==================== plic
## src/rtl/plic.sv

```systemverilog
// Platform-level interrupt controller: per-source gateways, priority/enable/threshold
// registers, claim/complete handshake and a registered external interrupt request.
module plic #(
  parameter int unsigned XLEN     = 32,
  parameter int unsigned NUM_SRC  = 8,
  parameter int unsigned PRIO_W   = 3,
  parameter int unsigned MEM_SIZE = 256,
  localparam int unsigned AW      = $clog2(MEM_SIZE)
) (
  input  logic               i_clk,
  input  logic               i_rst,
  input  logic [NUM_SRC-1:0] i_src,
  input  logic               i_re,
  input  logic               i_we,
  input  logic [AW-1:0]      i_addr,
  input  logic [XLEN-1:0]    i_wdata,
  output logic [XLEN-1:0]    o_rdata,
  output logic               o_meip
);

  localparam int unsigned WW  = AW - 2;
  localparam int unsigned IDW = $clog2(NUM_SRC + 1);

  localparam logic [WW-1:0] WA_PEND  = WW'(32'h80 >> 2);
  localparam logic [WW-1:0] WA_EN    = WW'(32'h84 >> 2);
  localparam logic [WW-1:0] WA_THR   = WW'(32'h88 >> 2);
  localparam logic [WW-1:0] WA_CLAIM = WW'(32'h8C >> 2);

  typedef enum logic [1:0] {
    IDLE,
    PENDING,
    CLAIMED
  } gw_state_t;

  gw_state_t         gw_q [1:NUM_SRC];
  gw_state_t         gw_d [1:NUM_SRC];
  logic [PRIO_W-1:0] prio [1:NUM_SRC];
  logic [NUM_SRC:1]  en;
  logic [PRIO_W-1:0] thr;
  logic [NUM_SRC:1]  pend;
  logic [NUM_SRC:1]  elig;
  logic [IDW-1:0]    best_id;
  logic [PRIO_W-1:0] best_prio;
  logic [WW-1:0]     waddr;
  logic              claim_fire;
  logic              complete_fire;
  logic              unused_addr_lsb;

  assign waddr           = i_addr[AW-1:2];
  assign unused_addr_lsb = ^i_addr[1:0];
  assign claim_fire      = i_re && (waddr == WA_CLAIM);
  assign complete_fire   = i_we && (waddr == WA_CLAIM);

  always_comb begin
    pend = '0;
    elig = '0;
    for (int unsigned k = 1; k <= NUM_SRC; k++) begin
      pend[k] = (gw_q[k] == PENDING);
      elig[k] = pend[k] && en[k] && (prio[k] > thr);
    end
  end

  // Strict '>' keeps the first (lowest-ID) source among equal priorities.
  always_comb begin
    best_id   = '0;
    best_prio = '0;
    for (int unsigned k = 1; k <= NUM_SRC; k++) begin
      if (elig[k] && (prio[k] > best_prio)) begin
        best_id   = IDW'(k);
        best_prio = prio[k];
      end
    end
  end

  always_comb begin
    for (int unsigned k = 1; k <= NUM_SRC; k++) begin
      gw_d[k] = gw_q[k];
      case (gw_q[k])
        IDLE:    if (i_src[k-1]) gw_d[k] = PENDING;
        PENDING: if (claim_fire && (best_id == IDW'(k))) gw_d[k] = CLAIMED;
        CLAIMED: if (complete_fire && (i_wdata == XLEN'(k))) gw_d[k] = IDLE;
        default: gw_d[k] = IDLE;
      endcase
    end
  end

  always_comb begin
    o_rdata = '0;
    if (i_re) begin
      for (int unsigned k = 1; k <= NUM_SRC; k++) begin
        if (waddr == WW'(k)) o_rdata[PRIO_W-1:0] = prio[k];
      end
      case (waddr)
        WA_PEND:  o_rdata[NUM_SRC:1] = pend;
        WA_EN:    o_rdata[NUM_SRC:1] = en;
        WA_THR:   o_rdata[PRIO_W-1:0] = thr;
        WA_CLAIM: o_rdata[IDW-1:0] = best_id;
        default:  ;
      endcase
    end
  end

  always_ff @(posedge i_clk) begin
    if (!i_rst) begin
      for (int unsigned k = 1; k <= NUM_SRC; k++) begin
        prio[k] <= '0;
        gw_q[k] <= IDLE;
      end
      en     <= '0;
      thr    <= '0;
      o_meip <= 1'b0;
    end else begin
      for (int unsigned k = 1; k <= NUM_SRC; k++) begin
        gw_q[k] <= gw_d[k];
        if (i_we && (waddr == WW'(k))) prio[k] <= i_wdata[PRIO_W-1:0];
      end
      if (i_we && (waddr == WA_EN))  en  <= i_wdata[NUM_SRC:1];
      if (i_we && (waddr == WA_THR)) thr <= i_wdata[PRIO_W-1:0];
      o_meip <= |elig;
    end
  end

endmodule

```

## config.mk

```make
export PLATFORM = sky130hd
export DESIGN_NAME = plic
export DESIGN_NICKNAME = d
export VERILOG_FILES = /design/src/rtl/plic.sv
export SDC_FILE = /design/constraint.sdc
export NUM_CORES = 1
export LEC_CHECK = 0
export CORE_ASPECT_RATIO = 2
export CORE_MARGIN = 3
export CORE_UTILIZATION = 45
export CTS_BUF_LIST = sky130_fd_sc_hd__clkbuf_16
export DETAILED_ROUTE_END_ITERATION = 7
export PLACE_DENSITY = 0.7
export SLEW_MARGIN = 20
export SYNTH_ARGS = -nofsm -noshare
export SYNTH_HDL_FRONTEND = slang
export SYNTH_SLANG_ARGS = --single-unit
```

## constraint.sdc

```tcl
create_clock -name i_clk -period 31.9 [get_ports i_clk]
set_input_delay 3.19 -clock i_clk [delete_from_list [all_inputs] [get_ports i_clk]]
set_output_delay 3.19 -clock i_clk [all_outputs]
set_load 0.1 [all_outputs]
```

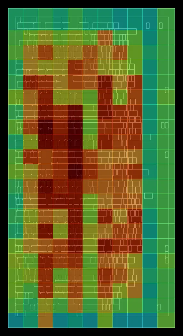
**Above:** plic (routing congestion map).
Global Route met1 Usage: 24.2%
Total GRT Usage: 25.8%
GR peak layer: met2
GRT met3 Usage: 3.03%

==> Slide: Implementation Results <==
Synthesis and Place & Route Summary

Outcome
  • Status: completed

Critical path
  • Crit end category: primary output
  • Largest stage delay on the critical path: roughly 1200 ps
  • Slowest CP cell: clkdlybuf4s50_1

Logic synthesis
  • Flops after synth: approximately 52
  • Synth cell count leaders: 45 x nand2_1, 43 x nor2_1, 40 x ha_1
  • Syn avg cell area: between 8 and 9 sq um
  • Seq share, synth: 28.2%
  • Area fraction in mux cells: under 10%
  • Dominant cells by area after synthesis: edfxtp_1 16%, dfxtp_1 12%, ha_1 11%
  • Adder-cell share of the synthesized area: between 10% and 20%

Floorplan
  • Die height: 148 um
  • Io pins: 85
  • Tapcell Cnt: between 100 and 150

Global routing
  • Vias in the first global route: between 4000 and 5000

Routing
  • DRC Markers: 0
  • WL met2: between 7000 and 8000 um
  • Vias: about 4500
  • WL met3: 813 um

Finish
  • Flop area: 1280 sq um
  • Non-clk invs: 32
  • Area Growth Syn to Fin: 16.2%
  • NonClk Buf Share: between 10% and 20%
  • Comb gate area: 2980 sq um
  • Layout cells sized above 1: ~6.9%

Job
  • Log Warnings: 28

Clock tree
  • Clk sink count: between 50 and 60
  • Post-cts sizing count: 0
  • Worst-path clk slew: ~70 ps
  • Clk buf depth: 2
  • CTS tree: built
  • Post-CTS Hold Buffers: 0
  • Skew-Pair Late Insertion Delay: between 200 and 300 ps

Hold path
  • Hold path depth: 1
  • HP Class: reg -> reg

Pwr
  • Comb power: just under 0.00004 W
  • Cell Int Power: about 0.00011 W
  • Combinational share of power: a little under a quarter
  • Top pwr grp: registers

Final timing
  • Setup ws final: approximately 15000 ps
  • Fmax: just under 60 MHz

Placed design
  • DP Area: ~5100 sq um
## worst max-delay path by stage
stage | depth (start not counted) | start | slack, ps | endpoint
after floorplan | 53 | thr[2] | 15800 | o_rdata[3]
after global placement | 51 | thr[2] | 15590 | o_rdata[0]
after detailed placement | 53 | thr[2] | 15350 | o_rdata[0]
after CTS | 53 | thr[2] | 14980 | o_rdata[0]
after global routing | 53 | thr[2] | 13920 | o_rdata[0]
final | 52 | thr[2] | 14890 | o_rdata[0]
## state kept, by name, summed over array words and instances, names as in the netlist
register / flops
en: 8
gw_q: 16
thr: 3
o_meip: 1
prio: 24

==================== rcv_sequencer
## src/rtl/rcv_pkg.sv

```systemverilog
// Shared types and helpers for the serial receive sequencer.
package rcv_pkg;

    localparam int unsigned DEF_TIMEOUT_CYCLES = 200;
    localparam int unsigned DEF_CNT_BITS       = 8;

    typedef enum logic [2:0] {
        IDLE      = 3'd0,
        START     = 3'd1,
        RECEIVE   = 3'd2,
        STOP_CHK  = 3'd3,
        STOP_WAIT = 3'd4,
        LOAD      = 3'd5,
        ERR       = 3'd6
    } state_e;

    // Increment that sticks at the all-ones value of a 'bits'-wide counter.
    function automatic int unsigned sat_inc(input int unsigned val, input int unsigned bits);
        int unsigned max_val;
        max_val = (bits >= 32) ? 32'hFFFF_FFFF : ((32'd1 << bits) - 32'd1);
        return (val >= max_val) ? val : val + 32'd1;
    endfunction

endpackage

```

## src/rtl/flex_counter.sv

```systemverilog
// Terminal-count counter: counts while enabled, wraps to 1 after rollover_val,
// flags when the count sits at rollover_val.
module flex_counter #(
    parameter int unsigned NUM_CNT_BITS = 4
) (
    input  logic                    clk,
    input  logic                    n_rst,
    input  logic                    clear,
    input  logic                    count_enable,
    input  logic [NUM_CNT_BITS-1:0] rollover_val,
    output logic                    rollover_flag
);

    logic [NUM_CNT_BITS-1:0] count_q, count_d;
    logic                    flag_q, flag_d;

    always_comb begin
        count_d = count_q;
        if (clear) begin
            count_d = '0;
        end else if (count_enable) begin
            count_d = (count_q == rollover_val) ? NUM_CNT_BITS'(1)
                                                : count_q + NUM_CNT_BITS'(1);
        end
        flag_d = !clear && (count_d == rollover_val);
    end

    always_ff @(posedge clk or negedge n_rst) begin
        if (!n_rst) begin
            count_q <= '0;
            flag_q  <= 1'b0;
        end else begin
            count_q <= count_d;
            flag_q  <= flag_d;
        end
    end

    assign rollover_flag = flag_q;

endmodule

```

## src/rtl/rcv_sequencer.sv

```systemverilog
// Receive-side controller: frame sequencing, stop-bit check, buffer load,
// consumer handshake, error flags, status counters and receive watchdog.
module rcv_sequencer
    import rcv_pkg::*;
#(
    parameter int unsigned TIMEOUT_CYCLES = DEF_TIMEOUT_CYCLES,
    parameter int unsigned CNT_BITS       = DEF_CNT_BITS
) (
    input  logic                clk,
    input  logic                n_rst,
    input  logic                start_bit_detected,
    input  logic                byte_received,
    input  logic                stop_bit,
    input  logic                data_read,
    output logic                rcving,
    output logic                sbc_clear,
    output logic                sbc_enable,
    output logic                load_buffer,
    output logic                data_ready,
    output logic                overrun_error,
    output logic                framing_error,
    output logic [CNT_BITS-1:0] good_count,
    output logic [CNT_BITS-1:0] err_count
);

    localparam int unsigned WD_BITS = $clog2(TIMEOUT_CYCLES + 1);

    state_e              state_q, state_d;
    logic                rcving_q, rcving_d;
    logic                sbc_clear_q, sbc_clear_d;
    logic                sbc_enable_q, sbc_enable_d;
    logic                load_buffer_q, load_buffer_d;
    logic                data_ready_q, data_ready_d;
    logic                overrun_q, overrun_d;
    logic                framing_q, framing_d;
    logic [CNT_BITS-1:0] good_q, good_d;
    logic [CNT_BITS-1:0] err_q, err_d;
    logic                wd_timeout;

    flex_counter #(.NUM_CNT_BITS(WD_BITS)) u_watchdog (
        .clk          (clk),
        .n_rst        (n_rst),
        .clear        (state_q == START),
        .count_enable (state_q == RECEIVE),
        .rollover_val (WD_BITS'(TIMEOUT_CYCLES - 1)),
        .rollover_flag(wd_timeout)
    );

    always_comb begin
        state_d      = state_q;
        data_ready_d = data_ready_q;
        overrun_d    = overrun_q;
        framing_d    = framing_q;
        good_d       = good_q;
        err_d        = err_q;

        case (state_q)
            IDLE: begin
                if (start_bit_detected) begin
                    state_d   = START;
                    framing_d = 1'b0;
                end
            end
            START:    state_d = RECEIVE;
            RECEIVE: begin
                if (byte_received) begin
                    state_d = STOP_CHK;
                end else if (wd_timeout) begin
                    state_d = ERR;
                end
            end
            STOP_CHK:  state_d = STOP_WAIT;
            STOP_WAIT: state_d = stop_bit ? LOAD : ERR;
            LOAD: begin
                state_d = IDLE;
                good_d  = CNT_BITS'(sat_inc(32'(good_q), CNT_BITS));
            end
            ERR: begin
                state_d   = IDLE;
                framing_d = 1'b1;
                err_d     = CNT_BITS'(sat_inc(32'(err_q), CNT_BITS));
            end
            default: state_d = IDLE;
        endcase

        // A load always wins over a simultaneous acknowledge.
        if (state_q == LOAD) begin
            data_ready_d = 1'b1;
            if (data_ready_q && !data_read) begin
                overrun_d = 1'b1;
            end
        end else if (data_read && data_ready_q) begin
            data_ready_d = 1'b0;
            overrun_d    = 1'b0;
        end

        // Strobes are registered from the next state so they track state_q exactly.
        rcving_d      = (state_d == START) || (state_d == RECEIVE);
        sbc_clear_d   = (state_d == START);
        sbc_enable_d  = (state_d == STOP_CHK);
        load_buffer_d = (state_d == LOAD);
    end

    always_ff @(posedge clk or negedge n_rst) begin
        if (!n_rst) begin
            state_q       <= IDLE;
            rcving_q      <= 1'b0;
            sbc_clear_q   <= 1'b0;
            sbc_enable_q  <= 1'b0;
            load_buffer_q <= 1'b0;
            data_ready_q  <= 1'b0;
            overrun_q     <= 1'b0;
            framing_q     <= 1'b0;
            good_q        <= '0;
            err_q         <= '0;
        end else begin
            state_q       <= state_d;
            rcving_q      <= rcving_d;
            sbc_clear_q   <= sbc_clear_d;
            sbc_enable_q  <= sbc_enable_d;
            load_buffer_q <= load_buffer_d;
            data_ready_q  <= data_ready_d;
            overrun_q     <= overrun_d;
            framing_q     <= framing_d;
            good_q        <= good_d;
            err_q         <= err_d;
        end
    end

    assign rcving        = rcving_q;
    assign sbc_clear     = sbc_clear_q;
    assign sbc_enable    = sbc_enable_q;
    assign load_buffer   = load_buffer_q;
    assign data_ready    = data_ready_q;
    assign overrun_error = overrun_q;
    assign framing_error = framing_q;
    assign good_count    = good_q;
    assign err_count     = err_q;

endmodule

```

## config.mk

```make
export PLATFORM = sky130hd
export DESIGN_NAME = rcv_sequencer
export DESIGN_NICKNAME = d
export VERILOG_FILES = /design/src/rtl/rcv_pkg.sv /design/src/rtl/flex_counter.sv /design/src/rtl/rcv_sequencer.sv
export SDC_FILE = /design/constraint.sdc
export NUM_CORES = 1
export LEC_CHECK = 0
export CAP_MARGIN = 20
export CORE_ASPECT_RATIO = 1.1
export CORE_MARGIN = 2
export CORE_UTILIZATION = 46
export DETAILED_ROUTE_END_ITERATION = 16
export GPL_ROUTABILITY_DRIVEN = 0
export GPL_TIMING_DRIVEN = 0
export PLACE_DENSITY = 0.74
export SYNTH_ARGS = -nofsm -noshare
export SYNTH_HDL_FRONTEND = slang
export SYNTH_SLANG_ARGS = --single-unit
export TNS_END_PERCENT = 1
```

## constraint.sdc

```tcl
create_clock -name clk -period 1.9 [get_ports clk]
set_clock_uncertainty 0.15 [all_clocks]
set_input_delay 0.19 -clock clk [delete_from_list [all_inputs] [get_ports clk]]
set_output_delay 0.19 -clock clk [all_outputs]
set_load 0.1 [all_outputs]
```

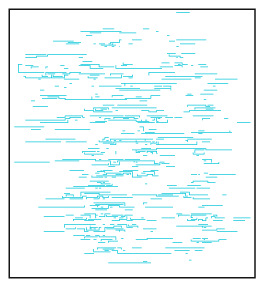
**Above:** rcv_sequencer (met1 routing).
Scale: 4 px per um.
wire length on this layer	1380 um
nets with wire on the layer	176
main direction	horizontal
longest straight run	15.4 um
share of all routed wire	43%

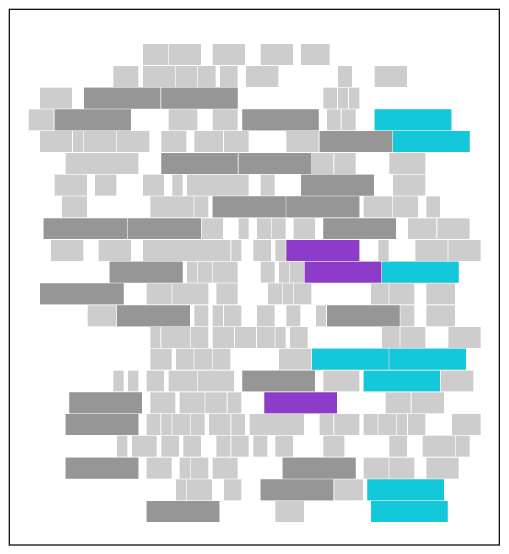
**Above:** rcv_sequencer (sequential cells coloured by netlist name).
Scale: 8 px per um. Other sequential cells in the stronger grey, the rest of the logic in the fainter grey.
signal	colour	placed flops
state_q	purple	3
err_count	cyan	8
Core Util, Final: 64.5%
P_seq: 0.00114 W
Seq area share: 41.3%
Flop area: 901 sq um

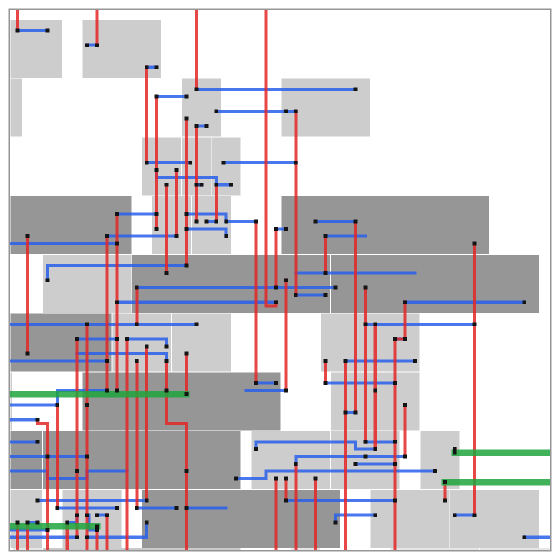
**Above:** rcv_sequencer (a small window of the routed layout).
Region (33, 38) to (58, 63) um. Cells in grey, sequential cells in the stronger grey; small squares are vias.
layer	colour
metal 3	green
metal 2	red
metal 1	blue
cells with their middle in the window	29
most frequent	dfrtp_1 (5), clkdlybuf4s15_2 (4)
netlist names of flops here include	err_count (2), good_count (2)
sequential cells in the window	8

==> Slide: Implementation Results <==
Synthesis and Place & Route Summary

Outcome
  • Status: completed

Global routing
  • GR Overflow Total: 0
  • Initial antenna violation count: 0

Critical path
  • CP delay by family, top: simple AND/OR/NAND/NOR gates
  • RR Endpoint: good_count[5]
  • Slowest CP cell: dfrtp_4
  • Critical Path Source: good_count[1]
  • CP Capture Point: good_count[5]

Placed design
  • Dpl cells: between 200 and 250
  • Dpl hpwl: roughly 2300 um

Finish
  • Non-filler cells, final: between 200 and 250
  • Layout cells sized above 1: 34.4%
  • Inserted Diodes: 0
  • FILL cells: 286

Final timing
  • Setup TNS: 0 ps
  • Final setup violation count: 0
  • Fmax: roughly 540 MHz

Logic synthesis
  • Simple-gate portion of the synthesized area: between 10% and 20%
  • Yosys top cell by area: dfrtp_1
  • Ys flop type: dfrtp_1
  • Count leader, synth: dfrtp_1

Clock tree
  • Post-CTS Setup Inserts: 0
  • Clk sink count: 35
  • Worst-path clk slew: around 110 ps
  • Clk buf depth: 2
  • CTS tree: built
  • CTS HTree Levels: 2

Routing
  • DRC Markers: 0
  • Avg WL per Cell: 13.6 um
  • Routed wire length: about 3200 um

Job
  • Max cap viols: 0
  • Log Warnings: 28

Floorplan
  • Rows: 22
  • Die height: 66.8 um
## cell type report
cell class	count	share of cell area (%)
buffer	3	0.917
clock buffer	5	1.72
clock inverter	3	2.01
inverter	7	1.20
multi-input combinational	104	35.2
sequential	35	41.3
tap	48	2.75
timing repair buffer	32	15.0
## layer usage
layer | global-route usage, % | share of wire (%)
met5 | 0 | 0
met2 | 29.4 | 50
met1 | 23.4 | 43
met3 | 6.02 | 5.8
met4 | 7.34 | 1.6
## power breakdown
part           internal [W]  switching, W
clock network      0.000277      0.000255
logic              0.000444       0.00119
registers          0.000938      0.000201

==================== stream_parity_accum_flat
--- config.mk ---
export PLATFORM = sky130hd
export DESIGN_NAME = stream_parity_accum_flat
export DESIGN_NICKNAME = d
export VERILOG_FILES = /design/src/rtl/stream_parity_accum_pkg.sv /design/src/rtl/stream_parity_accum_if.sv /design/src/rtl/stream_parity_accum_parity_reduce.sv /design/src/rtl/stream_parity_accum.sv /design/src/flat_wrapper.sv
export SDC_FILE = /design/constraint.sdc
export NUM_CORES = 1
export LEC_CHECK = 0
export CAP_MARGIN = 20
export CORE_UTILIZATION = 40
export DETAILED_ROUTE_END_ITERATION = 8
export PLACE_DENSITY_LB_ADDON = 0.25
export SLEW_MARGIN = 10
export SYNTH_ARGS = -nofsm -noshare
export SYNTH_HDL_FRONTEND = slang
export SYNTH_SLANG_ARGS = --single-unit
--- constraint.sdc ---
create_clock -name clk -period 3.9 [get_ports clk]
set_input_delay 0.78 -clock clk [delete_from_list [all_inputs] [get_ports clk]]
set_output_delay 0.78 -clock clk [all_outputs]
set_load 0.005 [all_outputs]
--- src/rtl/stream_parity_accum_pkg.sv ---
// rtl/stream_parity_accum_pkg.sv - shared types and parity helper for stream_parity_accum
package parity_pkg;

    // Widest beat the helper accepts; narrower beats are zero-extended,
    // which leaves their parity unchanged.
    localparam int MAX_DATA_W = 64;

    typedef logic [MAX_DATA_W-1:0] beat_t;

    typedef enum logic {
        IDLE  = 1'b0,
        ACCUM = 1'b1
    } state_e;

    // Even parity (XOR of all bits) of one beat
    function automatic logic reduce_parity(input beat_t beat);
        return ^beat;
    endfunction

endpackage

--- src/rtl/stream_parity_accum_if.sv ---
// rtl/stream_parity_accum_if.sv - beat input and frame result streams (PARITY_CHECK_EN adds in_chk/out_err)
interface stream_parity_accum_if #(
    parameter int DATA_W = 4,
    parameter int CNT_W  = 5
);
    logic              in_valid;
    logic              in_ready;
    logic [DATA_W-1:0] in_data;
    logic              in_last;
    logic              out_valid;
    logic              out_ready;
    logic              out_parity;
    logic [CNT_W-1:0]  out_beats;
    logic              out_trunc;
`ifdef PARITY_CHECK_EN
    logic              in_chk;
    logic              out_err;

    modport master (
        output in_valid, in_data, in_last, in_chk, out_ready,
        input  in_ready, out_valid, out_parity, out_beats, out_trunc, out_err
    );

    modport slave (
        input  in_valid, in_data, in_last, in_chk, out_ready,
        output in_ready, out_valid, out_parity, out_beats, out_trunc, out_err
    );
`else
    modport master (
        output in_valid, in_data, in_last, out_ready,
        input  in_ready, out_valid, out_parity, out_beats, out_trunc
    );

    modport slave (
        input  in_valid, in_data, in_last, out_ready,
        output in_ready, out_valid, out_parity, out_beats, out_trunc
    );
`endif
endinterface

--- src/rtl/stream_parity_accum_parity_reduce.sv ---
// rtl/stream_parity_accum_parity_reduce.sv - combinational DATA_W-to-1 XOR reduction of one beat
module parity_reduce
    import parity_pkg::*;
#(
    parameter int DATA_W = 4   // must not exceed MAX_DATA_W
) (
    input  logic [DATA_W-1:0] data,
    output logic              parity
);

    // Zero-extension to beat_t does not change the XOR of the bits
    assign parity = reduce_parity(beat_t'(data));

endmodule

--- src/rtl/stream_parity_accum.sv ---
// rtl/stream_parity_accum.sv - per-frame parity accumulator with registered result (optional PARITY_CHECK_EN)
module stream_parity_accum
    import parity_pkg::*;
#(
    parameter int DATA_W    = 4,
    parameter int MAX_BEATS = 16,
    parameter int ODD       = 0
) (
    input  logic                  clk,
    input  logic                  rst_n,
    stream_parity_accum_if.slave  bus
);

    localparam int               CNT_W   = $clog2(MAX_BEATS + 1);
    localparam logic [CNT_W-1:0] MAX_CNT = CNT_W'(MAX_BEATS);
    localparam logic             ODD_BIT = (ODD != 0);

    state_e           state_q;
    state_e           state_d;
    logic             acc_q;
    logic             acc_d;
    logic [CNT_W-1:0] cnt_q;
    logic [CNT_W-1:0] cnt_d;
    logic [CNT_W-1:0] cnt_inc;

    logic             ready_en_q;
    logic             bp;
    logic             accept;
    logic             force_close;
    logic             close;
    logic             acc_sum;
    logic             res_parity;

    logic             valid_q;
    logic             parity_q;
    logic [CNT_W-1:0] beats_q;
    logic             trunc_q;
`ifdef PARITY_CHECK_EN
    logic             err_q;
`endif

    parity_reduce #(
        .DATA_W (DATA_W)
    ) u_reduce (
        .data   (bus.in_data),
        .parity (bp)
    );

    // Single result register: take a beat only when the slot is free or being drained
    assign bus.in_ready = ready_en_q && (!valid_q || bus.out_ready);
    assign accept       = bus.in_valid && bus.in_ready;

    // In IDLE acc/cnt are zero, so the same expressions serve the first beat of a frame
    assign cnt_inc      = cnt_q + 1'b1;
    assign force_close  = (cnt_inc == MAX_CNT);
    assign close        = accept && (bus.in_last || force_close);
    assign acc_sum      = acc_q ^ bp;
    assign res_parity   = acc_sum ^ ODD_BIT;

    // Hold in_ready low until the first clock after reset release
    always_ff @(posedge clk or negedge rst_n) begin
        if (!rst_n) begin
            ready_en_q <= 1'b0;
        end else begin
            ready_en_q <= 1'b1;
        end
    end

    // Frame FSM state, parity accumulator and beat counter registers
    always_ff @(posedge clk or negedge rst_n) begin
        if (!rst_n) begin
            state_q <= IDLE;
            acc_q   <= 1'b0;
            cnt_q   <= '0;
        end else begin
            state_q <= state_d;
            acc_q   <= acc_d;
            cnt_q   <= cnt_d;
        end
    end

    // Next-state: a closing beat always returns to IDLE with a cleared accumulator
    always_comb begin
        state_d = state_q;
        acc_d   = acc_q;
        cnt_d   = cnt_q;
        if (accept) begin
            if (close) begin
                state_d = IDLE;
                acc_d   = 1'b0;
                cnt_d   = '0;
            end else begin
                state_d = ACCUM;
                acc_d   = acc_sum;
                cnt_d   = cnt_inc;
            end
        end
    end

    // Result register: a new load wins over a simultaneous pop, fields hold otherwise
    always_ff @(posedge clk or negedge rst_n) begin
        if (!rst_n) begin
            valid_q  <= 1'b0;
            parity_q <= 1'b0;
            beats_q  <= '0;
            trunc_q  <= 1'b0;
`ifdef PARITY_CHECK_EN
            err_q    <= 1'b0;
`endif
        end else if (close) begin
            valid_q  <= 1'b1;
            parity_q <= res_parity;
            beats_q  <= cnt_inc;
            trunc_q  <= !bus.in_last;
`ifdef PARITY_CHECK_EN
            // in_chk only carries meaning on a real frame end
            err_q    <= bus.in_last && (res_parity != bus.in_chk);
`endif
        end else if (bus.out_ready) begin
            valid_q  <= 1'b0;
        end
    end

    assign bus.out_valid  = valid_q;
    assign bus.out_parity = parity_q;
    assign bus.out_beats  = beats_q;
    assign bus.out_trunc  = trunc_q;
`ifdef PARITY_CHECK_EN
    assign bus.out_err    = err_q;
`endif

endmodule
--- src/flat_wrapper.sv ---
// flat-port wrapper written by rule: the top's interface ports become plain ports
module stream_parity_accum_flat import parity_pkg::*;
#(
    parameter int DATA_W    = 4,
    parameter int MAX_BEATS = 16,
    parameter int ODD       = 0
)
  (clk, rst_n, bus_in_valid, bus_in_data, bus_in_last, bus_out_ready, bus_in_ready, bus_out_valid, bus_out_parity, bus_out_beats, bus_out_trunc);
  stream_parity_accum_if #(.DATA_W(DATA_W)) bus_i ();
  input  logic clk;
  input  logic rst_n;
  input wire logic [$bits(bus_i.in_valid)-1:0] bus_in_valid;
  input wire logic [$bits(bus_i.in_data)-1:0] bus_in_data;
  input wire logic [$bits(bus_i.in_last)-1:0] bus_in_last;
  input wire logic [$bits(bus_i.out_ready)-1:0] bus_out_ready;
  output wire logic [$bits(bus_i.in_ready)-1:0] bus_in_ready;
  output wire logic [$bits(bus_i.out_valid)-1:0] bus_out_valid;
  output wire logic [$bits(bus_i.out_parity)-1:0] bus_out_parity;
  output wire logic [$bits(bus_i.out_beats)-1:0] bus_out_beats;
  output wire logic [$bits(bus_i.out_trunc)-1:0] bus_out_trunc;
  assign bus_i.in_valid = bus_in_valid;
  assign bus_i.in_data = bus_in_data;
  assign bus_i.in_last = bus_in_last;
  assign bus_i.out_ready = bus_out_ready;
  assign bus_in_ready = bus_i.in_ready;
  assign bus_out_valid = bus_i.out_valid;
  assign bus_out_parity = bus_i.out_parity;
  assign bus_out_beats = bus_i.out_beats;
  assign bus_out_trunc = bus_i.out_trunc;
  stream_parity_accum #(.DATA_W(DATA_W), .MAX_BEATS(MAX_BEATS), .ODD(ODD)) u_core (.clk(clk), .rst_n(rst_n), .bus(bus_i));
endmodule
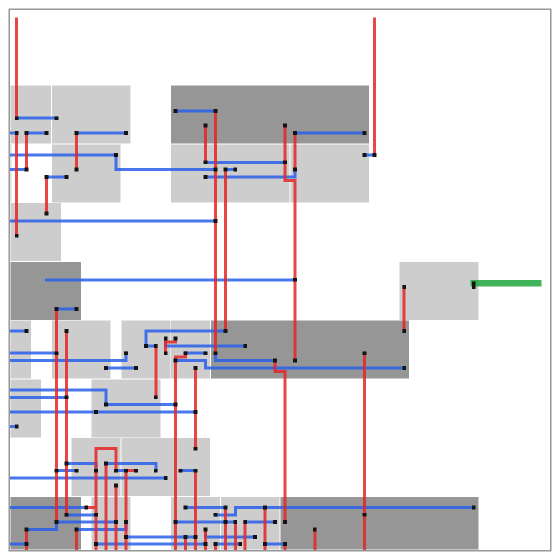
**Above:** stream_parity_accum_flat (a small window of the routed layout).
Region (22, 22) to (47, 47) um. Cells in grey, sequential cells in the stronger grey; small squares are vias.
layer	colour
metal 1	blue
metal 2	red
metal 3	green
cells with their middle in the window	20
most frequent	clkdlybuf4s50_1 (4), dfrtp_1 (3), xnor2_1 (2)
sequential cells in the window	3

==> Slide: Implementation Results <==
Synthesis and Place & Route Summary

Critical path
  • R2R depth: 6
  • Worst path cell trace: clkdlybuf4s50_1 > nand2b_1 > and2_1 > clkdlybuf4s50_1

Pwr
  • Top pwr grp: registers
  • Clock network power share: 22.1%

Logic synthesis
  • Aoi share: between 15 and 20%
  • Area fraction in mux cells: 4.48%
  • Count leader, synth: dfrtp_1
  • Async S/R FF share, synth: 100%
  • Top non-seq family: simple AND/OR/NAND/NOR gates
  • XOR/XNOR Fraction of Synth Area: 6.48%

Finish
  • Flop area: roughly 380 sq um

Clock tree
  • Worst-path clk slew: ~90 ps
  • CTS buffer count: 3

Routing
  • DRT iter0 DRCs: 8

Final timing
  • Worst Skew: ~2.8 ps
  • Setup TNS: 0 ps
  • RSZ-0062 raised after global routing: false

Outcome
  • Status: completed

Hold path
  • Hold path depth: 1

Floorplan
  • Die boundary width: approximately 47 um

Global routing
  • Initial antenna violation count: 0
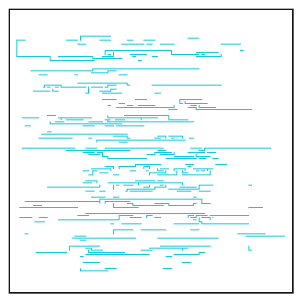
**Above:** stream_parity_accum_flat (met1 routing).
Scale: 6 px per um.
nets with wire on the layer	96
longest straight run	19.8 um

-- flip-flops by register name (all words and copies together) (netlist names) --
register	cells
u_core.acc_q	1
u_core.bus.out_beats	5
u_core.bus.out_parity	1
u_core.bus.out_trunc	1
u_core.bus.out_valid	1
u_core.cnt_q	5
u_core.ready_en_q	1
-- per-layer routing --
layer  up-vias  part of all wire [%]  GRT usage (%)
li1        325                     -              -
met5         -                     0              0
met3         5                   3.5           3.46
met2        12                    46           25.0
met4         0                   2.5           12.6
met1       312                    48           23.2

==================== pooling_2d_sched
**pooling_2d_sched: met1 routing**

Scale: 1 px per um.
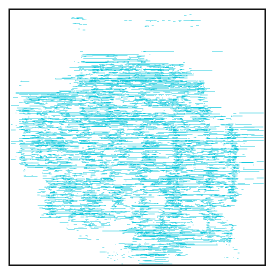
<file path="src/rtl/pooling_sched_pkg.sv">
// pooling_sched_pkg: shared state encoding, error code and default widths for pooling_2d_sched.
// Rev 1.0
`default_nettype none

package pooling_sched_pkg;

  localparam int DEF_ADDR_WIDTH = 32;
  localparam int DEF_DIM_WIDTH  = 12;
  localparam int DEF_K_WIDTH    = 4;

  localparam logic ERR_BAD_CFG = 1'b1;

  typedef enum logic [2:0] {
    ST_IDLE  = 3'd0,
    ST_SETUP = 3'd1,
    ST_RUN   = 3'd2,
    ST_DRAIN = 3'd3,
    ST_FIN   = 3'd4
  } state_e;

endpackage

`default_nettype wire

</file>
<file path="src/rtl/pooling_2d_sched_cnt.sv">
// pooling_2d_sched_cnt: nested kc/kr/col0/row0 window walker with incremental address accumulators.
// POOL_SCHED_CEIL_EN selects clipped (ceil) windows. Rev 1.0
`default_nettype none

module pooling_2d_sched_cnt
  import pooling_sched_pkg::*;
#(
  parameter int ADDR_WIDTH = DEF_ADDR_WIDTH,
  parameter int DIM_WIDTH  = DEF_DIM_WIDTH,
  parameter int K_WIDTH    = DEF_K_WIDTH
) (
  input  logic                  clk_i,
  input  logic                  rst_ni,
  input  logic                  clr_i,
  input  logic                  load_i,
  input  logic                  step_i,
  input  logic [ADDR_WIDTH-1:0] base_i,
  input  logic [ADDR_WIDTH-1:0] sw_i,
  input  logic [DIM_WIDTH-1:0]  w_i,
  input  logic [DIM_WIDTH-1:0]  h_i,
  input  logic [K_WIDTH-1:0]    k_i,
  input  logic [K_WIDTH-1:0]    s_i,
  output logic [ADDR_WIDTH-1:0] addr_o,
  output logic                  last_o,
  output logic                  final_o
);

  localparam int EW = DIM_WIDTH + 1;

  logic [K_WIDTH-1:0]    kc_q, kc_d, kr_q, kr_d;
  logic [DIM_WIDTH-1:0]  col0_q, col0_d, row0_q, row0_d;
  logic [ADDR_WIDTH-1:0] krw_q, krw_d, rb_q, rb_d;
  logic [EW-1:0]         col_e, row_e, w_e, h_e, k_e, s_e;
  logic                  kc_end, kr_end, col_more, row_more;

  assign col_e = EW'(col0_q);
  assign row_e = EW'(row0_q);
  assign w_e   = EW'(w_i);
  assign h_e   = EW'(h_i);
  assign k_e   = EW'(k_i);
  assign s_e   = EW'(s_i);

`ifdef POOL_SCHED_CEIL_EN
  // Windows are clipped at the right/bottom map edge.
  assign kc_end   = (kc_q + K_WIDTH'(1) == k_i) || (col_e + EW'(kc_q) + EW'(1) == w_e);
  assign kr_end   = (kr_q + K_WIDTH'(1) == k_i) || (row_e + EW'(kr_q) + EW'(1) == h_e);
  assign col_more = (col_e + s_e) < w_e;
  assign row_more = (row_e + s_e) < h_e;
`else
  assign kc_end   = (kc_q + K_WIDTH'(1) == k_i);
  assign kr_end   = (kr_q + K_WIDTH'(1) == k_i);
  assign col_more = (col_e + s_e + k_e) <= w_e;
  assign row_more = (row_e + s_e + k_e) <= h_e;
`endif

  assign last_o  = kc_end & kr_end;
  assign final_o = last_o & ~col_more & ~row_more;
  assign addr_o  = rb_q + krw_q + ADDR_WIDTH'(col0_q) + ADDR_WIDTH'(kc_q);

  always_comb begin
    kc_d   = kc_q;
    kr_d   = kr_q;
    col0_d = col0_q;
    row0_d = row0_q;
    krw_d  = krw_q;
    rb_d   = rb_q;
    if (load_i) begin
      kc_d   = '0;
      kr_d   = '0;
      col0_d = '0;
      row0_d = '0;
      krw_d  = '0;
      rb_d   = base_i;
    end else if (step_i) begin
      if (!kc_end) begin
        kc_d = kc_q + K_WIDTH'(1);
      end else begin
        kc_d = '0;
        if (!kr_end) begin
          kr_d  = kr_q + K_WIDTH'(1);
          krw_d = krw_q + ADDR_WIDTH'(w_i);
        end else begin
          kr_d  = '0;
          krw_d = '0;
          if (col_more) begin
            col0_d = col0_q + DIM_WIDTH'(s_i);
          end else begin
            col0_d = '0;
            row0_d = row0_q + DIM_WIDTH'(s_i);
            rb_d   = rb_q + sw_i;
          end
        end
      end
    end
  end

  always_ff @(posedge clk_i or negedge rst_ni) begin
    if (!rst_ni) begin
      kc_q <= '0; kr_q <= '0; col0_q <= '0; row0_q <= '0; krw_q <= '0; rb_q <= '0;
    end else if (clr_i) begin
      kc_q <= '0; kr_q <= '0; col0_q <= '0; row0_q <= '0; krw_q <= '0; rb_q <= '0;
    end else begin
      kc_q <= kc_d; kr_q <= kr_d; col0_q <= col0_d; row0_q <= row0_d; krw_q <= krw_d; rb_q <= rb_d;
    end
  end

endmodule

`default_nettype wire

</file>
<file path="src/rtl/pooling_2d_sched.sv">
// pooling_2d_sched: max-pooling address sequencer (job FSM, config check, result counting).
// POOL_SCHED_CEIL_EN drops the K>W / K>H checks and enables clipped windows. Rev 1.0
`default_nettype none

module pooling_2d_sched
  import pooling_sched_pkg::*;
#(
  parameter int ADDR_WIDTH = DEF_ADDR_WIDTH,
  parameter int DIM_WIDTH  = DEF_DIM_WIDTH,
  parameter int K_WIDTH    = DEF_K_WIDTH
) (
  input  logic                  clk_i,
  input  logic                  rst_ni,
  input  logic                  init_i,
  input  logic                  go_i,
  output logic                  busy_o,
  output logic                  done_o,
  output logic                  error_o,
  input  logic [ADDR_WIDTH-1:0] cfg_base_i,
  input  logic [DIM_WIDTH-1:0]  cfg_width_i,
  input  logic [DIM_WIDTH-1:0]  cfg_height_i,
  input  logic [K_WIDTH-1:0]    cfg_kernel_i,
  input  logic [K_WIDTH-1:0]    cfg_stride_i,
  output logic [ADDR_WIDTH-1:0] addr_data_o,
  output logic                  addr_valid_o,
  input  logic                  addr_ready_i,
  output logic                  addr_last_o,
  input  logic                  res_valid_i,
  input  logic                  res_ready_i,
  input  logic                  res_last_i
);

  localparam int CW = 2 * DIM_WIDTH + 1;

  state_e                state_q;
  logic                  busy_q, done_q, error_q;
  logic [ADDR_WIDTH-1:0] base_q, sw_q;
  logic [DIM_WIDTH-1:0]  w_q, h_q;
  logic [K_WIDTH-1:0]    k_q, s_q, sc_q;
  logic [CW-1:0]         win_q, res_q;
  logic                  hs, load, cnt_last, cnt_final, cfg_bad, res_beat;

  assign busy_o       = busy_q;
  assign done_o       = done_q;
  assign error_o      = error_q;
  assign addr_valid_o = (state_q == ST_RUN);
  assign addr_last_o  = addr_valid_o & cnt_last;
  assign hs           = addr_valid_o & addr_ready_i;
  assign load         = (state_q == ST_SETUP) && (sc_q == s_q);
  assign res_beat     = res_valid_i & res_ready_i & res_last_i;

`ifdef POOL_SCHED_CEIL_EN
  assign cfg_bad = (k_q == '0) || (s_q == '0);
`else
  assign cfg_bad = (k_q == '0) || (s_q == '0) ||
                   (DIM_WIDTH'(k_q) > w_q) || (DIM_WIDTH'(k_q) > h_q);
`endif

  pooling_2d_sched_cnt #(
    .ADDR_WIDTH(ADDR_WIDTH),
    .DIM_WIDTH (DIM_WIDTH),
    .K_WIDTH   (K_WIDTH)
  ) u_cnt (
    .clk_i  (clk_i),
    .rst_ni (rst_ni),
    .clr_i  (init_i),
    .load_i (load),
    .step_i (hs),
    .base_i (base_q),
    .sw_i   (sw_q),
    .w_i    (w_q),
    .h_i    (h_q),
    .k_i    (k_q),
    .s_i    (s_q),
    .addr_o (addr_data_o),
    .last_o (cnt_last),
    .final_o(cnt_final)
  );

  always_ff @(posedge clk_i or negedge rst_ni) begin
    if (!rst_ni) begin
      state_q <= ST_IDLE; busy_q <= 1'b0; done_q <= 1'b0; error_q <= 1'b0;
      base_q <= '0; sw_q <= '0; w_q <= '0; h_q <= '0; k_q <= '0; s_q <= '0;
      sc_q <= '0; win_q <= '0; res_q <= '0;
    end else if (init_i) begin
      state_q <= ST_IDLE; busy_q <= 1'b0; done_q <= 1'b0; error_q <= 1'b0;
      base_q <= '0; sw_q <= '0; w_q <= '0; h_q <= '0; k_q <= '0; s_q <= '0;
      sc_q <= '0; win_q <= '0; res_q <= '0;
    end else begin
      done_q <= 1'b0;
      if (state_q != ST_IDLE && res_beat) res_q <= res_q + CW'(1);
      case (state_q)
        ST_IDLE: begin
          if (go_i) begin
            base_q  <= cfg_base_i;
            w_q     <= cfg_width_i;
            h_q     <= cfg_height_i;
            k_q     <= cfg_kernel_i;
            s_q     <= cfg_stride_i;
            error_q <= 1'b0;
            busy_q  <= 1'b1;
            sc_q    <= '0;
            sw_q    <= '0;
            win_q   <= '0;
            res_q   <= '0;
            state_q <= ST_SETUP;
          end
        end
        // S*W is built by S additions of W, one per cycle, before RUN.
        ST_SETUP: begin
          if (sc_q == '0 && cfg_bad) begin
            error_q <= ERR_BAD_CFG;
            busy_q  <= 1'b0;
            done_q  <= 1'b1;
            state_q <= ST_FIN;
          end else if (sc_q == s_q) begin
            state_q <= ST_RUN;
          end else begin
            sw_q <= sw_q + ADDR_WIDTH'(w_q);
            sc_q <= sc_q + K_WIDTH'(1);
          end
        end
        ST_RUN: begin
          if (hs) begin
            if (cnt_last)  win_q   <= win_q + CW'(1);
            if (cnt_final) state_q <= ST_DRAIN;
          end
        end
        ST_DRAIN: begin
          if (res_q == win_q) begin
            busy_q  <= 1'b0;
            done_q  <= 1'b1;
            state_q <= ST_FIN;
          end
        end
        ST_FIN:  state_q <= ST_IDLE;
        default: state_q <= ST_IDLE;
      endcase
    end
  end

endmodule

`default_nettype wire

</file>
<file path="config.mk">
export PLATFORM = sky130hd
export DESIGN_NAME = pooling_2d_sched
export DESIGN_NICKNAME = d
export VERILOG_FILES = /design/src/rtl/pooling_sched_pkg.sv /design/src/rtl/pooling_2d_sched_cnt.sv /design/src/rtl/pooling_2d_sched.sv
export SDC_FILE = /design/constraint.sdc
export NUM_CORES = 1
export LEC_CHECK = 0
export CAP_MARGIN = 25
export CORE_MARGIN = 2
export CORE_UTILIZATION = 29
export DETAILED_ROUTE_END_ITERATION = 16
export HOLD_SLACK_MARGIN = 0.08
export SLEW_MARGIN = 20
export SYNTH_ARGS = -nofsm -noshare
export SYNTH_HDL_FRONTEND = slang
export SYNTH_SLANG_ARGS = --single-unit
</file>
<file path="constraint.sdc">
create_clock -name clk_i -period 6.2 [get_ports clk_i]
set_input_delay 0.93 -clock clk_i [delete_from_list [all_inputs] [get_ports clk_i]]
set_output_delay 0.93 -clock clk_i [all_outputs]
set_load 0.03 [all_outputs]
</file>
==> Slide: Implementation Results <==
Synthesis and Place & Route Summary

Outcome
  • Status: completed

Placed design
  • Placement Setup Slack: 471 ps
  • Port Buffers: roughly 110

Pwr
  • Cell Int Power: ~0.0033 W
  • Clk power: approximately 0.0019 W
  • Design Power: between 0.004 and 0.005 W
  • NetSw: 0.00152 W
  • Clock network power share: about 39%

Finish
  • Flop area: 6310 sq um
  • # clk buffers: around 43
  • Non-clk invs: around 85
  • Seq cells: roughly 250

Final timing
  • Worst hold margin: between 300 and 400 ps
  • Worst-Margin Slew: just over 1000 ps
  • Minimum clock period: slightly below 6000 ps
  • Final setup violation count: 0
  • Setup ws final: 272 ps

Global routing
  • GR Overflow Total: 0
  • Initial antenna violation count: 1

Routing
  • WL met3: around 2900 um
  • Drt first pass iters: 6
  • Routed wire length: between 50000 and 60000 um
  • M1 WL: around 25000 um

Logic synthesis
  • Yosys top cell by area: dfrtp_1
  • Chip Area, Yosys: ~18000 sq um
  • Ys flop type: dfrtp_1
  • Synth cell count leaders: 252 x dfrtp_1, 187 x nor2_1, 186 x ha_1
  • Count leader, synth: dfrtp_1
  • Seq share, synth: about a third

Critical path
  • Cell mode on critical path: fa_1
  • Worst path cell trace: fa_1 > fa_1 > ha_1 > a211oi_1 > o21ai_1 > a22oi_2 > o21ai_2 > o221ai_1 > o211a_1 > o21bai_1 > a21oi_1 > xnor2_1 > clkdlybuf4s50_1
  • WP data required: between 5000 and 6000 ps
  • Crit end category: primary output
  • CP Capture Point: addr_data_o[30]
  • Arr. time, crit path: about 5000 ps

Clock tree
  • CTS tree: built
  • Post-CTS Hold Buffers: 0
  • CTS buffer count: 31
  • Clk sink count: 252
  • Clk root buf: clkbuf_16

Floorplan
  • Initial core utilization: between 20 and 30%
## Picture notes: 'met1 routing' of pooling_2d_sched
longest straight run	76.8 um
main direction	horizontal
wire length on this layer	24.6 mm
share of all routed wire	47%
nets with wire on the layer	2182

[cells by family (layout without fill, tap and decap cells)]
kind of cell | count (synthesis) | count (layout) | share of synthesized area (%)
AND/OR/NAND/NOR | 593 | 593 | 15.9
AND-OR/OR-AND | 473 | 473 | 17.5
flip-flops | 252 | 252 | 34.7
XOR/XNOR | 226 | 226 | 11.0
adder cells (fa/ha/maj) | 217 | 217 | 16.2
buffers and inverters | 144 | 275 | 3.16
multiplexers | 27 | 27 | 1.53

==================== f2i_seq
$ cat config.mk
export PLATFORM = sky130hd
export DESIGN_NAME = f2i_seq
export DESIGN_NICKNAME = d
export VERILOG_FILES = /design/src/rtl/f2i_seq.sv
export SDC_FILE = /design/constraint.sdc
export NUM_CORES = 1
export LEC_CHECK = 0
export CORE_ASPECT_RATIO = 0.7
export CORE_MARGIN = 3
export CORE_UTILIZATION = 30
export DETAILED_ROUTE_END_ITERATION = 7
export PLACE_DENSITY = 0.58
export SLEW_MARGIN = 5
export SYNTH_ARGS = -nofsm -noshare
export SYNTH_HDL_FRONTEND = slang
export SYNTH_SLANG_ARGS = --single-unit
$ cat constraint.sdc
create_clock -name clk -period 2.8 [get_ports clk]
set_input_delay 0.84 -clock clk [delete_from_list [all_inputs] [get_ports clk]]
set_output_delay 0.84 -clock clk [all_outputs]
set_load 0.005 [all_outputs]
$ cat src/rtl/f2i_seq.sv
//==============================================================================
// Module      : f2i_seq
// Description : Sequential IEEE-754 single to 16-bit unsigned integer converter.
//               It uses a bit-serial right shifter, and the ready/valid
//               handshake holds the result until the consumer takes it.
//               Define F2I_ROUND_EN for round-to-nearest-even; without it
//               the result is truncated toward zero.
// Revision    : 1.0 - initial release
//==============================================================================
`default_nettype none

module f2i_seq (
    input  logic        clk,
    input  logic        rst,
    input  logic        in_valid,
    output logic        in_ready,
    input  logic [31:0] f_number,
    output logic        out_valid,
    input  logic        out_ready,
    output logic [15:0] i_number,
    output logic        ovf,
    output logic        neg
);

    typedef enum logic [1:0] {
        IDLE  = 2'd0,
        SHIFT = 2'd1,
        DONE  = 2'd2
    } state_t;

    localparam logic [7:0] c_EXP_MAX    = 8'd142;
    localparam logic [7:0] c_SHIFT_BASE = 8'd150;
`ifdef F2I_ROUND_EN
    // 0.5..1.0 must reach the rounder, so exponent 126 also takes the shift path
    localparam logic [7:0] c_EXP_MIN    = 8'd126;
`else
    localparam logic [7:0] c_EXP_MIN    = 8'd127;
`endif

    state_t      r_state, w_state_n;
    logic [23:0] r_sig, w_sig_n;
    logic [4:0]  r_cnt, w_cnt_n;
    logic [15:0] r_inum, w_inum_n;
    logic        r_ovf, w_ovf_n;
    logic        r_neg, w_neg_n;

    logic        w_sign;
    logic [7:0]  w_exp;
    logic [22:0] w_man;
    logic [23:0] w_shifted;

    assign w_sign    = f_number[31];
    assign w_exp     = f_number[30:23];
    assign w_man     = f_number[22:0];
    assign w_shifted = r_sig >> 1;

`ifdef F2I_ROUND_EN
    logic        r_guard, w_guard_n;
    logic        r_sticky, w_sticky_n;
    logic        w_rnd_up;
    logic [16:0] w_rnd_sum;

    // Guard/sticky seen after the final shift: guard is the bit dropped on this edge
    assign w_rnd_up  = r_sig[0] && (r_sticky || r_guard || w_shifted[0]);
    assign w_rnd_sum = {1'b0, w_shifted[15:0]} + 17'd1;
`endif

    always_comb begin
        w_state_n = r_state;
        w_sig_n   = r_sig;
        w_cnt_n   = r_cnt;
        w_inum_n  = r_inum;
        w_ovf_n   = r_ovf;
        w_neg_n   = r_neg;
`ifdef F2I_ROUND_EN
        w_guard_n  = r_guard;
        w_sticky_n = r_sticky;
`endif
        case (r_state)
            IDLE: begin
                if (in_valid) begin
                    w_state_n = DONE;
                    w_inum_n  = 16'h0000;
                    w_ovf_n   = 1'b0;
                    w_neg_n   = 1'b0;
                    if (w_exp == 8'hFF) begin
                        w_inum_n = 16'hFFFF;
                        w_ovf_n  = 1'b1;
                    end else if (w_sign && (f_number[30:0] != 31'd0)) begin
                        w_neg_n = 1'b1;
                    end else if (w_exp > c_EXP_MAX) begin
                        w_inum_n = 16'hFFFF;
                        w_ovf_n  = 1'b1;
                    end else if (w_exp >= c_EXP_MIN) begin
                        w_sig_n   = {1'b1, w_man};
                        w_cnt_n   = 5'(c_SHIFT_BASE - w_exp);
                        w_state_n = SHIFT;
`ifdef F2I_ROUND_EN
                        w_guard_n  = 1'b0;
                        w_sticky_n = 1'b0;
`endif
                    end
                end
            end
            SHIFT: begin
                w_sig_n = w_shifted;
                w_cnt_n = r_cnt - 5'd1;
`ifdef F2I_ROUND_EN
                w_guard_n  = r_sig[0];
                w_sticky_n = r_sticky | r_guard;
`endif
                if (r_cnt == 5'd1) begin
                    w_state_n = DONE;
                    w_inum_n  = w_shifted[15:0];
`ifdef F2I_ROUND_EN
                    if (w_rnd_up) begin
                        if (w_rnd_sum[16]) begin
                            w_inum_n = 16'hFFFF;
                            w_ovf_n  = 1'b1;
                        end else begin
                            w_inum_n = w_rnd_sum[15:0];
                        end
                    end
`endif
                end
            end
            DONE: begin
                if (out_ready) begin
                    w_state_n = IDLE;
                end
            end
            default: begin
                w_state_n = IDLE;
            end
        endcase
    end

    always_ff @(posedge clk or posedge rst) begin
        if (rst) begin
            r_state <= IDLE;
            r_sig   <= 24'd0;
            r_cnt   <= 5'd0;
            r_inum  <= 16'h0000;
            r_ovf   <= 1'b0;
            r_neg   <= 1'b0;
`ifdef F2I_ROUND_EN
            r_guard  <= 1'b0;
            r_sticky <= 1'b0;
`endif
        end else begin
            r_state <= w_state_n;
            r_sig   <= w_sig_n;
            r_cnt   <= w_cnt_n;
            r_inum  <= w_inum_n;
            r_ovf   <= w_ovf_n;
            r_neg   <= w_neg_n;
`ifdef F2I_ROUND_EN
            r_guard  <= w_guard_n;
            r_sticky <= w_sticky_n;
`endif
        end
    end

    assign in_ready  = (r_state == IDLE);
    assign out_valid = (r_state == DONE);
    assign i_number  = r_inum;
    assign ovf       = r_ovf;
    assign neg       = r_neg;

endmodule

`default_nettype wire

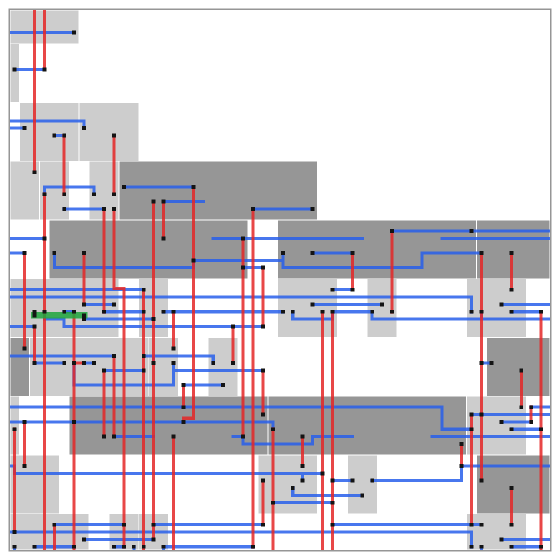
**Above:** f2i_seq (a small window of the routed layout).
Region (75, 50) to (100, 75) um. Cells in grey, sequential cells in the stronger grey; small squares are vias.
layer	colour
metal 1	blue
metal 2	red
metal 3	green
most frequent	nand2_1 (9), o211ai_1 (5), dfrtp_1 (5)
cells with their middle in the window	25
sequential cells in the window	5
netlist names of flops here include	r_sig (3), i_number (2)

==> Slide: Implementation Results <==
Synthesis and Place & Route Summary

Clock tree
  • Post-CTS Hold Buffers: 0
  • Clk root buf: clkbuf_16

Finish
  • Seq area share: 33.0%
  • Area Growth Syn to Fin: 42.9%
  • Most frequent cells in the layout: 71 x nand2_1, 55 x clkdlybuf4s50_1, 48 x dfrtp_1
  • # clk buffers: 6
  • Layout cells sized above 1: 19.9%
  • Non-clk invs: 7

Global routing
  • GRT met3 Usage: ~4%
  • First-pass GRT wire length: roughly 11000 um
  • Total GRT Usage: roughly 15%

Critical path
  • WP buf/inv: 1
  • Setup slack, reg-to-reg: 990 ps
  • Worst path cell trace: clkdlybuf4s50_1 > ha_1 > nand4_1 > or3_4 > a31oi_4 > nand2_4 > mux2_4
  • Largest stage delay on the critical path: 540 ps

Placed design
  • Dpl cells: 444

Floorplan
  • Die Area: 9640 sq um
  • Initial core utilization: around a third

Routing
  • WL met2: 2920 um
  • Post-DRT Antenna Nets: 0
  • Highest signal layer in the routed design: met4
  • Vias: 2226

Outcome
  • Status: completed

Final timing
  • Worst hold margin: about 480 ps
  • Final setup violation count: 0

Logic synthesis
  • Top non-seq family: simple AND/OR/NAND/NOR gates
  • Adder-cell share of the synthesized area: under 10%

Pwr
  • Design Power: between 0.002 and 0.003 W
  • Sw frac: between 20% and 30%

Hold path
  • Hold path depth: 1
Yosys cell counts (2+ instances only):
cell type,count
mux2i_1,8
clkbuf_1,8
nand2b_1,2
inv_1,7
o22ai_1,2
nor2_1,9
a211oi_1,2
nor4_1,7
nand2_1,71
o211ai_1,16
buf_2,3
xor2_1,3
ha_1,5
and3_1,3
a21o_1,2
buf_6,2
nand4_1,3
a21oi_1,12
nand3_1,4
dfrtp_1,48
o21ai_1,2
nor3_1,2
mux2_4,14
o21ai_0,3
a31oi_1,7
a2bb2oi_1,2

==================== result_bcd_conv_flat
**config.mk**
```make
export PLATFORM = sky130hd
export DESIGN_NAME = result_bcd_conv_flat
export DESIGN_NICKNAME = d
export VERILOG_FILES = /design/src/rtl/result_bcd_conv_pkg.sv /design/src/rtl/result_bcd_conv_if.sv /design/src/rtl/result_bcd_conv_bcd_add3.sv /design/src/rtl/result_bcd_conv.sv /design/src/flat_wrapper.sv
export SDC_FILE = /design/constraint.sdc
export NUM_CORES = 1
export LEC_CHECK = 0
export ABC_AREA = 1
export CAP_MARGIN = 40
export CORE_MARGIN = 2
export CORE_UTILIZATION = 55
export DETAILED_ROUTE_END_ITERATION = 8
export GPL_TIMING_DRIVEN = 0
export PLACE_DENSITY = 0.89
export SYNTH_ARGS = -nofsm -noshare
export SYNTH_HDL_FRONTEND = slang
export SYNTH_HIERARCHICAL = 1
export SYNTH_SLANG_ARGS = --single-unit
```
**constraint.sdc**
```tcl
create_clock -name clk_i -period 3.3 [get_ports clk_i]
set_input_delay 0.66 -clock clk_i [delete_from_list [all_inputs] [get_ports clk_i]]
set_output_delay 0.66 -clock clk_i [all_outputs]
set_load 0.02 [all_outputs]
```
**src/rtl/result_bcd_conv_pkg.sv**
```systemverilog
// ---------------------------------------------------------------------------
// volt_pkg : shared definitions for the dual-slope result readout path.
//   - state_t           : converter FSM encoding (S_IDLE / S_SHIFT / S_DONE)
//   - DEF_*             : default count width, digit count and full scale
//   - BCD_NINE          : the "9" nibble shown on overrange
//   - AVG_SAMPLES/SHIFT : averaging depth used when RESULT_AVG_EN is defined
//   - bcd_adjust()      : double-dabble digit correction (add 3 if >= 5)
// ---------------------------------------------------------------------------
package volt_pkg;

  typedef enum logic [1:0] {
    S_IDLE  = 2'd0,
    S_SHIFT = 2'd1,
    S_DONE  = 2'd2
  } state_t;

  localparam int DEF_COUNT_WIDTH = 32;
  localparam int DEF_DIGITS      = 5;
  localparam int DEF_FULL_SCALE  = 99999;

  localparam logic [3:0] BCD_NINE = 4'h9;

  localparam int AVG_SAMPLES = 4;
  localparam int AVG_SHIFT   = $clog2(AVG_SAMPLES);

  // A digit >= 5 would become >= 10 after the next doubling; pre-adding 3
  // makes the carry land in the next nibble instead.
  function automatic logic [3:0] bcd_adjust(input logic [3:0] digit);
    return (digit >= 4'd5) ? digit + 4'd3 : digit;
  endfunction

endpackage

```
**src/rtl/result_bcd_conv_if.sv**
```systemverilog
// ---------------------------------------------------------------------------
// result_bcd_conv_if : result capture + BCD readout bus.
//   master : conversion FSM / display side (drives the sample and ready_i)
//   slave  : result_bcd_conv (drives digits, status and valid_o)
// Signals:
//   data_ready_i, result_count_i, ref_sign_i, error_i : captured sample
//   ready_i                                           : downstream accept
//   bcd_o, sign_o, overrange_o, error_o, valid_o      : readout result
//   busy_o, overrun_o                                 : converter status
// ---------------------------------------------------------------------------
interface result_bcd_conv_if
  import volt_pkg::*;
#(
  parameter int COUNT_WIDTH = DEF_COUNT_WIDTH,
  parameter int DIGITS      = DEF_DIGITS
);

  logic                   data_ready_i;
  logic [COUNT_WIDTH-1:0] result_count_i;
  logic                   ref_sign_i;
  logic                   error_i;
  logic                   ready_i;
  logic [4*DIGITS-1:0]    bcd_o;
  logic                   sign_o;
  logic                   overrange_o;
  logic                   error_o;
  logic                   valid_o;
  logic                   busy_o;
  logic                   overrun_o;

  modport master (
    output data_ready_i, result_count_i, ref_sign_i, error_i, ready_i,
    input  bcd_o, sign_o, overrange_o, error_o, valid_o, busy_o, overrun_o
  );

  modport slave (
    input  data_ready_i, result_count_i, ref_sign_i, error_i, ready_i,
    output bcd_o, sign_o, overrange_o, error_o, valid_o, busy_o, overrun_o
  );

endinterface

```
**src/rtl/result_bcd_conv_bcd_add3.sv**
```systemverilog
// ---------------------------------------------------------------------------
// bcd_add3 : combinational double-dabble digit adjust.
//   digit_i : BCD digit before the shift
//   digit_o : digit_i + 3 when digit_i >= 5, otherwise digit_i
// ---------------------------------------------------------------------------
module bcd_add3
  import volt_pkg::*;
(
  input  logic [3:0] digit_i,
  output logic [3:0] digit_o
);

  assign digit_o = bcd_adjust(digit_i);

endmodule

```
**src/rtl/result_bcd_conv.sv**
```systemverilog
// ---------------------------------------------------------------------------
// result_bcd_conv : captures the dual-slope FSM result and presents it as
// packed BCD over a valid/ready handshake.
//   clk_i : clock
//   rst_i : asynchronous, active-high reset
//   bus   : result_bcd_conv_if.slave (sample in, digits/status out)
// A sample accepted in S_IDLE is converted by a sequential double-dabble
// engine (one bit per cycle, COUNT_WIDTH cycles). The result is loaded in
// the first S_DONE cycle and held until ready_i. Samples arriving while
// busy or holding are dropped and flagged on the sticky overrun_o.
// Optional feature macro: RESULT_AVG_EN -- average AVG_SAMPLES same-sign
// samples and convert the truncated mean; error samples convert at once.
// ---------------------------------------------------------------------------
module result_bcd_conv
  import volt_pkg::*;
#(
  parameter int COUNT_WIDTH = DEF_COUNT_WIDTH,
  parameter int DIGITS      = DEF_DIGITS,
  parameter int FULL_SCALE  = DEF_FULL_SCALE
) (
  input logic               clk_i,
  input logic               rst_i,
  result_bcd_conv_if.slave  bus
);

  localparam int BCD_W = 4 * DIGITS;
  localparam int CNT_W = $clog2(COUNT_WIDTH + 1);
  localparam logic [COUNT_WIDTH-1:0] FS_VAL   = COUNT_WIDTH'(FULL_SCALE);
  localparam logic [CNT_W-1:0]       LAST_BIT = CNT_W'(COUNT_WIDTH - 1);

  state_t state_q, state_d;

  logic [COUNT_WIDTH-1:0] bin_q;
  logic [BCD_W-1:0]       acc_q;
  logic [BCD_W-1:0]       acc_adj;
  logic [CNT_W-1:0]       bit_cnt_q;
  logic                   cap_sign_q;
  logic                   cap_err_q;
  logic                   cap_ovr_q;

  logic [BCD_W-1:0] bcd_q;
  logic             sign_q;
  logic             ovr_q;
  logic             err_q;
  logic             valid_q;
  logic             busy_q;
  logic             overrun_q;

  logic                   accept;
  logic                   drop;
  logic                   capture;
  logic [COUNT_WIDTH-1:0] cap_value;
  logic                   do_shift;
  logic                   do_load;
  logic                   do_release;

  assign accept = bus.data_ready_i && (state_q == S_IDLE);
  assign drop   = bus.data_ready_i && (state_q != S_IDLE);

  // -------------------------------------------------------------------------
  // Capture source: either the raw sample or the mean of a sample set.
  // -------------------------------------------------------------------------
`ifdef RESULT_AVG_EN
  logic [COUNT_WIDTH+AVG_SHIFT-1:0] sum_q;
  logic [COUNT_WIDTH+AVG_SHIFT-1:0] sum_add;
  logic [AVG_SHIFT-1:0]             avg_cnt_q;
  logic                             first_sign_q;
  logic                             set_restart;
  logic                             set_complete;

  assign sum_add      = sum_q + (COUNT_WIDTH+AVG_SHIFT)'(bus.result_count_i);
  // An empty set or a polarity change starts a fresh set with this sample.
  assign set_restart  = (avg_cnt_q == '0) || (bus.ref_sign_i != first_sign_q);
  assign set_complete = !set_restart && (avg_cnt_q == AVG_SHIFT'(AVG_SAMPLES - 1));

  always_comb begin
    capture   = 1'b0;
    cap_value = bus.result_count_i;
    if (accept) begin
      if (bus.error_i) begin
        capture = 1'b1;
      end else if (set_complete) begin
        capture   = 1'b1;
        cap_value = sum_add[COUNT_WIDTH+AVG_SHIFT-1:AVG_SHIFT];
      end
    end
  end

  always_ff @(posedge clk_i or posedge rst_i) begin
    if (rst_i) begin
      sum_q        <= '0;
      avg_cnt_q    <= '0;
      first_sign_q <= 1'b0;
    end else if (accept) begin
      if (bus.error_i || set_complete) begin
        sum_q     <= '0;
        avg_cnt_q <= '0;
      end else if (set_restart) begin
        sum_q        <= (COUNT_WIDTH+AVG_SHIFT)'(bus.result_count_i);
        avg_cnt_q    <= AVG_SHIFT'(1);
        first_sign_q <= bus.ref_sign_i;
      end else begin
        sum_q     <= sum_add;
        avg_cnt_q <= avg_cnt_q + AVG_SHIFT'(1);
      end
    end
  end
`else
  assign capture   = accept;
  assign cap_value = bus.result_count_i;
`endif

  // -------------------------------------------------------------------------
  // Digit adjust, one instance per BCD digit.
  // -------------------------------------------------------------------------
  for (genvar g = 0; g < DIGITS; g++) begin : g_digit
    bcd_add3 u_add3 (
      .digit_i (acc_q[4*g +: 4]),
      .digit_o (acc_adj[4*g +: 4])
    );
  end

  // -------------------------------------------------------------------------
  // FSM: state register + next-state / control strobes.
  // -------------------------------------------------------------------------
  always_ff @(posedge clk_i or posedge rst_i) begin
    if (rst_i) state_q <= S_IDLE;
    else       state_q <= state_d;
  end

  // NOTE: every always_comb output gets a default before the case so that
  // no path leaves it unassigned, which would otherwise infer a latch.
  always_comb begin
    state_d    = state_q;
    do_shift   = 1'b0;
    do_load    = 1'b0;
    do_release = 1'b0;
    case (state_q)
      S_IDLE: begin
        if (capture) state_d = S_SHIFT;
      end
      S_SHIFT: begin
        do_shift = 1'b1;
        if (bit_cnt_q == LAST_BIT) state_d = S_DONE;
      end
      S_DONE: begin
        // First S_DONE cycle loads the outputs; afterwards wait for ready_i.
        if (!valid_q) begin
          do_load = 1'b1;
        end else if (bus.ready_i) begin
          do_release = 1'b1;
          state_d    = S_IDLE;
        end
      end
      default: state_d = S_IDLE;
    endcase
  end

  // -------------------------------------------------------------------------
  // Conversion datapath.
  // -------------------------------------------------------------------------
  // NOTE: clocked state uses non-blocking assignments so every register
  // samples the pre-edge values regardless of statement order.
  always_ff @(posedge clk_i or posedge rst_i) begin
    if (rst_i) begin
      bin_q      <= '0;
      acc_q      <= '0;
      bit_cnt_q  <= '0;
      cap_sign_q <= 1'b0;
      cap_err_q  <= 1'b0;
      cap_ovr_q  <= 1'b0;
    end else if (capture) begin
      bin_q      <= cap_value;
      acc_q      <= '0;
      bit_cnt_q  <= '0;
      cap_sign_q <= bus.ref_sign_i;
      cap_err_q  <= bus.error_i;
      cap_ovr_q  <= (cap_value > FS_VAL);
    end else if (do_shift) begin
      // Bits leaving the top digit are lost; only an overrange count gets
      // that far, and its digits are replaced by nines at load time.
      acc_q     <= {acc_adj[BCD_W-2:0], bin_q[COUNT_WIDTH-1]};
      bin_q     <= {bin_q[COUNT_WIDTH-2:0], 1'b0};
      bit_cnt_q <= bit_cnt_q + CNT_W'(1);
    end
  end

  // -------------------------------------------------------------------------
  // Output registers and status flags.
  // -------------------------------------------------------------------------
  always_ff @(posedge clk_i or posedge rst_i) begin
    if (rst_i) begin
      bcd_q     <= '0;
      sign_q    <= 1'b0;
      ovr_q     <= 1'b0;
      err_q     <= 1'b0;
      valid_q   <= 1'b0;
      busy_q    <= 1'b0;
      overrun_q <= 1'b0;
    end else begin
      if (capture) busy_q <= 1'b1;

      if (do_load) begin
        valid_q <= 1'b1;
        busy_q  <= 1'b0;
        sign_q  <= cap_sign_q;
        // Error outranks overrange.
        if (cap_err_q) begin
          bcd_q <= '0;
          err_q <= 1'b1;
          ovr_q <= 1'b0;
        end else if (cap_ovr_q) begin
          bcd_q <= {DIGITS{BCD_NINE}};
          err_q <= 1'b0;
          ovr_q <= 1'b1;
        end else begin
          bcd_q <= acc_q;
          err_q <= 1'b0;
          ovr_q <= 1'b0;
        end
      end else if (do_release) begin
        valid_q <= 1'b0;
      end

      if (accept)    overrun_q <= 1'b0;
      else if (drop) overrun_q <= 1'b1;
    end
  end

  assign bus.bcd_o       = bcd_q;
  assign bus.sign_o      = sign_q;
  assign bus.overrange_o = ovr_q;
  assign bus.error_o     = err_q;
  assign bus.valid_o     = valid_q;
  assign bus.busy_o      = busy_q;
  assign bus.overrun_o   = overrun_q;

endmodule

```
**src/flat_wrapper.sv**
```systemverilog
// flat-port wrapper written by rule: the top's interface ports become plain ports
module result_bcd_conv_flat import volt_pkg::*;
#(
  parameter int COUNT_WIDTH = DEF_COUNT_WIDTH,
  parameter int DIGITS      = DEF_DIGITS,
  parameter int FULL_SCALE  = DEF_FULL_SCALE
)
  (clk_i, rst_i, bus_data_ready_i, bus_result_count_i, bus_ref_sign_i, bus_error_i, bus_ready_i, bus_bcd_o, bus_sign_o, bus_overrange_o, bus_error_o, bus_valid_o, bus_busy_o, bus_overrun_o);
  result_bcd_conv_if #(.COUNT_WIDTH(COUNT_WIDTH), .DIGITS(DIGITS)) bus_i ();
  input logic clk_i;
  input logic rst_i;
  input wire logic [$bits(bus_i.data_ready_i)-1:0] bus_data_ready_i;
  input wire logic [$bits(bus_i.result_count_i)-1:0] bus_result_count_i;
  input wire logic [$bits(bus_i.ref_sign_i)-1:0] bus_ref_sign_i;
  input wire logic [$bits(bus_i.error_i)-1:0] bus_error_i;
  input wire logic [$bits(bus_i.ready_i)-1:0] bus_ready_i;
  output wire logic [$bits(bus_i.bcd_o)-1:0] bus_bcd_o;
  output wire logic [$bits(bus_i.sign_o)-1:0] bus_sign_o;
  output wire logic [$bits(bus_i.overrange_o)-1:0] bus_overrange_o;
  output wire logic [$bits(bus_i.error_o)-1:0] bus_error_o;
  output wire logic [$bits(bus_i.valid_o)-1:0] bus_valid_o;
  output wire logic [$bits(bus_i.busy_o)-1:0] bus_busy_o;
  output wire logic [$bits(bus_i.overrun_o)-1:0] bus_overrun_o;
  assign bus_i.data_ready_i = bus_data_ready_i;
  assign bus_i.result_count_i = bus_result_count_i;
  assign bus_i.ref_sign_i = bus_ref_sign_i;
  assign bus_i.error_i = bus_error_i;
  assign bus_i.ready_i = bus_ready_i;
  assign bus_bcd_o = bus_i.bcd_o;
  assign bus_sign_o = bus_i.sign_o;
  assign bus_overrange_o = bus_i.overrange_o;
  assign bus_error_o = bus_i.error_o;
  assign bus_valid_o = bus_i.valid_o;
  assign bus_busy_o = bus_i.busy_o;
  assign bus_overrun_o = bus_i.overrun_o;
  result_bcd_conv #(.COUNT_WIDTH(COUNT_WIDTH), .DIGITS(DIGITS), .FULL_SCALE(FULL_SCALE)) u_core (.clk_i(clk_i), .rst_i(rst_i), .bus(bus_i));
endmodule
```
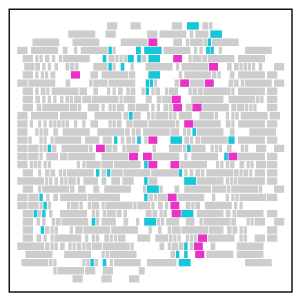
**Above:** result_bcd_conv_flat (gate-type map).
Scale: 3 px per um.
family	colour	cells	most used
AND-OR and OR-AND gates	magenta	23	a22o_1
NOR gates	cyan	49	nor2_1

==> Slide: Implementation Results <==
Synthesis and Place & Route Summary

Routing
  • Vias per cell: 5.47
  • Routed wire length: about 9900 um

Hold path
  • Hold path depth: 2
  • HP Class: reg -> reg

Critical path
  • Worst-path maximum fanout: 3
  • Stages on the worst setup path: 1
  • Worst path cell trace: clkdlybuf4s50_1
  • CP Capture Point: bus_valid_o
  • Slowest CP cell: clkdlybuf4s50_1
  • CP Launch Type: register

Global routing
  • GR Overflow Total: 0

Placed design
  • Dpl hpwl: 7180 um

Finish
  • Inserted Diodes: 0
  • Most frequent cells in the layout: 185 x nand2_1, 89 x dfrtp_1, 63 x clkdlybuf4s50_1
  • Nets: between 600 and 700

Pwr
  • Top pwr grp: combinational cells
  • Power Density: between 800 and 900 nW/um^2
  • Combinational share of power: roughly two fifths
  • P_seq: around 0.0018 W

Floorplan
  • Initial core utilization: between 50% and 60%
  • Placeable Area: about 8000 sq um

Clock tree
  • Clk buf depth: 2
  • Post-cts sizing count: 0

Final timing
  • Final period util: between 60% and 70%
  • Worst-Margin Slew: around 630 ps
  • Worst Skew: between 9 and 10 ps
  • Final hold violation count: 0

Outcome
  • Status: completed

Logic synthesis
  • Post-Syn Area: ~4400 sq um
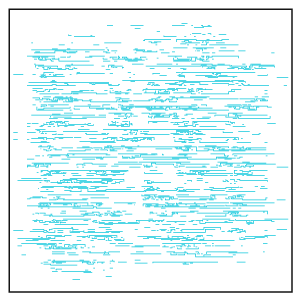
**Above:** result_bcd_conv_flat (met1 routing).
Scale: 3 px per um.
wire length on this layer	4170 um
nets with wire on the layer	561
main direction	horizontal

[layout make-up]
class | count | area [sq um] | area share (%)
clock inverter | 4 | 73.8 | 1.35
tap | 102 | 128 | 2.34
clock buffer | 12 | 165 | 3.03
buffer | 20 | 150 | 2.75
timing repair buffer | 64 | 658 | 12.1
multi-input combinational | 367 | 1890 | 34.6
sequential | 89 | 2230 | 40.8
inverter | 42 | 163 | 2.98
[metal layers]
layer	global-route usage (%)	part of all wire [%]
met5	0	0
met4	7.00	0.72
met3	4.82	6.0
met2	41.3	51
met1	30.1	42

==================== fixed_point_accumulate_flat
**fixed_point_accumulate_flat: met1 routing**

Scale: 2 px per um.
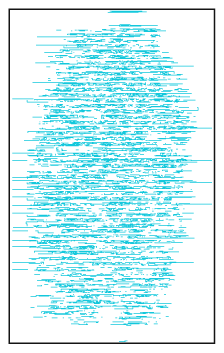
**fixed_point_accumulate_flat: sequential cells coloured by netlist name**

Scale: 4 px per um. Other sequential cells in the stronger grey, the rest of the logic in the fainter grey.
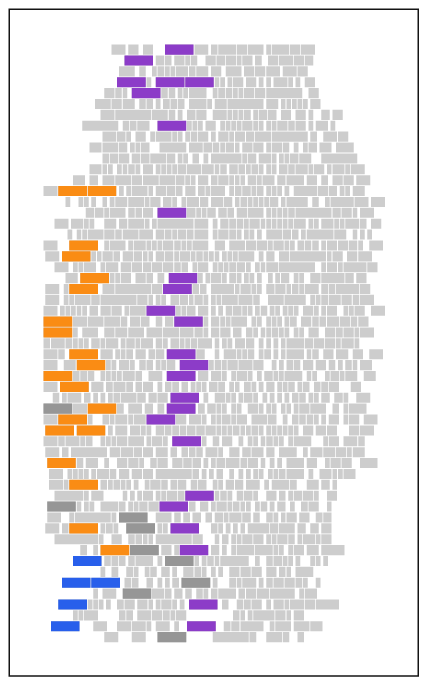
**fixed_point_accumulate_flat: a small window of the routed layout**

Region (64, 112) to (89, 137) um. Cells in grey, sequential cells in the stronger grey; small squares are vias.
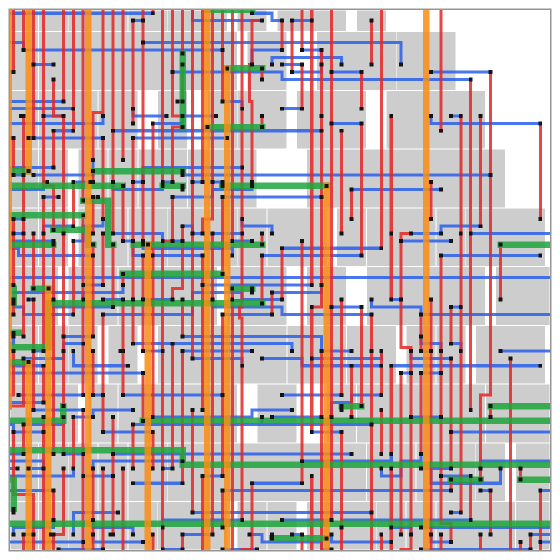
<file path="src/rtl/fixed_point_accumulate_if.sv">
// fixed_point_accumulate_if
// Bundles the product stream (input side) and the saturated result stream
// (output side) of the sign-magnitude accumulator.
// master: the environment driving products and consuming results.
// slave : the accumulator itself.

interface fixed_point_accumulate_if #(
  parameter int BITSIZE   = 20,
  parameter int MAX_TERMS = 16
) ();

  localparam int CNT_W = $clog2(MAX_TERMS + 1);

  // Product stream
  logic [BITSIZE-1:0] in_data;
  logic               in_valid;
  logic               in_last;
  logic               in_ready;
  logic [BITSIZE-1:0] bias;

  // Result stream
  logic [BITSIZE-1:0] out_data;
  logic               out_valid;
  logic               out_ready;
  logic               out_sat;
  logic [CNT_W-1:0]   out_count;

  modport master (
    output in_data,
    output in_valid,
    output in_last,
    output bias,
    output out_ready,
    input  in_ready,
    input  out_data,
    input  out_valid,
    input  out_sat,
    input  out_count
  );

  modport slave (
    input  in_data,
    input  in_valid,
    input  in_last,
    input  bias,
    input  out_ready,
    output in_ready,
    output out_data,
    output out_valid,
    output out_sat,
    output out_count
  );

endinterface

</file>
<file path="src/rtl/fixed_point_accumulate.sv">
// fixed_point_accumulate
// Summing stage of a neuron dot product. Sign-magnitude product terms are
// converted to two's complement and added to a per-vector bias. The
// accumulator is wide enough that it can never overflow internally. One
// saturated sign-magnitude sum is produced per vector. A vector ends on
// in_last or when MAX_TERMS terms have been accepted, whichever comes first.

module fixed_point_accumulate #(
  parameter int BITSIZE   = 20,
  parameter int MAX_TERMS = 16,
  parameter int ACC_W     = BITSIZE + $clog2(MAX_TERMS + 1)
) (
  input  logic                      i_clk,
  input  logic                      i_rst,
  fixed_point_accumulate_if.slave   io_bus
);

  localparam int CNT_W = $clog2(MAX_TERMS + 1);

  // Term count at which a vector is closed regardless of in_last
  localparam logic [CNT_W-1:0] MAX_CNT = CNT_W'(MAX_TERMS);

  // Largest magnitude representable in the sign-magnitude output
  localparam logic [ACC_W-1:0] MAG_MAX = ACC_W'((64'd1 << (BITSIZE - 1)) - 64'd1);

  localparam logic [1:0] S_IDLE  = 2'd0;
  localparam logic [1:0] S_ACCUM = 2'd1;
  localparam logic [1:0] S_DONE  = 2'd2;

  // Sign-magnitude to two's complement. Negative zero maps to zero because
  // negating a zero magnitude gives zero.
  function automatic logic signed [ACC_W-1:0] sm_to_tc(input logic [BITSIZE-1:0] sm);
    logic signed [ACC_W-1:0] mag;
    mag = signed'({{(ACC_W-BITSIZE+1){1'b0}}, sm[BITSIZE-2:0]});
    if (sm[BITSIZE-1]) begin
      sm_to_tc = -mag;
    end else begin
      sm_to_tc = mag;
    end
  endfunction

  // Two's complement to saturated sign-magnitude, returned as {sat, sm}.
  // A zero accumulator always produces a positive zero since acc<0 is false.
  function automatic logic [BITSIZE:0] tc_to_sm(input logic signed [ACC_W-1:0] acc);
    logic             neg;
    logic [ACC_W-1:0] mag;
    neg = acc[ACC_W-1];
    if (neg) begin
      mag = $unsigned(-acc);
    end else begin
      mag = $unsigned(acc);
    end
    if (mag > MAG_MAX) begin
      tc_to_sm = {1'b1, neg, {(BITSIZE-1){1'b1}}};
    end else begin
      tc_to_sm = {1'b0, neg, mag[BITSIZE-2:0]};
    end
  endfunction

  // State and datapath registers
  logic [1:0]              r_state;
  logic signed [ACC_W-1:0] r_acc;
  logic [CNT_W-1:0]        r_count;
  logic [BITSIZE-1:0]      r_out_data;
  logic                    r_out_valid;
  logic                    r_out_sat;
  logic [CNT_W-1:0]        r_out_count;

  // Combinational next-value signals
  logic                    w_in_ready;
  logic                    w_accept;
  logic                    w_transfer;
  logic signed [ACC_W-1:0] w_term;
  logic signed [ACC_W-1:0] w_sum;
  logic [CNT_W-1:0]        w_cnt_next;
  logic                    w_last_beat;
  logic [1:0]              w_state_next;
  logic [BITSIZE:0]        w_result;

  // Handshake qualifiers; in_ready is held low while reset is asserted
  always_comb begin
    w_in_ready = 1'b0;
    if (i_rst) begin
      w_in_ready = 1'b0;
    end else if (r_state == S_DONE) begin
      w_in_ready = 1'b0;
    end else begin
      w_in_ready = 1'b1;
    end
    w_accept   = io_bus.in_valid & w_in_ready;
    w_transfer = r_out_valid & io_bus.out_ready;
    w_term     = sm_to_tc(io_bus.in_data);
  end

  // Candidate sum, count and end-of-vector decision for the current beat
  always_comb begin
    w_sum       = r_acc;
    w_cnt_next  = r_count;
    w_last_beat = 1'b0;
    case (r_state)
      S_IDLE: begin
        w_sum       = sm_to_tc(io_bus.bias) + w_term;
        w_cnt_next  = CNT_W'(1);
        w_last_beat = io_bus.in_last | (MAX_CNT == CNT_W'(1));
      end
      S_ACCUM: begin
        w_sum       = r_acc + w_term;
        w_cnt_next  = r_count + CNT_W'(1);
        w_last_beat = io_bus.in_last | (w_cnt_next == MAX_CNT);
      end
      default: begin
        w_sum       = r_acc;
        w_cnt_next  = r_count;
        w_last_beat = 1'b0;
      end
    endcase
    w_result = tc_to_sm(w_sum);
  end

  // Next-state selection for the IDLE/ACCUM/DONE controller
  always_comb begin
    w_state_next = r_state;
    case (r_state)
      S_IDLE: begin
        if (w_accept) begin
          w_state_next = w_last_beat ? S_DONE : S_ACCUM;
        end else begin
          w_state_next = S_IDLE;
        end
      end
      S_ACCUM: begin
        if (w_accept) begin
          w_state_next = w_last_beat ? S_DONE : S_ACCUM;
        end else begin
          w_state_next = S_ACCUM;
        end
      end
      S_DONE: begin
        if (w_transfer) begin
          w_state_next = S_IDLE;
        end else begin
          w_state_next = S_DONE;
        end
      end
      default: begin
        w_state_next = S_IDLE;
      end
    endcase
  end

  // State, accumulator and result registers; results captured on entry to DONE
  always_ff @(posedge i_clk) begin
    if (i_rst) begin
      r_state     <= S_IDLE;
      r_acc       <= '0;
      r_count     <= '0;
      r_out_data  <= '0;
      r_out_valid <= 1'b0;
      r_out_sat   <= 1'b0;
      r_out_count <= '0;
    end else begin
      r_state <= w_state_next;
      if (w_accept) begin
        r_acc   <= w_sum;
        r_count <= w_cnt_next;
      end
      if (w_accept && w_last_beat) begin
        r_out_data  <= w_result[BITSIZE-1:0];
        r_out_sat   <= w_result[BITSIZE];
        r_out_count <= w_cnt_next;
        r_out_valid <= 1'b1;
      end else if (w_transfer) begin
        r_out_valid <= 1'b0;
      end
    end
  end

  assign io_bus.in_ready  = w_in_ready;
  assign io_bus.out_data  = r_out_data;
  assign io_bus.out_valid = r_out_valid;
  assign io_bus.out_sat   = r_out_sat;
  assign io_bus.out_count = r_out_count;

endmodule

</file>
<file path="src/flat_wrapper.sv">
// flat-port wrapper written by rule: the top's interface ports become plain ports
module fixed_point_accumulate_flat 
#(
  parameter int BITSIZE   = 20,
  parameter int MAX_TERMS = 16,
  parameter int ACC_W     = BITSIZE + $clog2(MAX_TERMS + 1)
)
  (i_clk, i_rst, io_bus_in_data, io_bus_in_valid, io_bus_in_last, io_bus_bias, io_bus_out_ready, io_bus_in_ready, io_bus_out_data, io_bus_out_valid, io_bus_out_sat, io_bus_out_count);
  fixed_point_accumulate_if #(.BITSIZE(BITSIZE), .MAX_TERMS(MAX_TERMS)) io_bus_i ();
  input  logic i_clk;
  input  logic i_rst;
  input wire logic [$bits(io_bus_i.in_data)-1:0] io_bus_in_data;
  input wire logic [$bits(io_bus_i.in_valid)-1:0] io_bus_in_valid;
  input wire logic [$bits(io_bus_i.in_last)-1:0] io_bus_in_last;
  input wire logic [$bits(io_bus_i.bias)-1:0] io_bus_bias;
  input wire logic [$bits(io_bus_i.out_ready)-1:0] io_bus_out_ready;
  output wire logic [$bits(io_bus_i.in_ready)-1:0] io_bus_in_ready;
  output wire logic [$bits(io_bus_i.out_data)-1:0] io_bus_out_data;
  output wire logic [$bits(io_bus_i.out_valid)-1:0] io_bus_out_valid;
  output wire logic [$bits(io_bus_i.out_sat)-1:0] io_bus_out_sat;
  output wire logic [$bits(io_bus_i.out_count)-1:0] io_bus_out_count;
  assign io_bus_i.in_data = io_bus_in_data;
  assign io_bus_i.in_valid = io_bus_in_valid;
  assign io_bus_i.in_last = io_bus_in_last;
  assign io_bus_i.bias = io_bus_bias;
  assign io_bus_i.out_ready = io_bus_out_ready;
  assign io_bus_in_ready = io_bus_i.in_ready;
  assign io_bus_out_data = io_bus_i.out_data;
  assign io_bus_out_valid = io_bus_i.out_valid;
  assign io_bus_out_sat = io_bus_i.out_sat;
  assign io_bus_out_count = io_bus_i.out_count;
  fixed_point_accumulate #(.BITSIZE(BITSIZE), .MAX_TERMS(MAX_TERMS), .ACC_W(ACC_W)) u_core (.i_clk(i_clk), .i_rst(i_rst), .io_bus(io_bus_i));
endmodule
</file>
<file path="config.mk">
export PLATFORM = sky130hd
export DESIGN_NAME = fixed_point_accumulate_flat
export DESIGN_NICKNAME = d
export VERILOG_FILES = /design/src/rtl/fixed_point_accumulate_if.sv /design/src/rtl/fixed_point_accumulate.sv /design/src/flat_wrapper.sv
export SDC_FILE = /design/constraint.sdc
export NUM_CORES = 1
export LEC_CHECK = 0
export ABC_AREA = 1
export ABC_CLOCK_PERIOD_IN_PS = 4350
export CORE_ASPECT_RATIO = 1.75
export CORE_MARGIN = 8
export CORE_UTILIZATION = 50
export CTS_CLUSTER_DIAMETER = 200
export DETAILED_ROUTE_END_ITERATION = 10
export GPL_ROUTABILITY_DRIVEN = 0
export PLACE_DENSITY = 0.84
export SYNTH_ARGS = -nofsm -noshare
export SYNTH_HDL_FRONTEND = slang
export SYNTH_SLANG_ARGS = --single-unit
</file>
<file path="constraint.sdc">
create_clock -name i_clk -period 4.35 [get_ports i_clk]
set_clock_uncertainty 0.1 [all_clocks]
set_input_delay 0.87 -clock i_clk [delete_from_list [all_inputs] [get_ports i_clk]]
set_output_delay 0.87 -clock i_clk [all_outputs]
set_load 0.1 [all_outputs]
</file>
==> Slide: Implementation Results <==
Synthesis and Place & Route Summary

Global routing
  • Initial antenna violation count: 0
  • GR peak layer: met2
  • Vias in the first global route: ~8300
  • Largest net degree at the start of global routing: ~49

Clock tree
  • Worst-path clk slew: roughly 60 ps
  • Post-cts sizing count: approximately 120
  • Clk buf depth: 2
  • Post-CTS Setup Inserts: 22
  • Clk root buf: clkbuf_16
  • Post-CTS Hold Buffers: 0
  • Clk sink count: slightly below 60

Routing
  • M1 WL: 9280 um
  • DRC Markers: 0

Logic synthesis
  • Area share, top type: a little under a fifth
  • Area fraction in mux cells: 0%
  • Flops after synth: slightly below 60
  • Ys flop type: dfxtp_1
  • Mapped Cells: ~1100
  • Async S/R FF share, synth: 0%
  • Chip Area, Yosys: about 6500 sq um
  • Yosys cell types: 38

Critical path
  • WP buf/inv: 7
  • Crit Path Category: in -> reg
  • Worst-path maximum fanout: 5
  • Arr. time, crit path: about 5400 ps

Job
  • Max cap viols: 0

Floorplan
  • Initial core utilization: between 50 and 60%
  • Placeable Area: about 13000 sq um

Finish
  • Max reg flops: 25

Hold path
  • HP Class: reg -> reg
  • Hold EP: u_core.io_bus.out_sat

Final timing
  • Final period util: 120%
  • RSZ-0062 raised after global routing: true
  • Setup ws final: -878 ps
  • Final setup violation count: 22
  • Worst hold margin: ~360 ps

Placed design
  • Port Buffers: a little over 70
  • Placement Setup Slack: -1390 ps

Pwr
  • Worst VDD drop: 360 uV

Outcome
  • Failing checks: negative setup slack
  • Status: complete, but fails checks
About 'met1 routing' of fixed_point_accumulate_flat:
wire length on this layer	9280 um
nets with wire on the layer	1375
main direction	horizontal
share of all routed wire	35%
longest straight run	39.6 um
Global Route met1 Usage: 27.5%
Vias: 8816
routed wire length: 26500 um

About 'sequential cells coloured by netlist name' of fixed_point_accumulate_flat:
signal	colour	placed flops
u_core.io_bus.out_count	blue	5
u_core.io_bus.out_data	orange	20
u_core.r_acc	purple	25

About 'a small window of the routed layout' of fixed_point_accumulate_flat:
layer	colour
metal 2	red
metal 1	blue
metal 4	orange
metal 3	green
most frequent	nand2_1 (15), inv_1 (11), buf_4 (8)
sequential cells in the window	0
cells with their middle in the window	77

layout make-up:
type                            instances  area (sq um)
Fill cell                             912          3170
Tap cell                              171           214
Timing Repair Buffer                  259          2140
Sequential cell                        59          1180
Multi-Input combinational cell        835          5000
Inverter                              206           790
Clock buffer                            9           225
Clock inverter                          7          76.3
where the power goes:
part	internal [W]	switching [W]	leakage [nW]	total [W]
Sequential	0.000604	0.0000559	0.485	0.000660
Clock	0.000446	0.000279	0.142	0.000725
Combinational	0.000955	0.00151	4.25	0.00246
Total	0.00200	0.00184	4.87	0.00385


## Gallery

Sequential cells coloured by netlist name.
picture 1
Scale: 4 px per um. Other sequential cells in the stronger grey, the rest of the logic in the fainter grey.
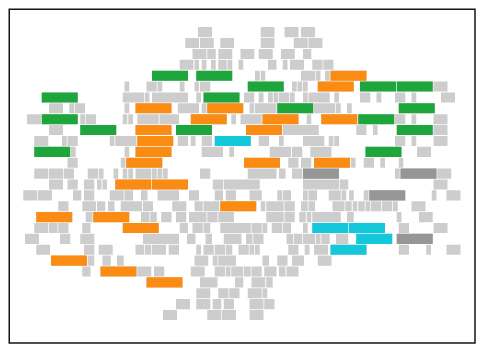
picture 2
Scale: 2 px per um. Other sequential cells in the stronger grey, the rest of the logic in the fainter grey.
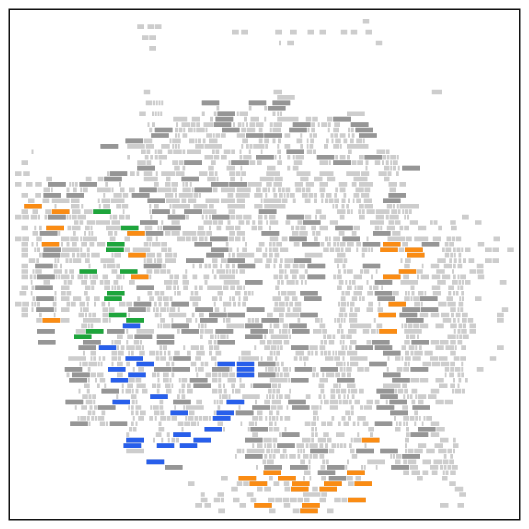
picture 3
Scale: 4 px per um. Other sequential cells in the stronger grey, the rest of the logic in the fainter grey.
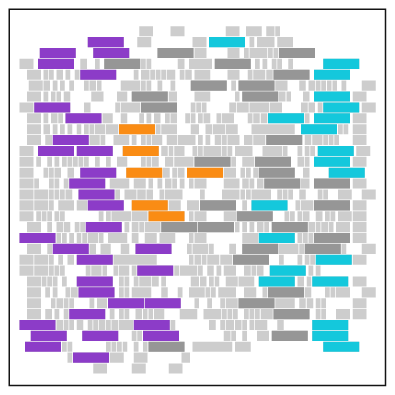
picture 4
Scale: 4 px per um. Other sequential cells in the stronger grey, the rest of the logic in the fainter grey.
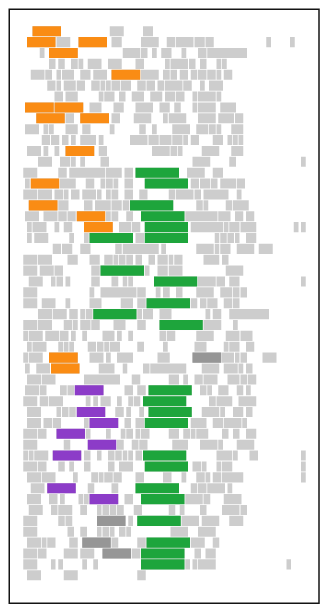
Picture 2 is pooling_2d_sched.
Picture 4 is plic.
Picture 1 is f2i_seq.
Picture 3 is result_bcd_conv_flat.

Key to picture 4:
signal	colour	placed flops
gw_q	orange	16
prio	green	24
en	purple	8


==> gallery <==
A small window of the routed layout.
image #1
Region (178, 178) to (203, 203) um. Cells in grey, sequential cells in the stronger grey; small squares are vias.
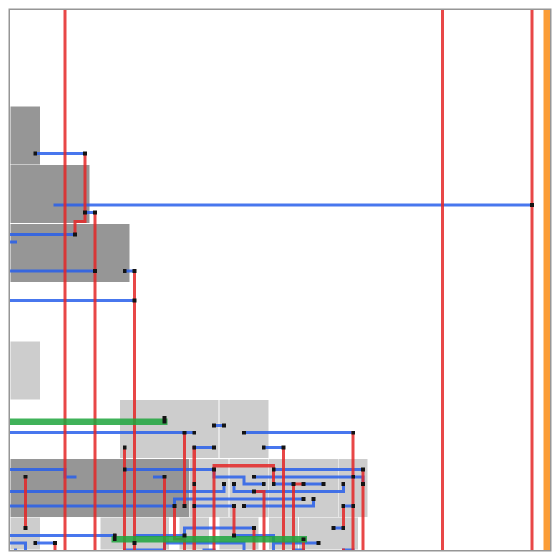
image #2
Region (58, 58) to (83, 83) um. Cells in grey, sequential cells in the stronger grey; small squares are vias.
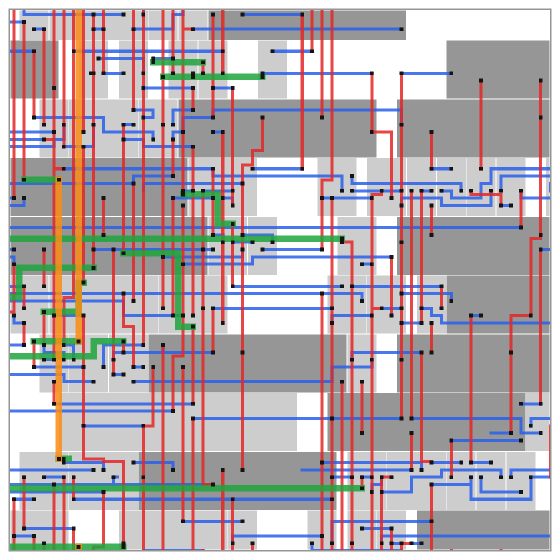
image #3
Region (45, 99) to (70, 124) um. Cells in grey, sequential cells in the stronger grey; small squares are vias.
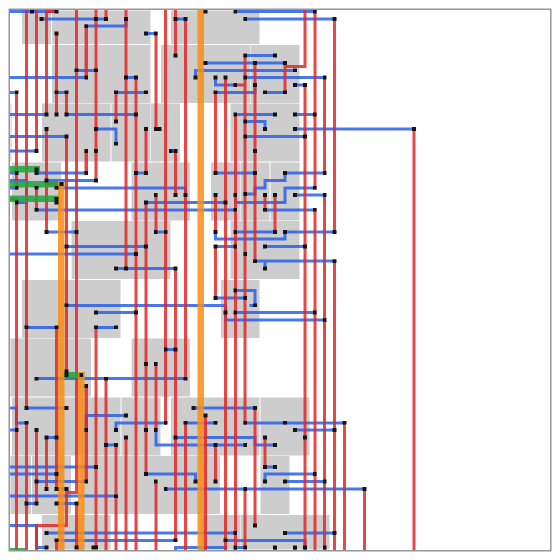
Image #3 is plic.
Image #1 is pooling_2d_sched.
Image #2 is result_bcd_conv_flat.

Key to image #2:
layer	colour
metal 3	green
metal 2	red
metal 1	blue
metal 4	orange
cells with their middle in the window	60
netlist names of flops here include	u_core/bus.bcd_o (8), u_core/acc_q (5)
most frequent	nand2_1 (19), dfrtp_1 (13), nand3_1 (5)
sequential cells in the window	13

Power figures rest on the tool's default switching activity, not on a simulated workload.
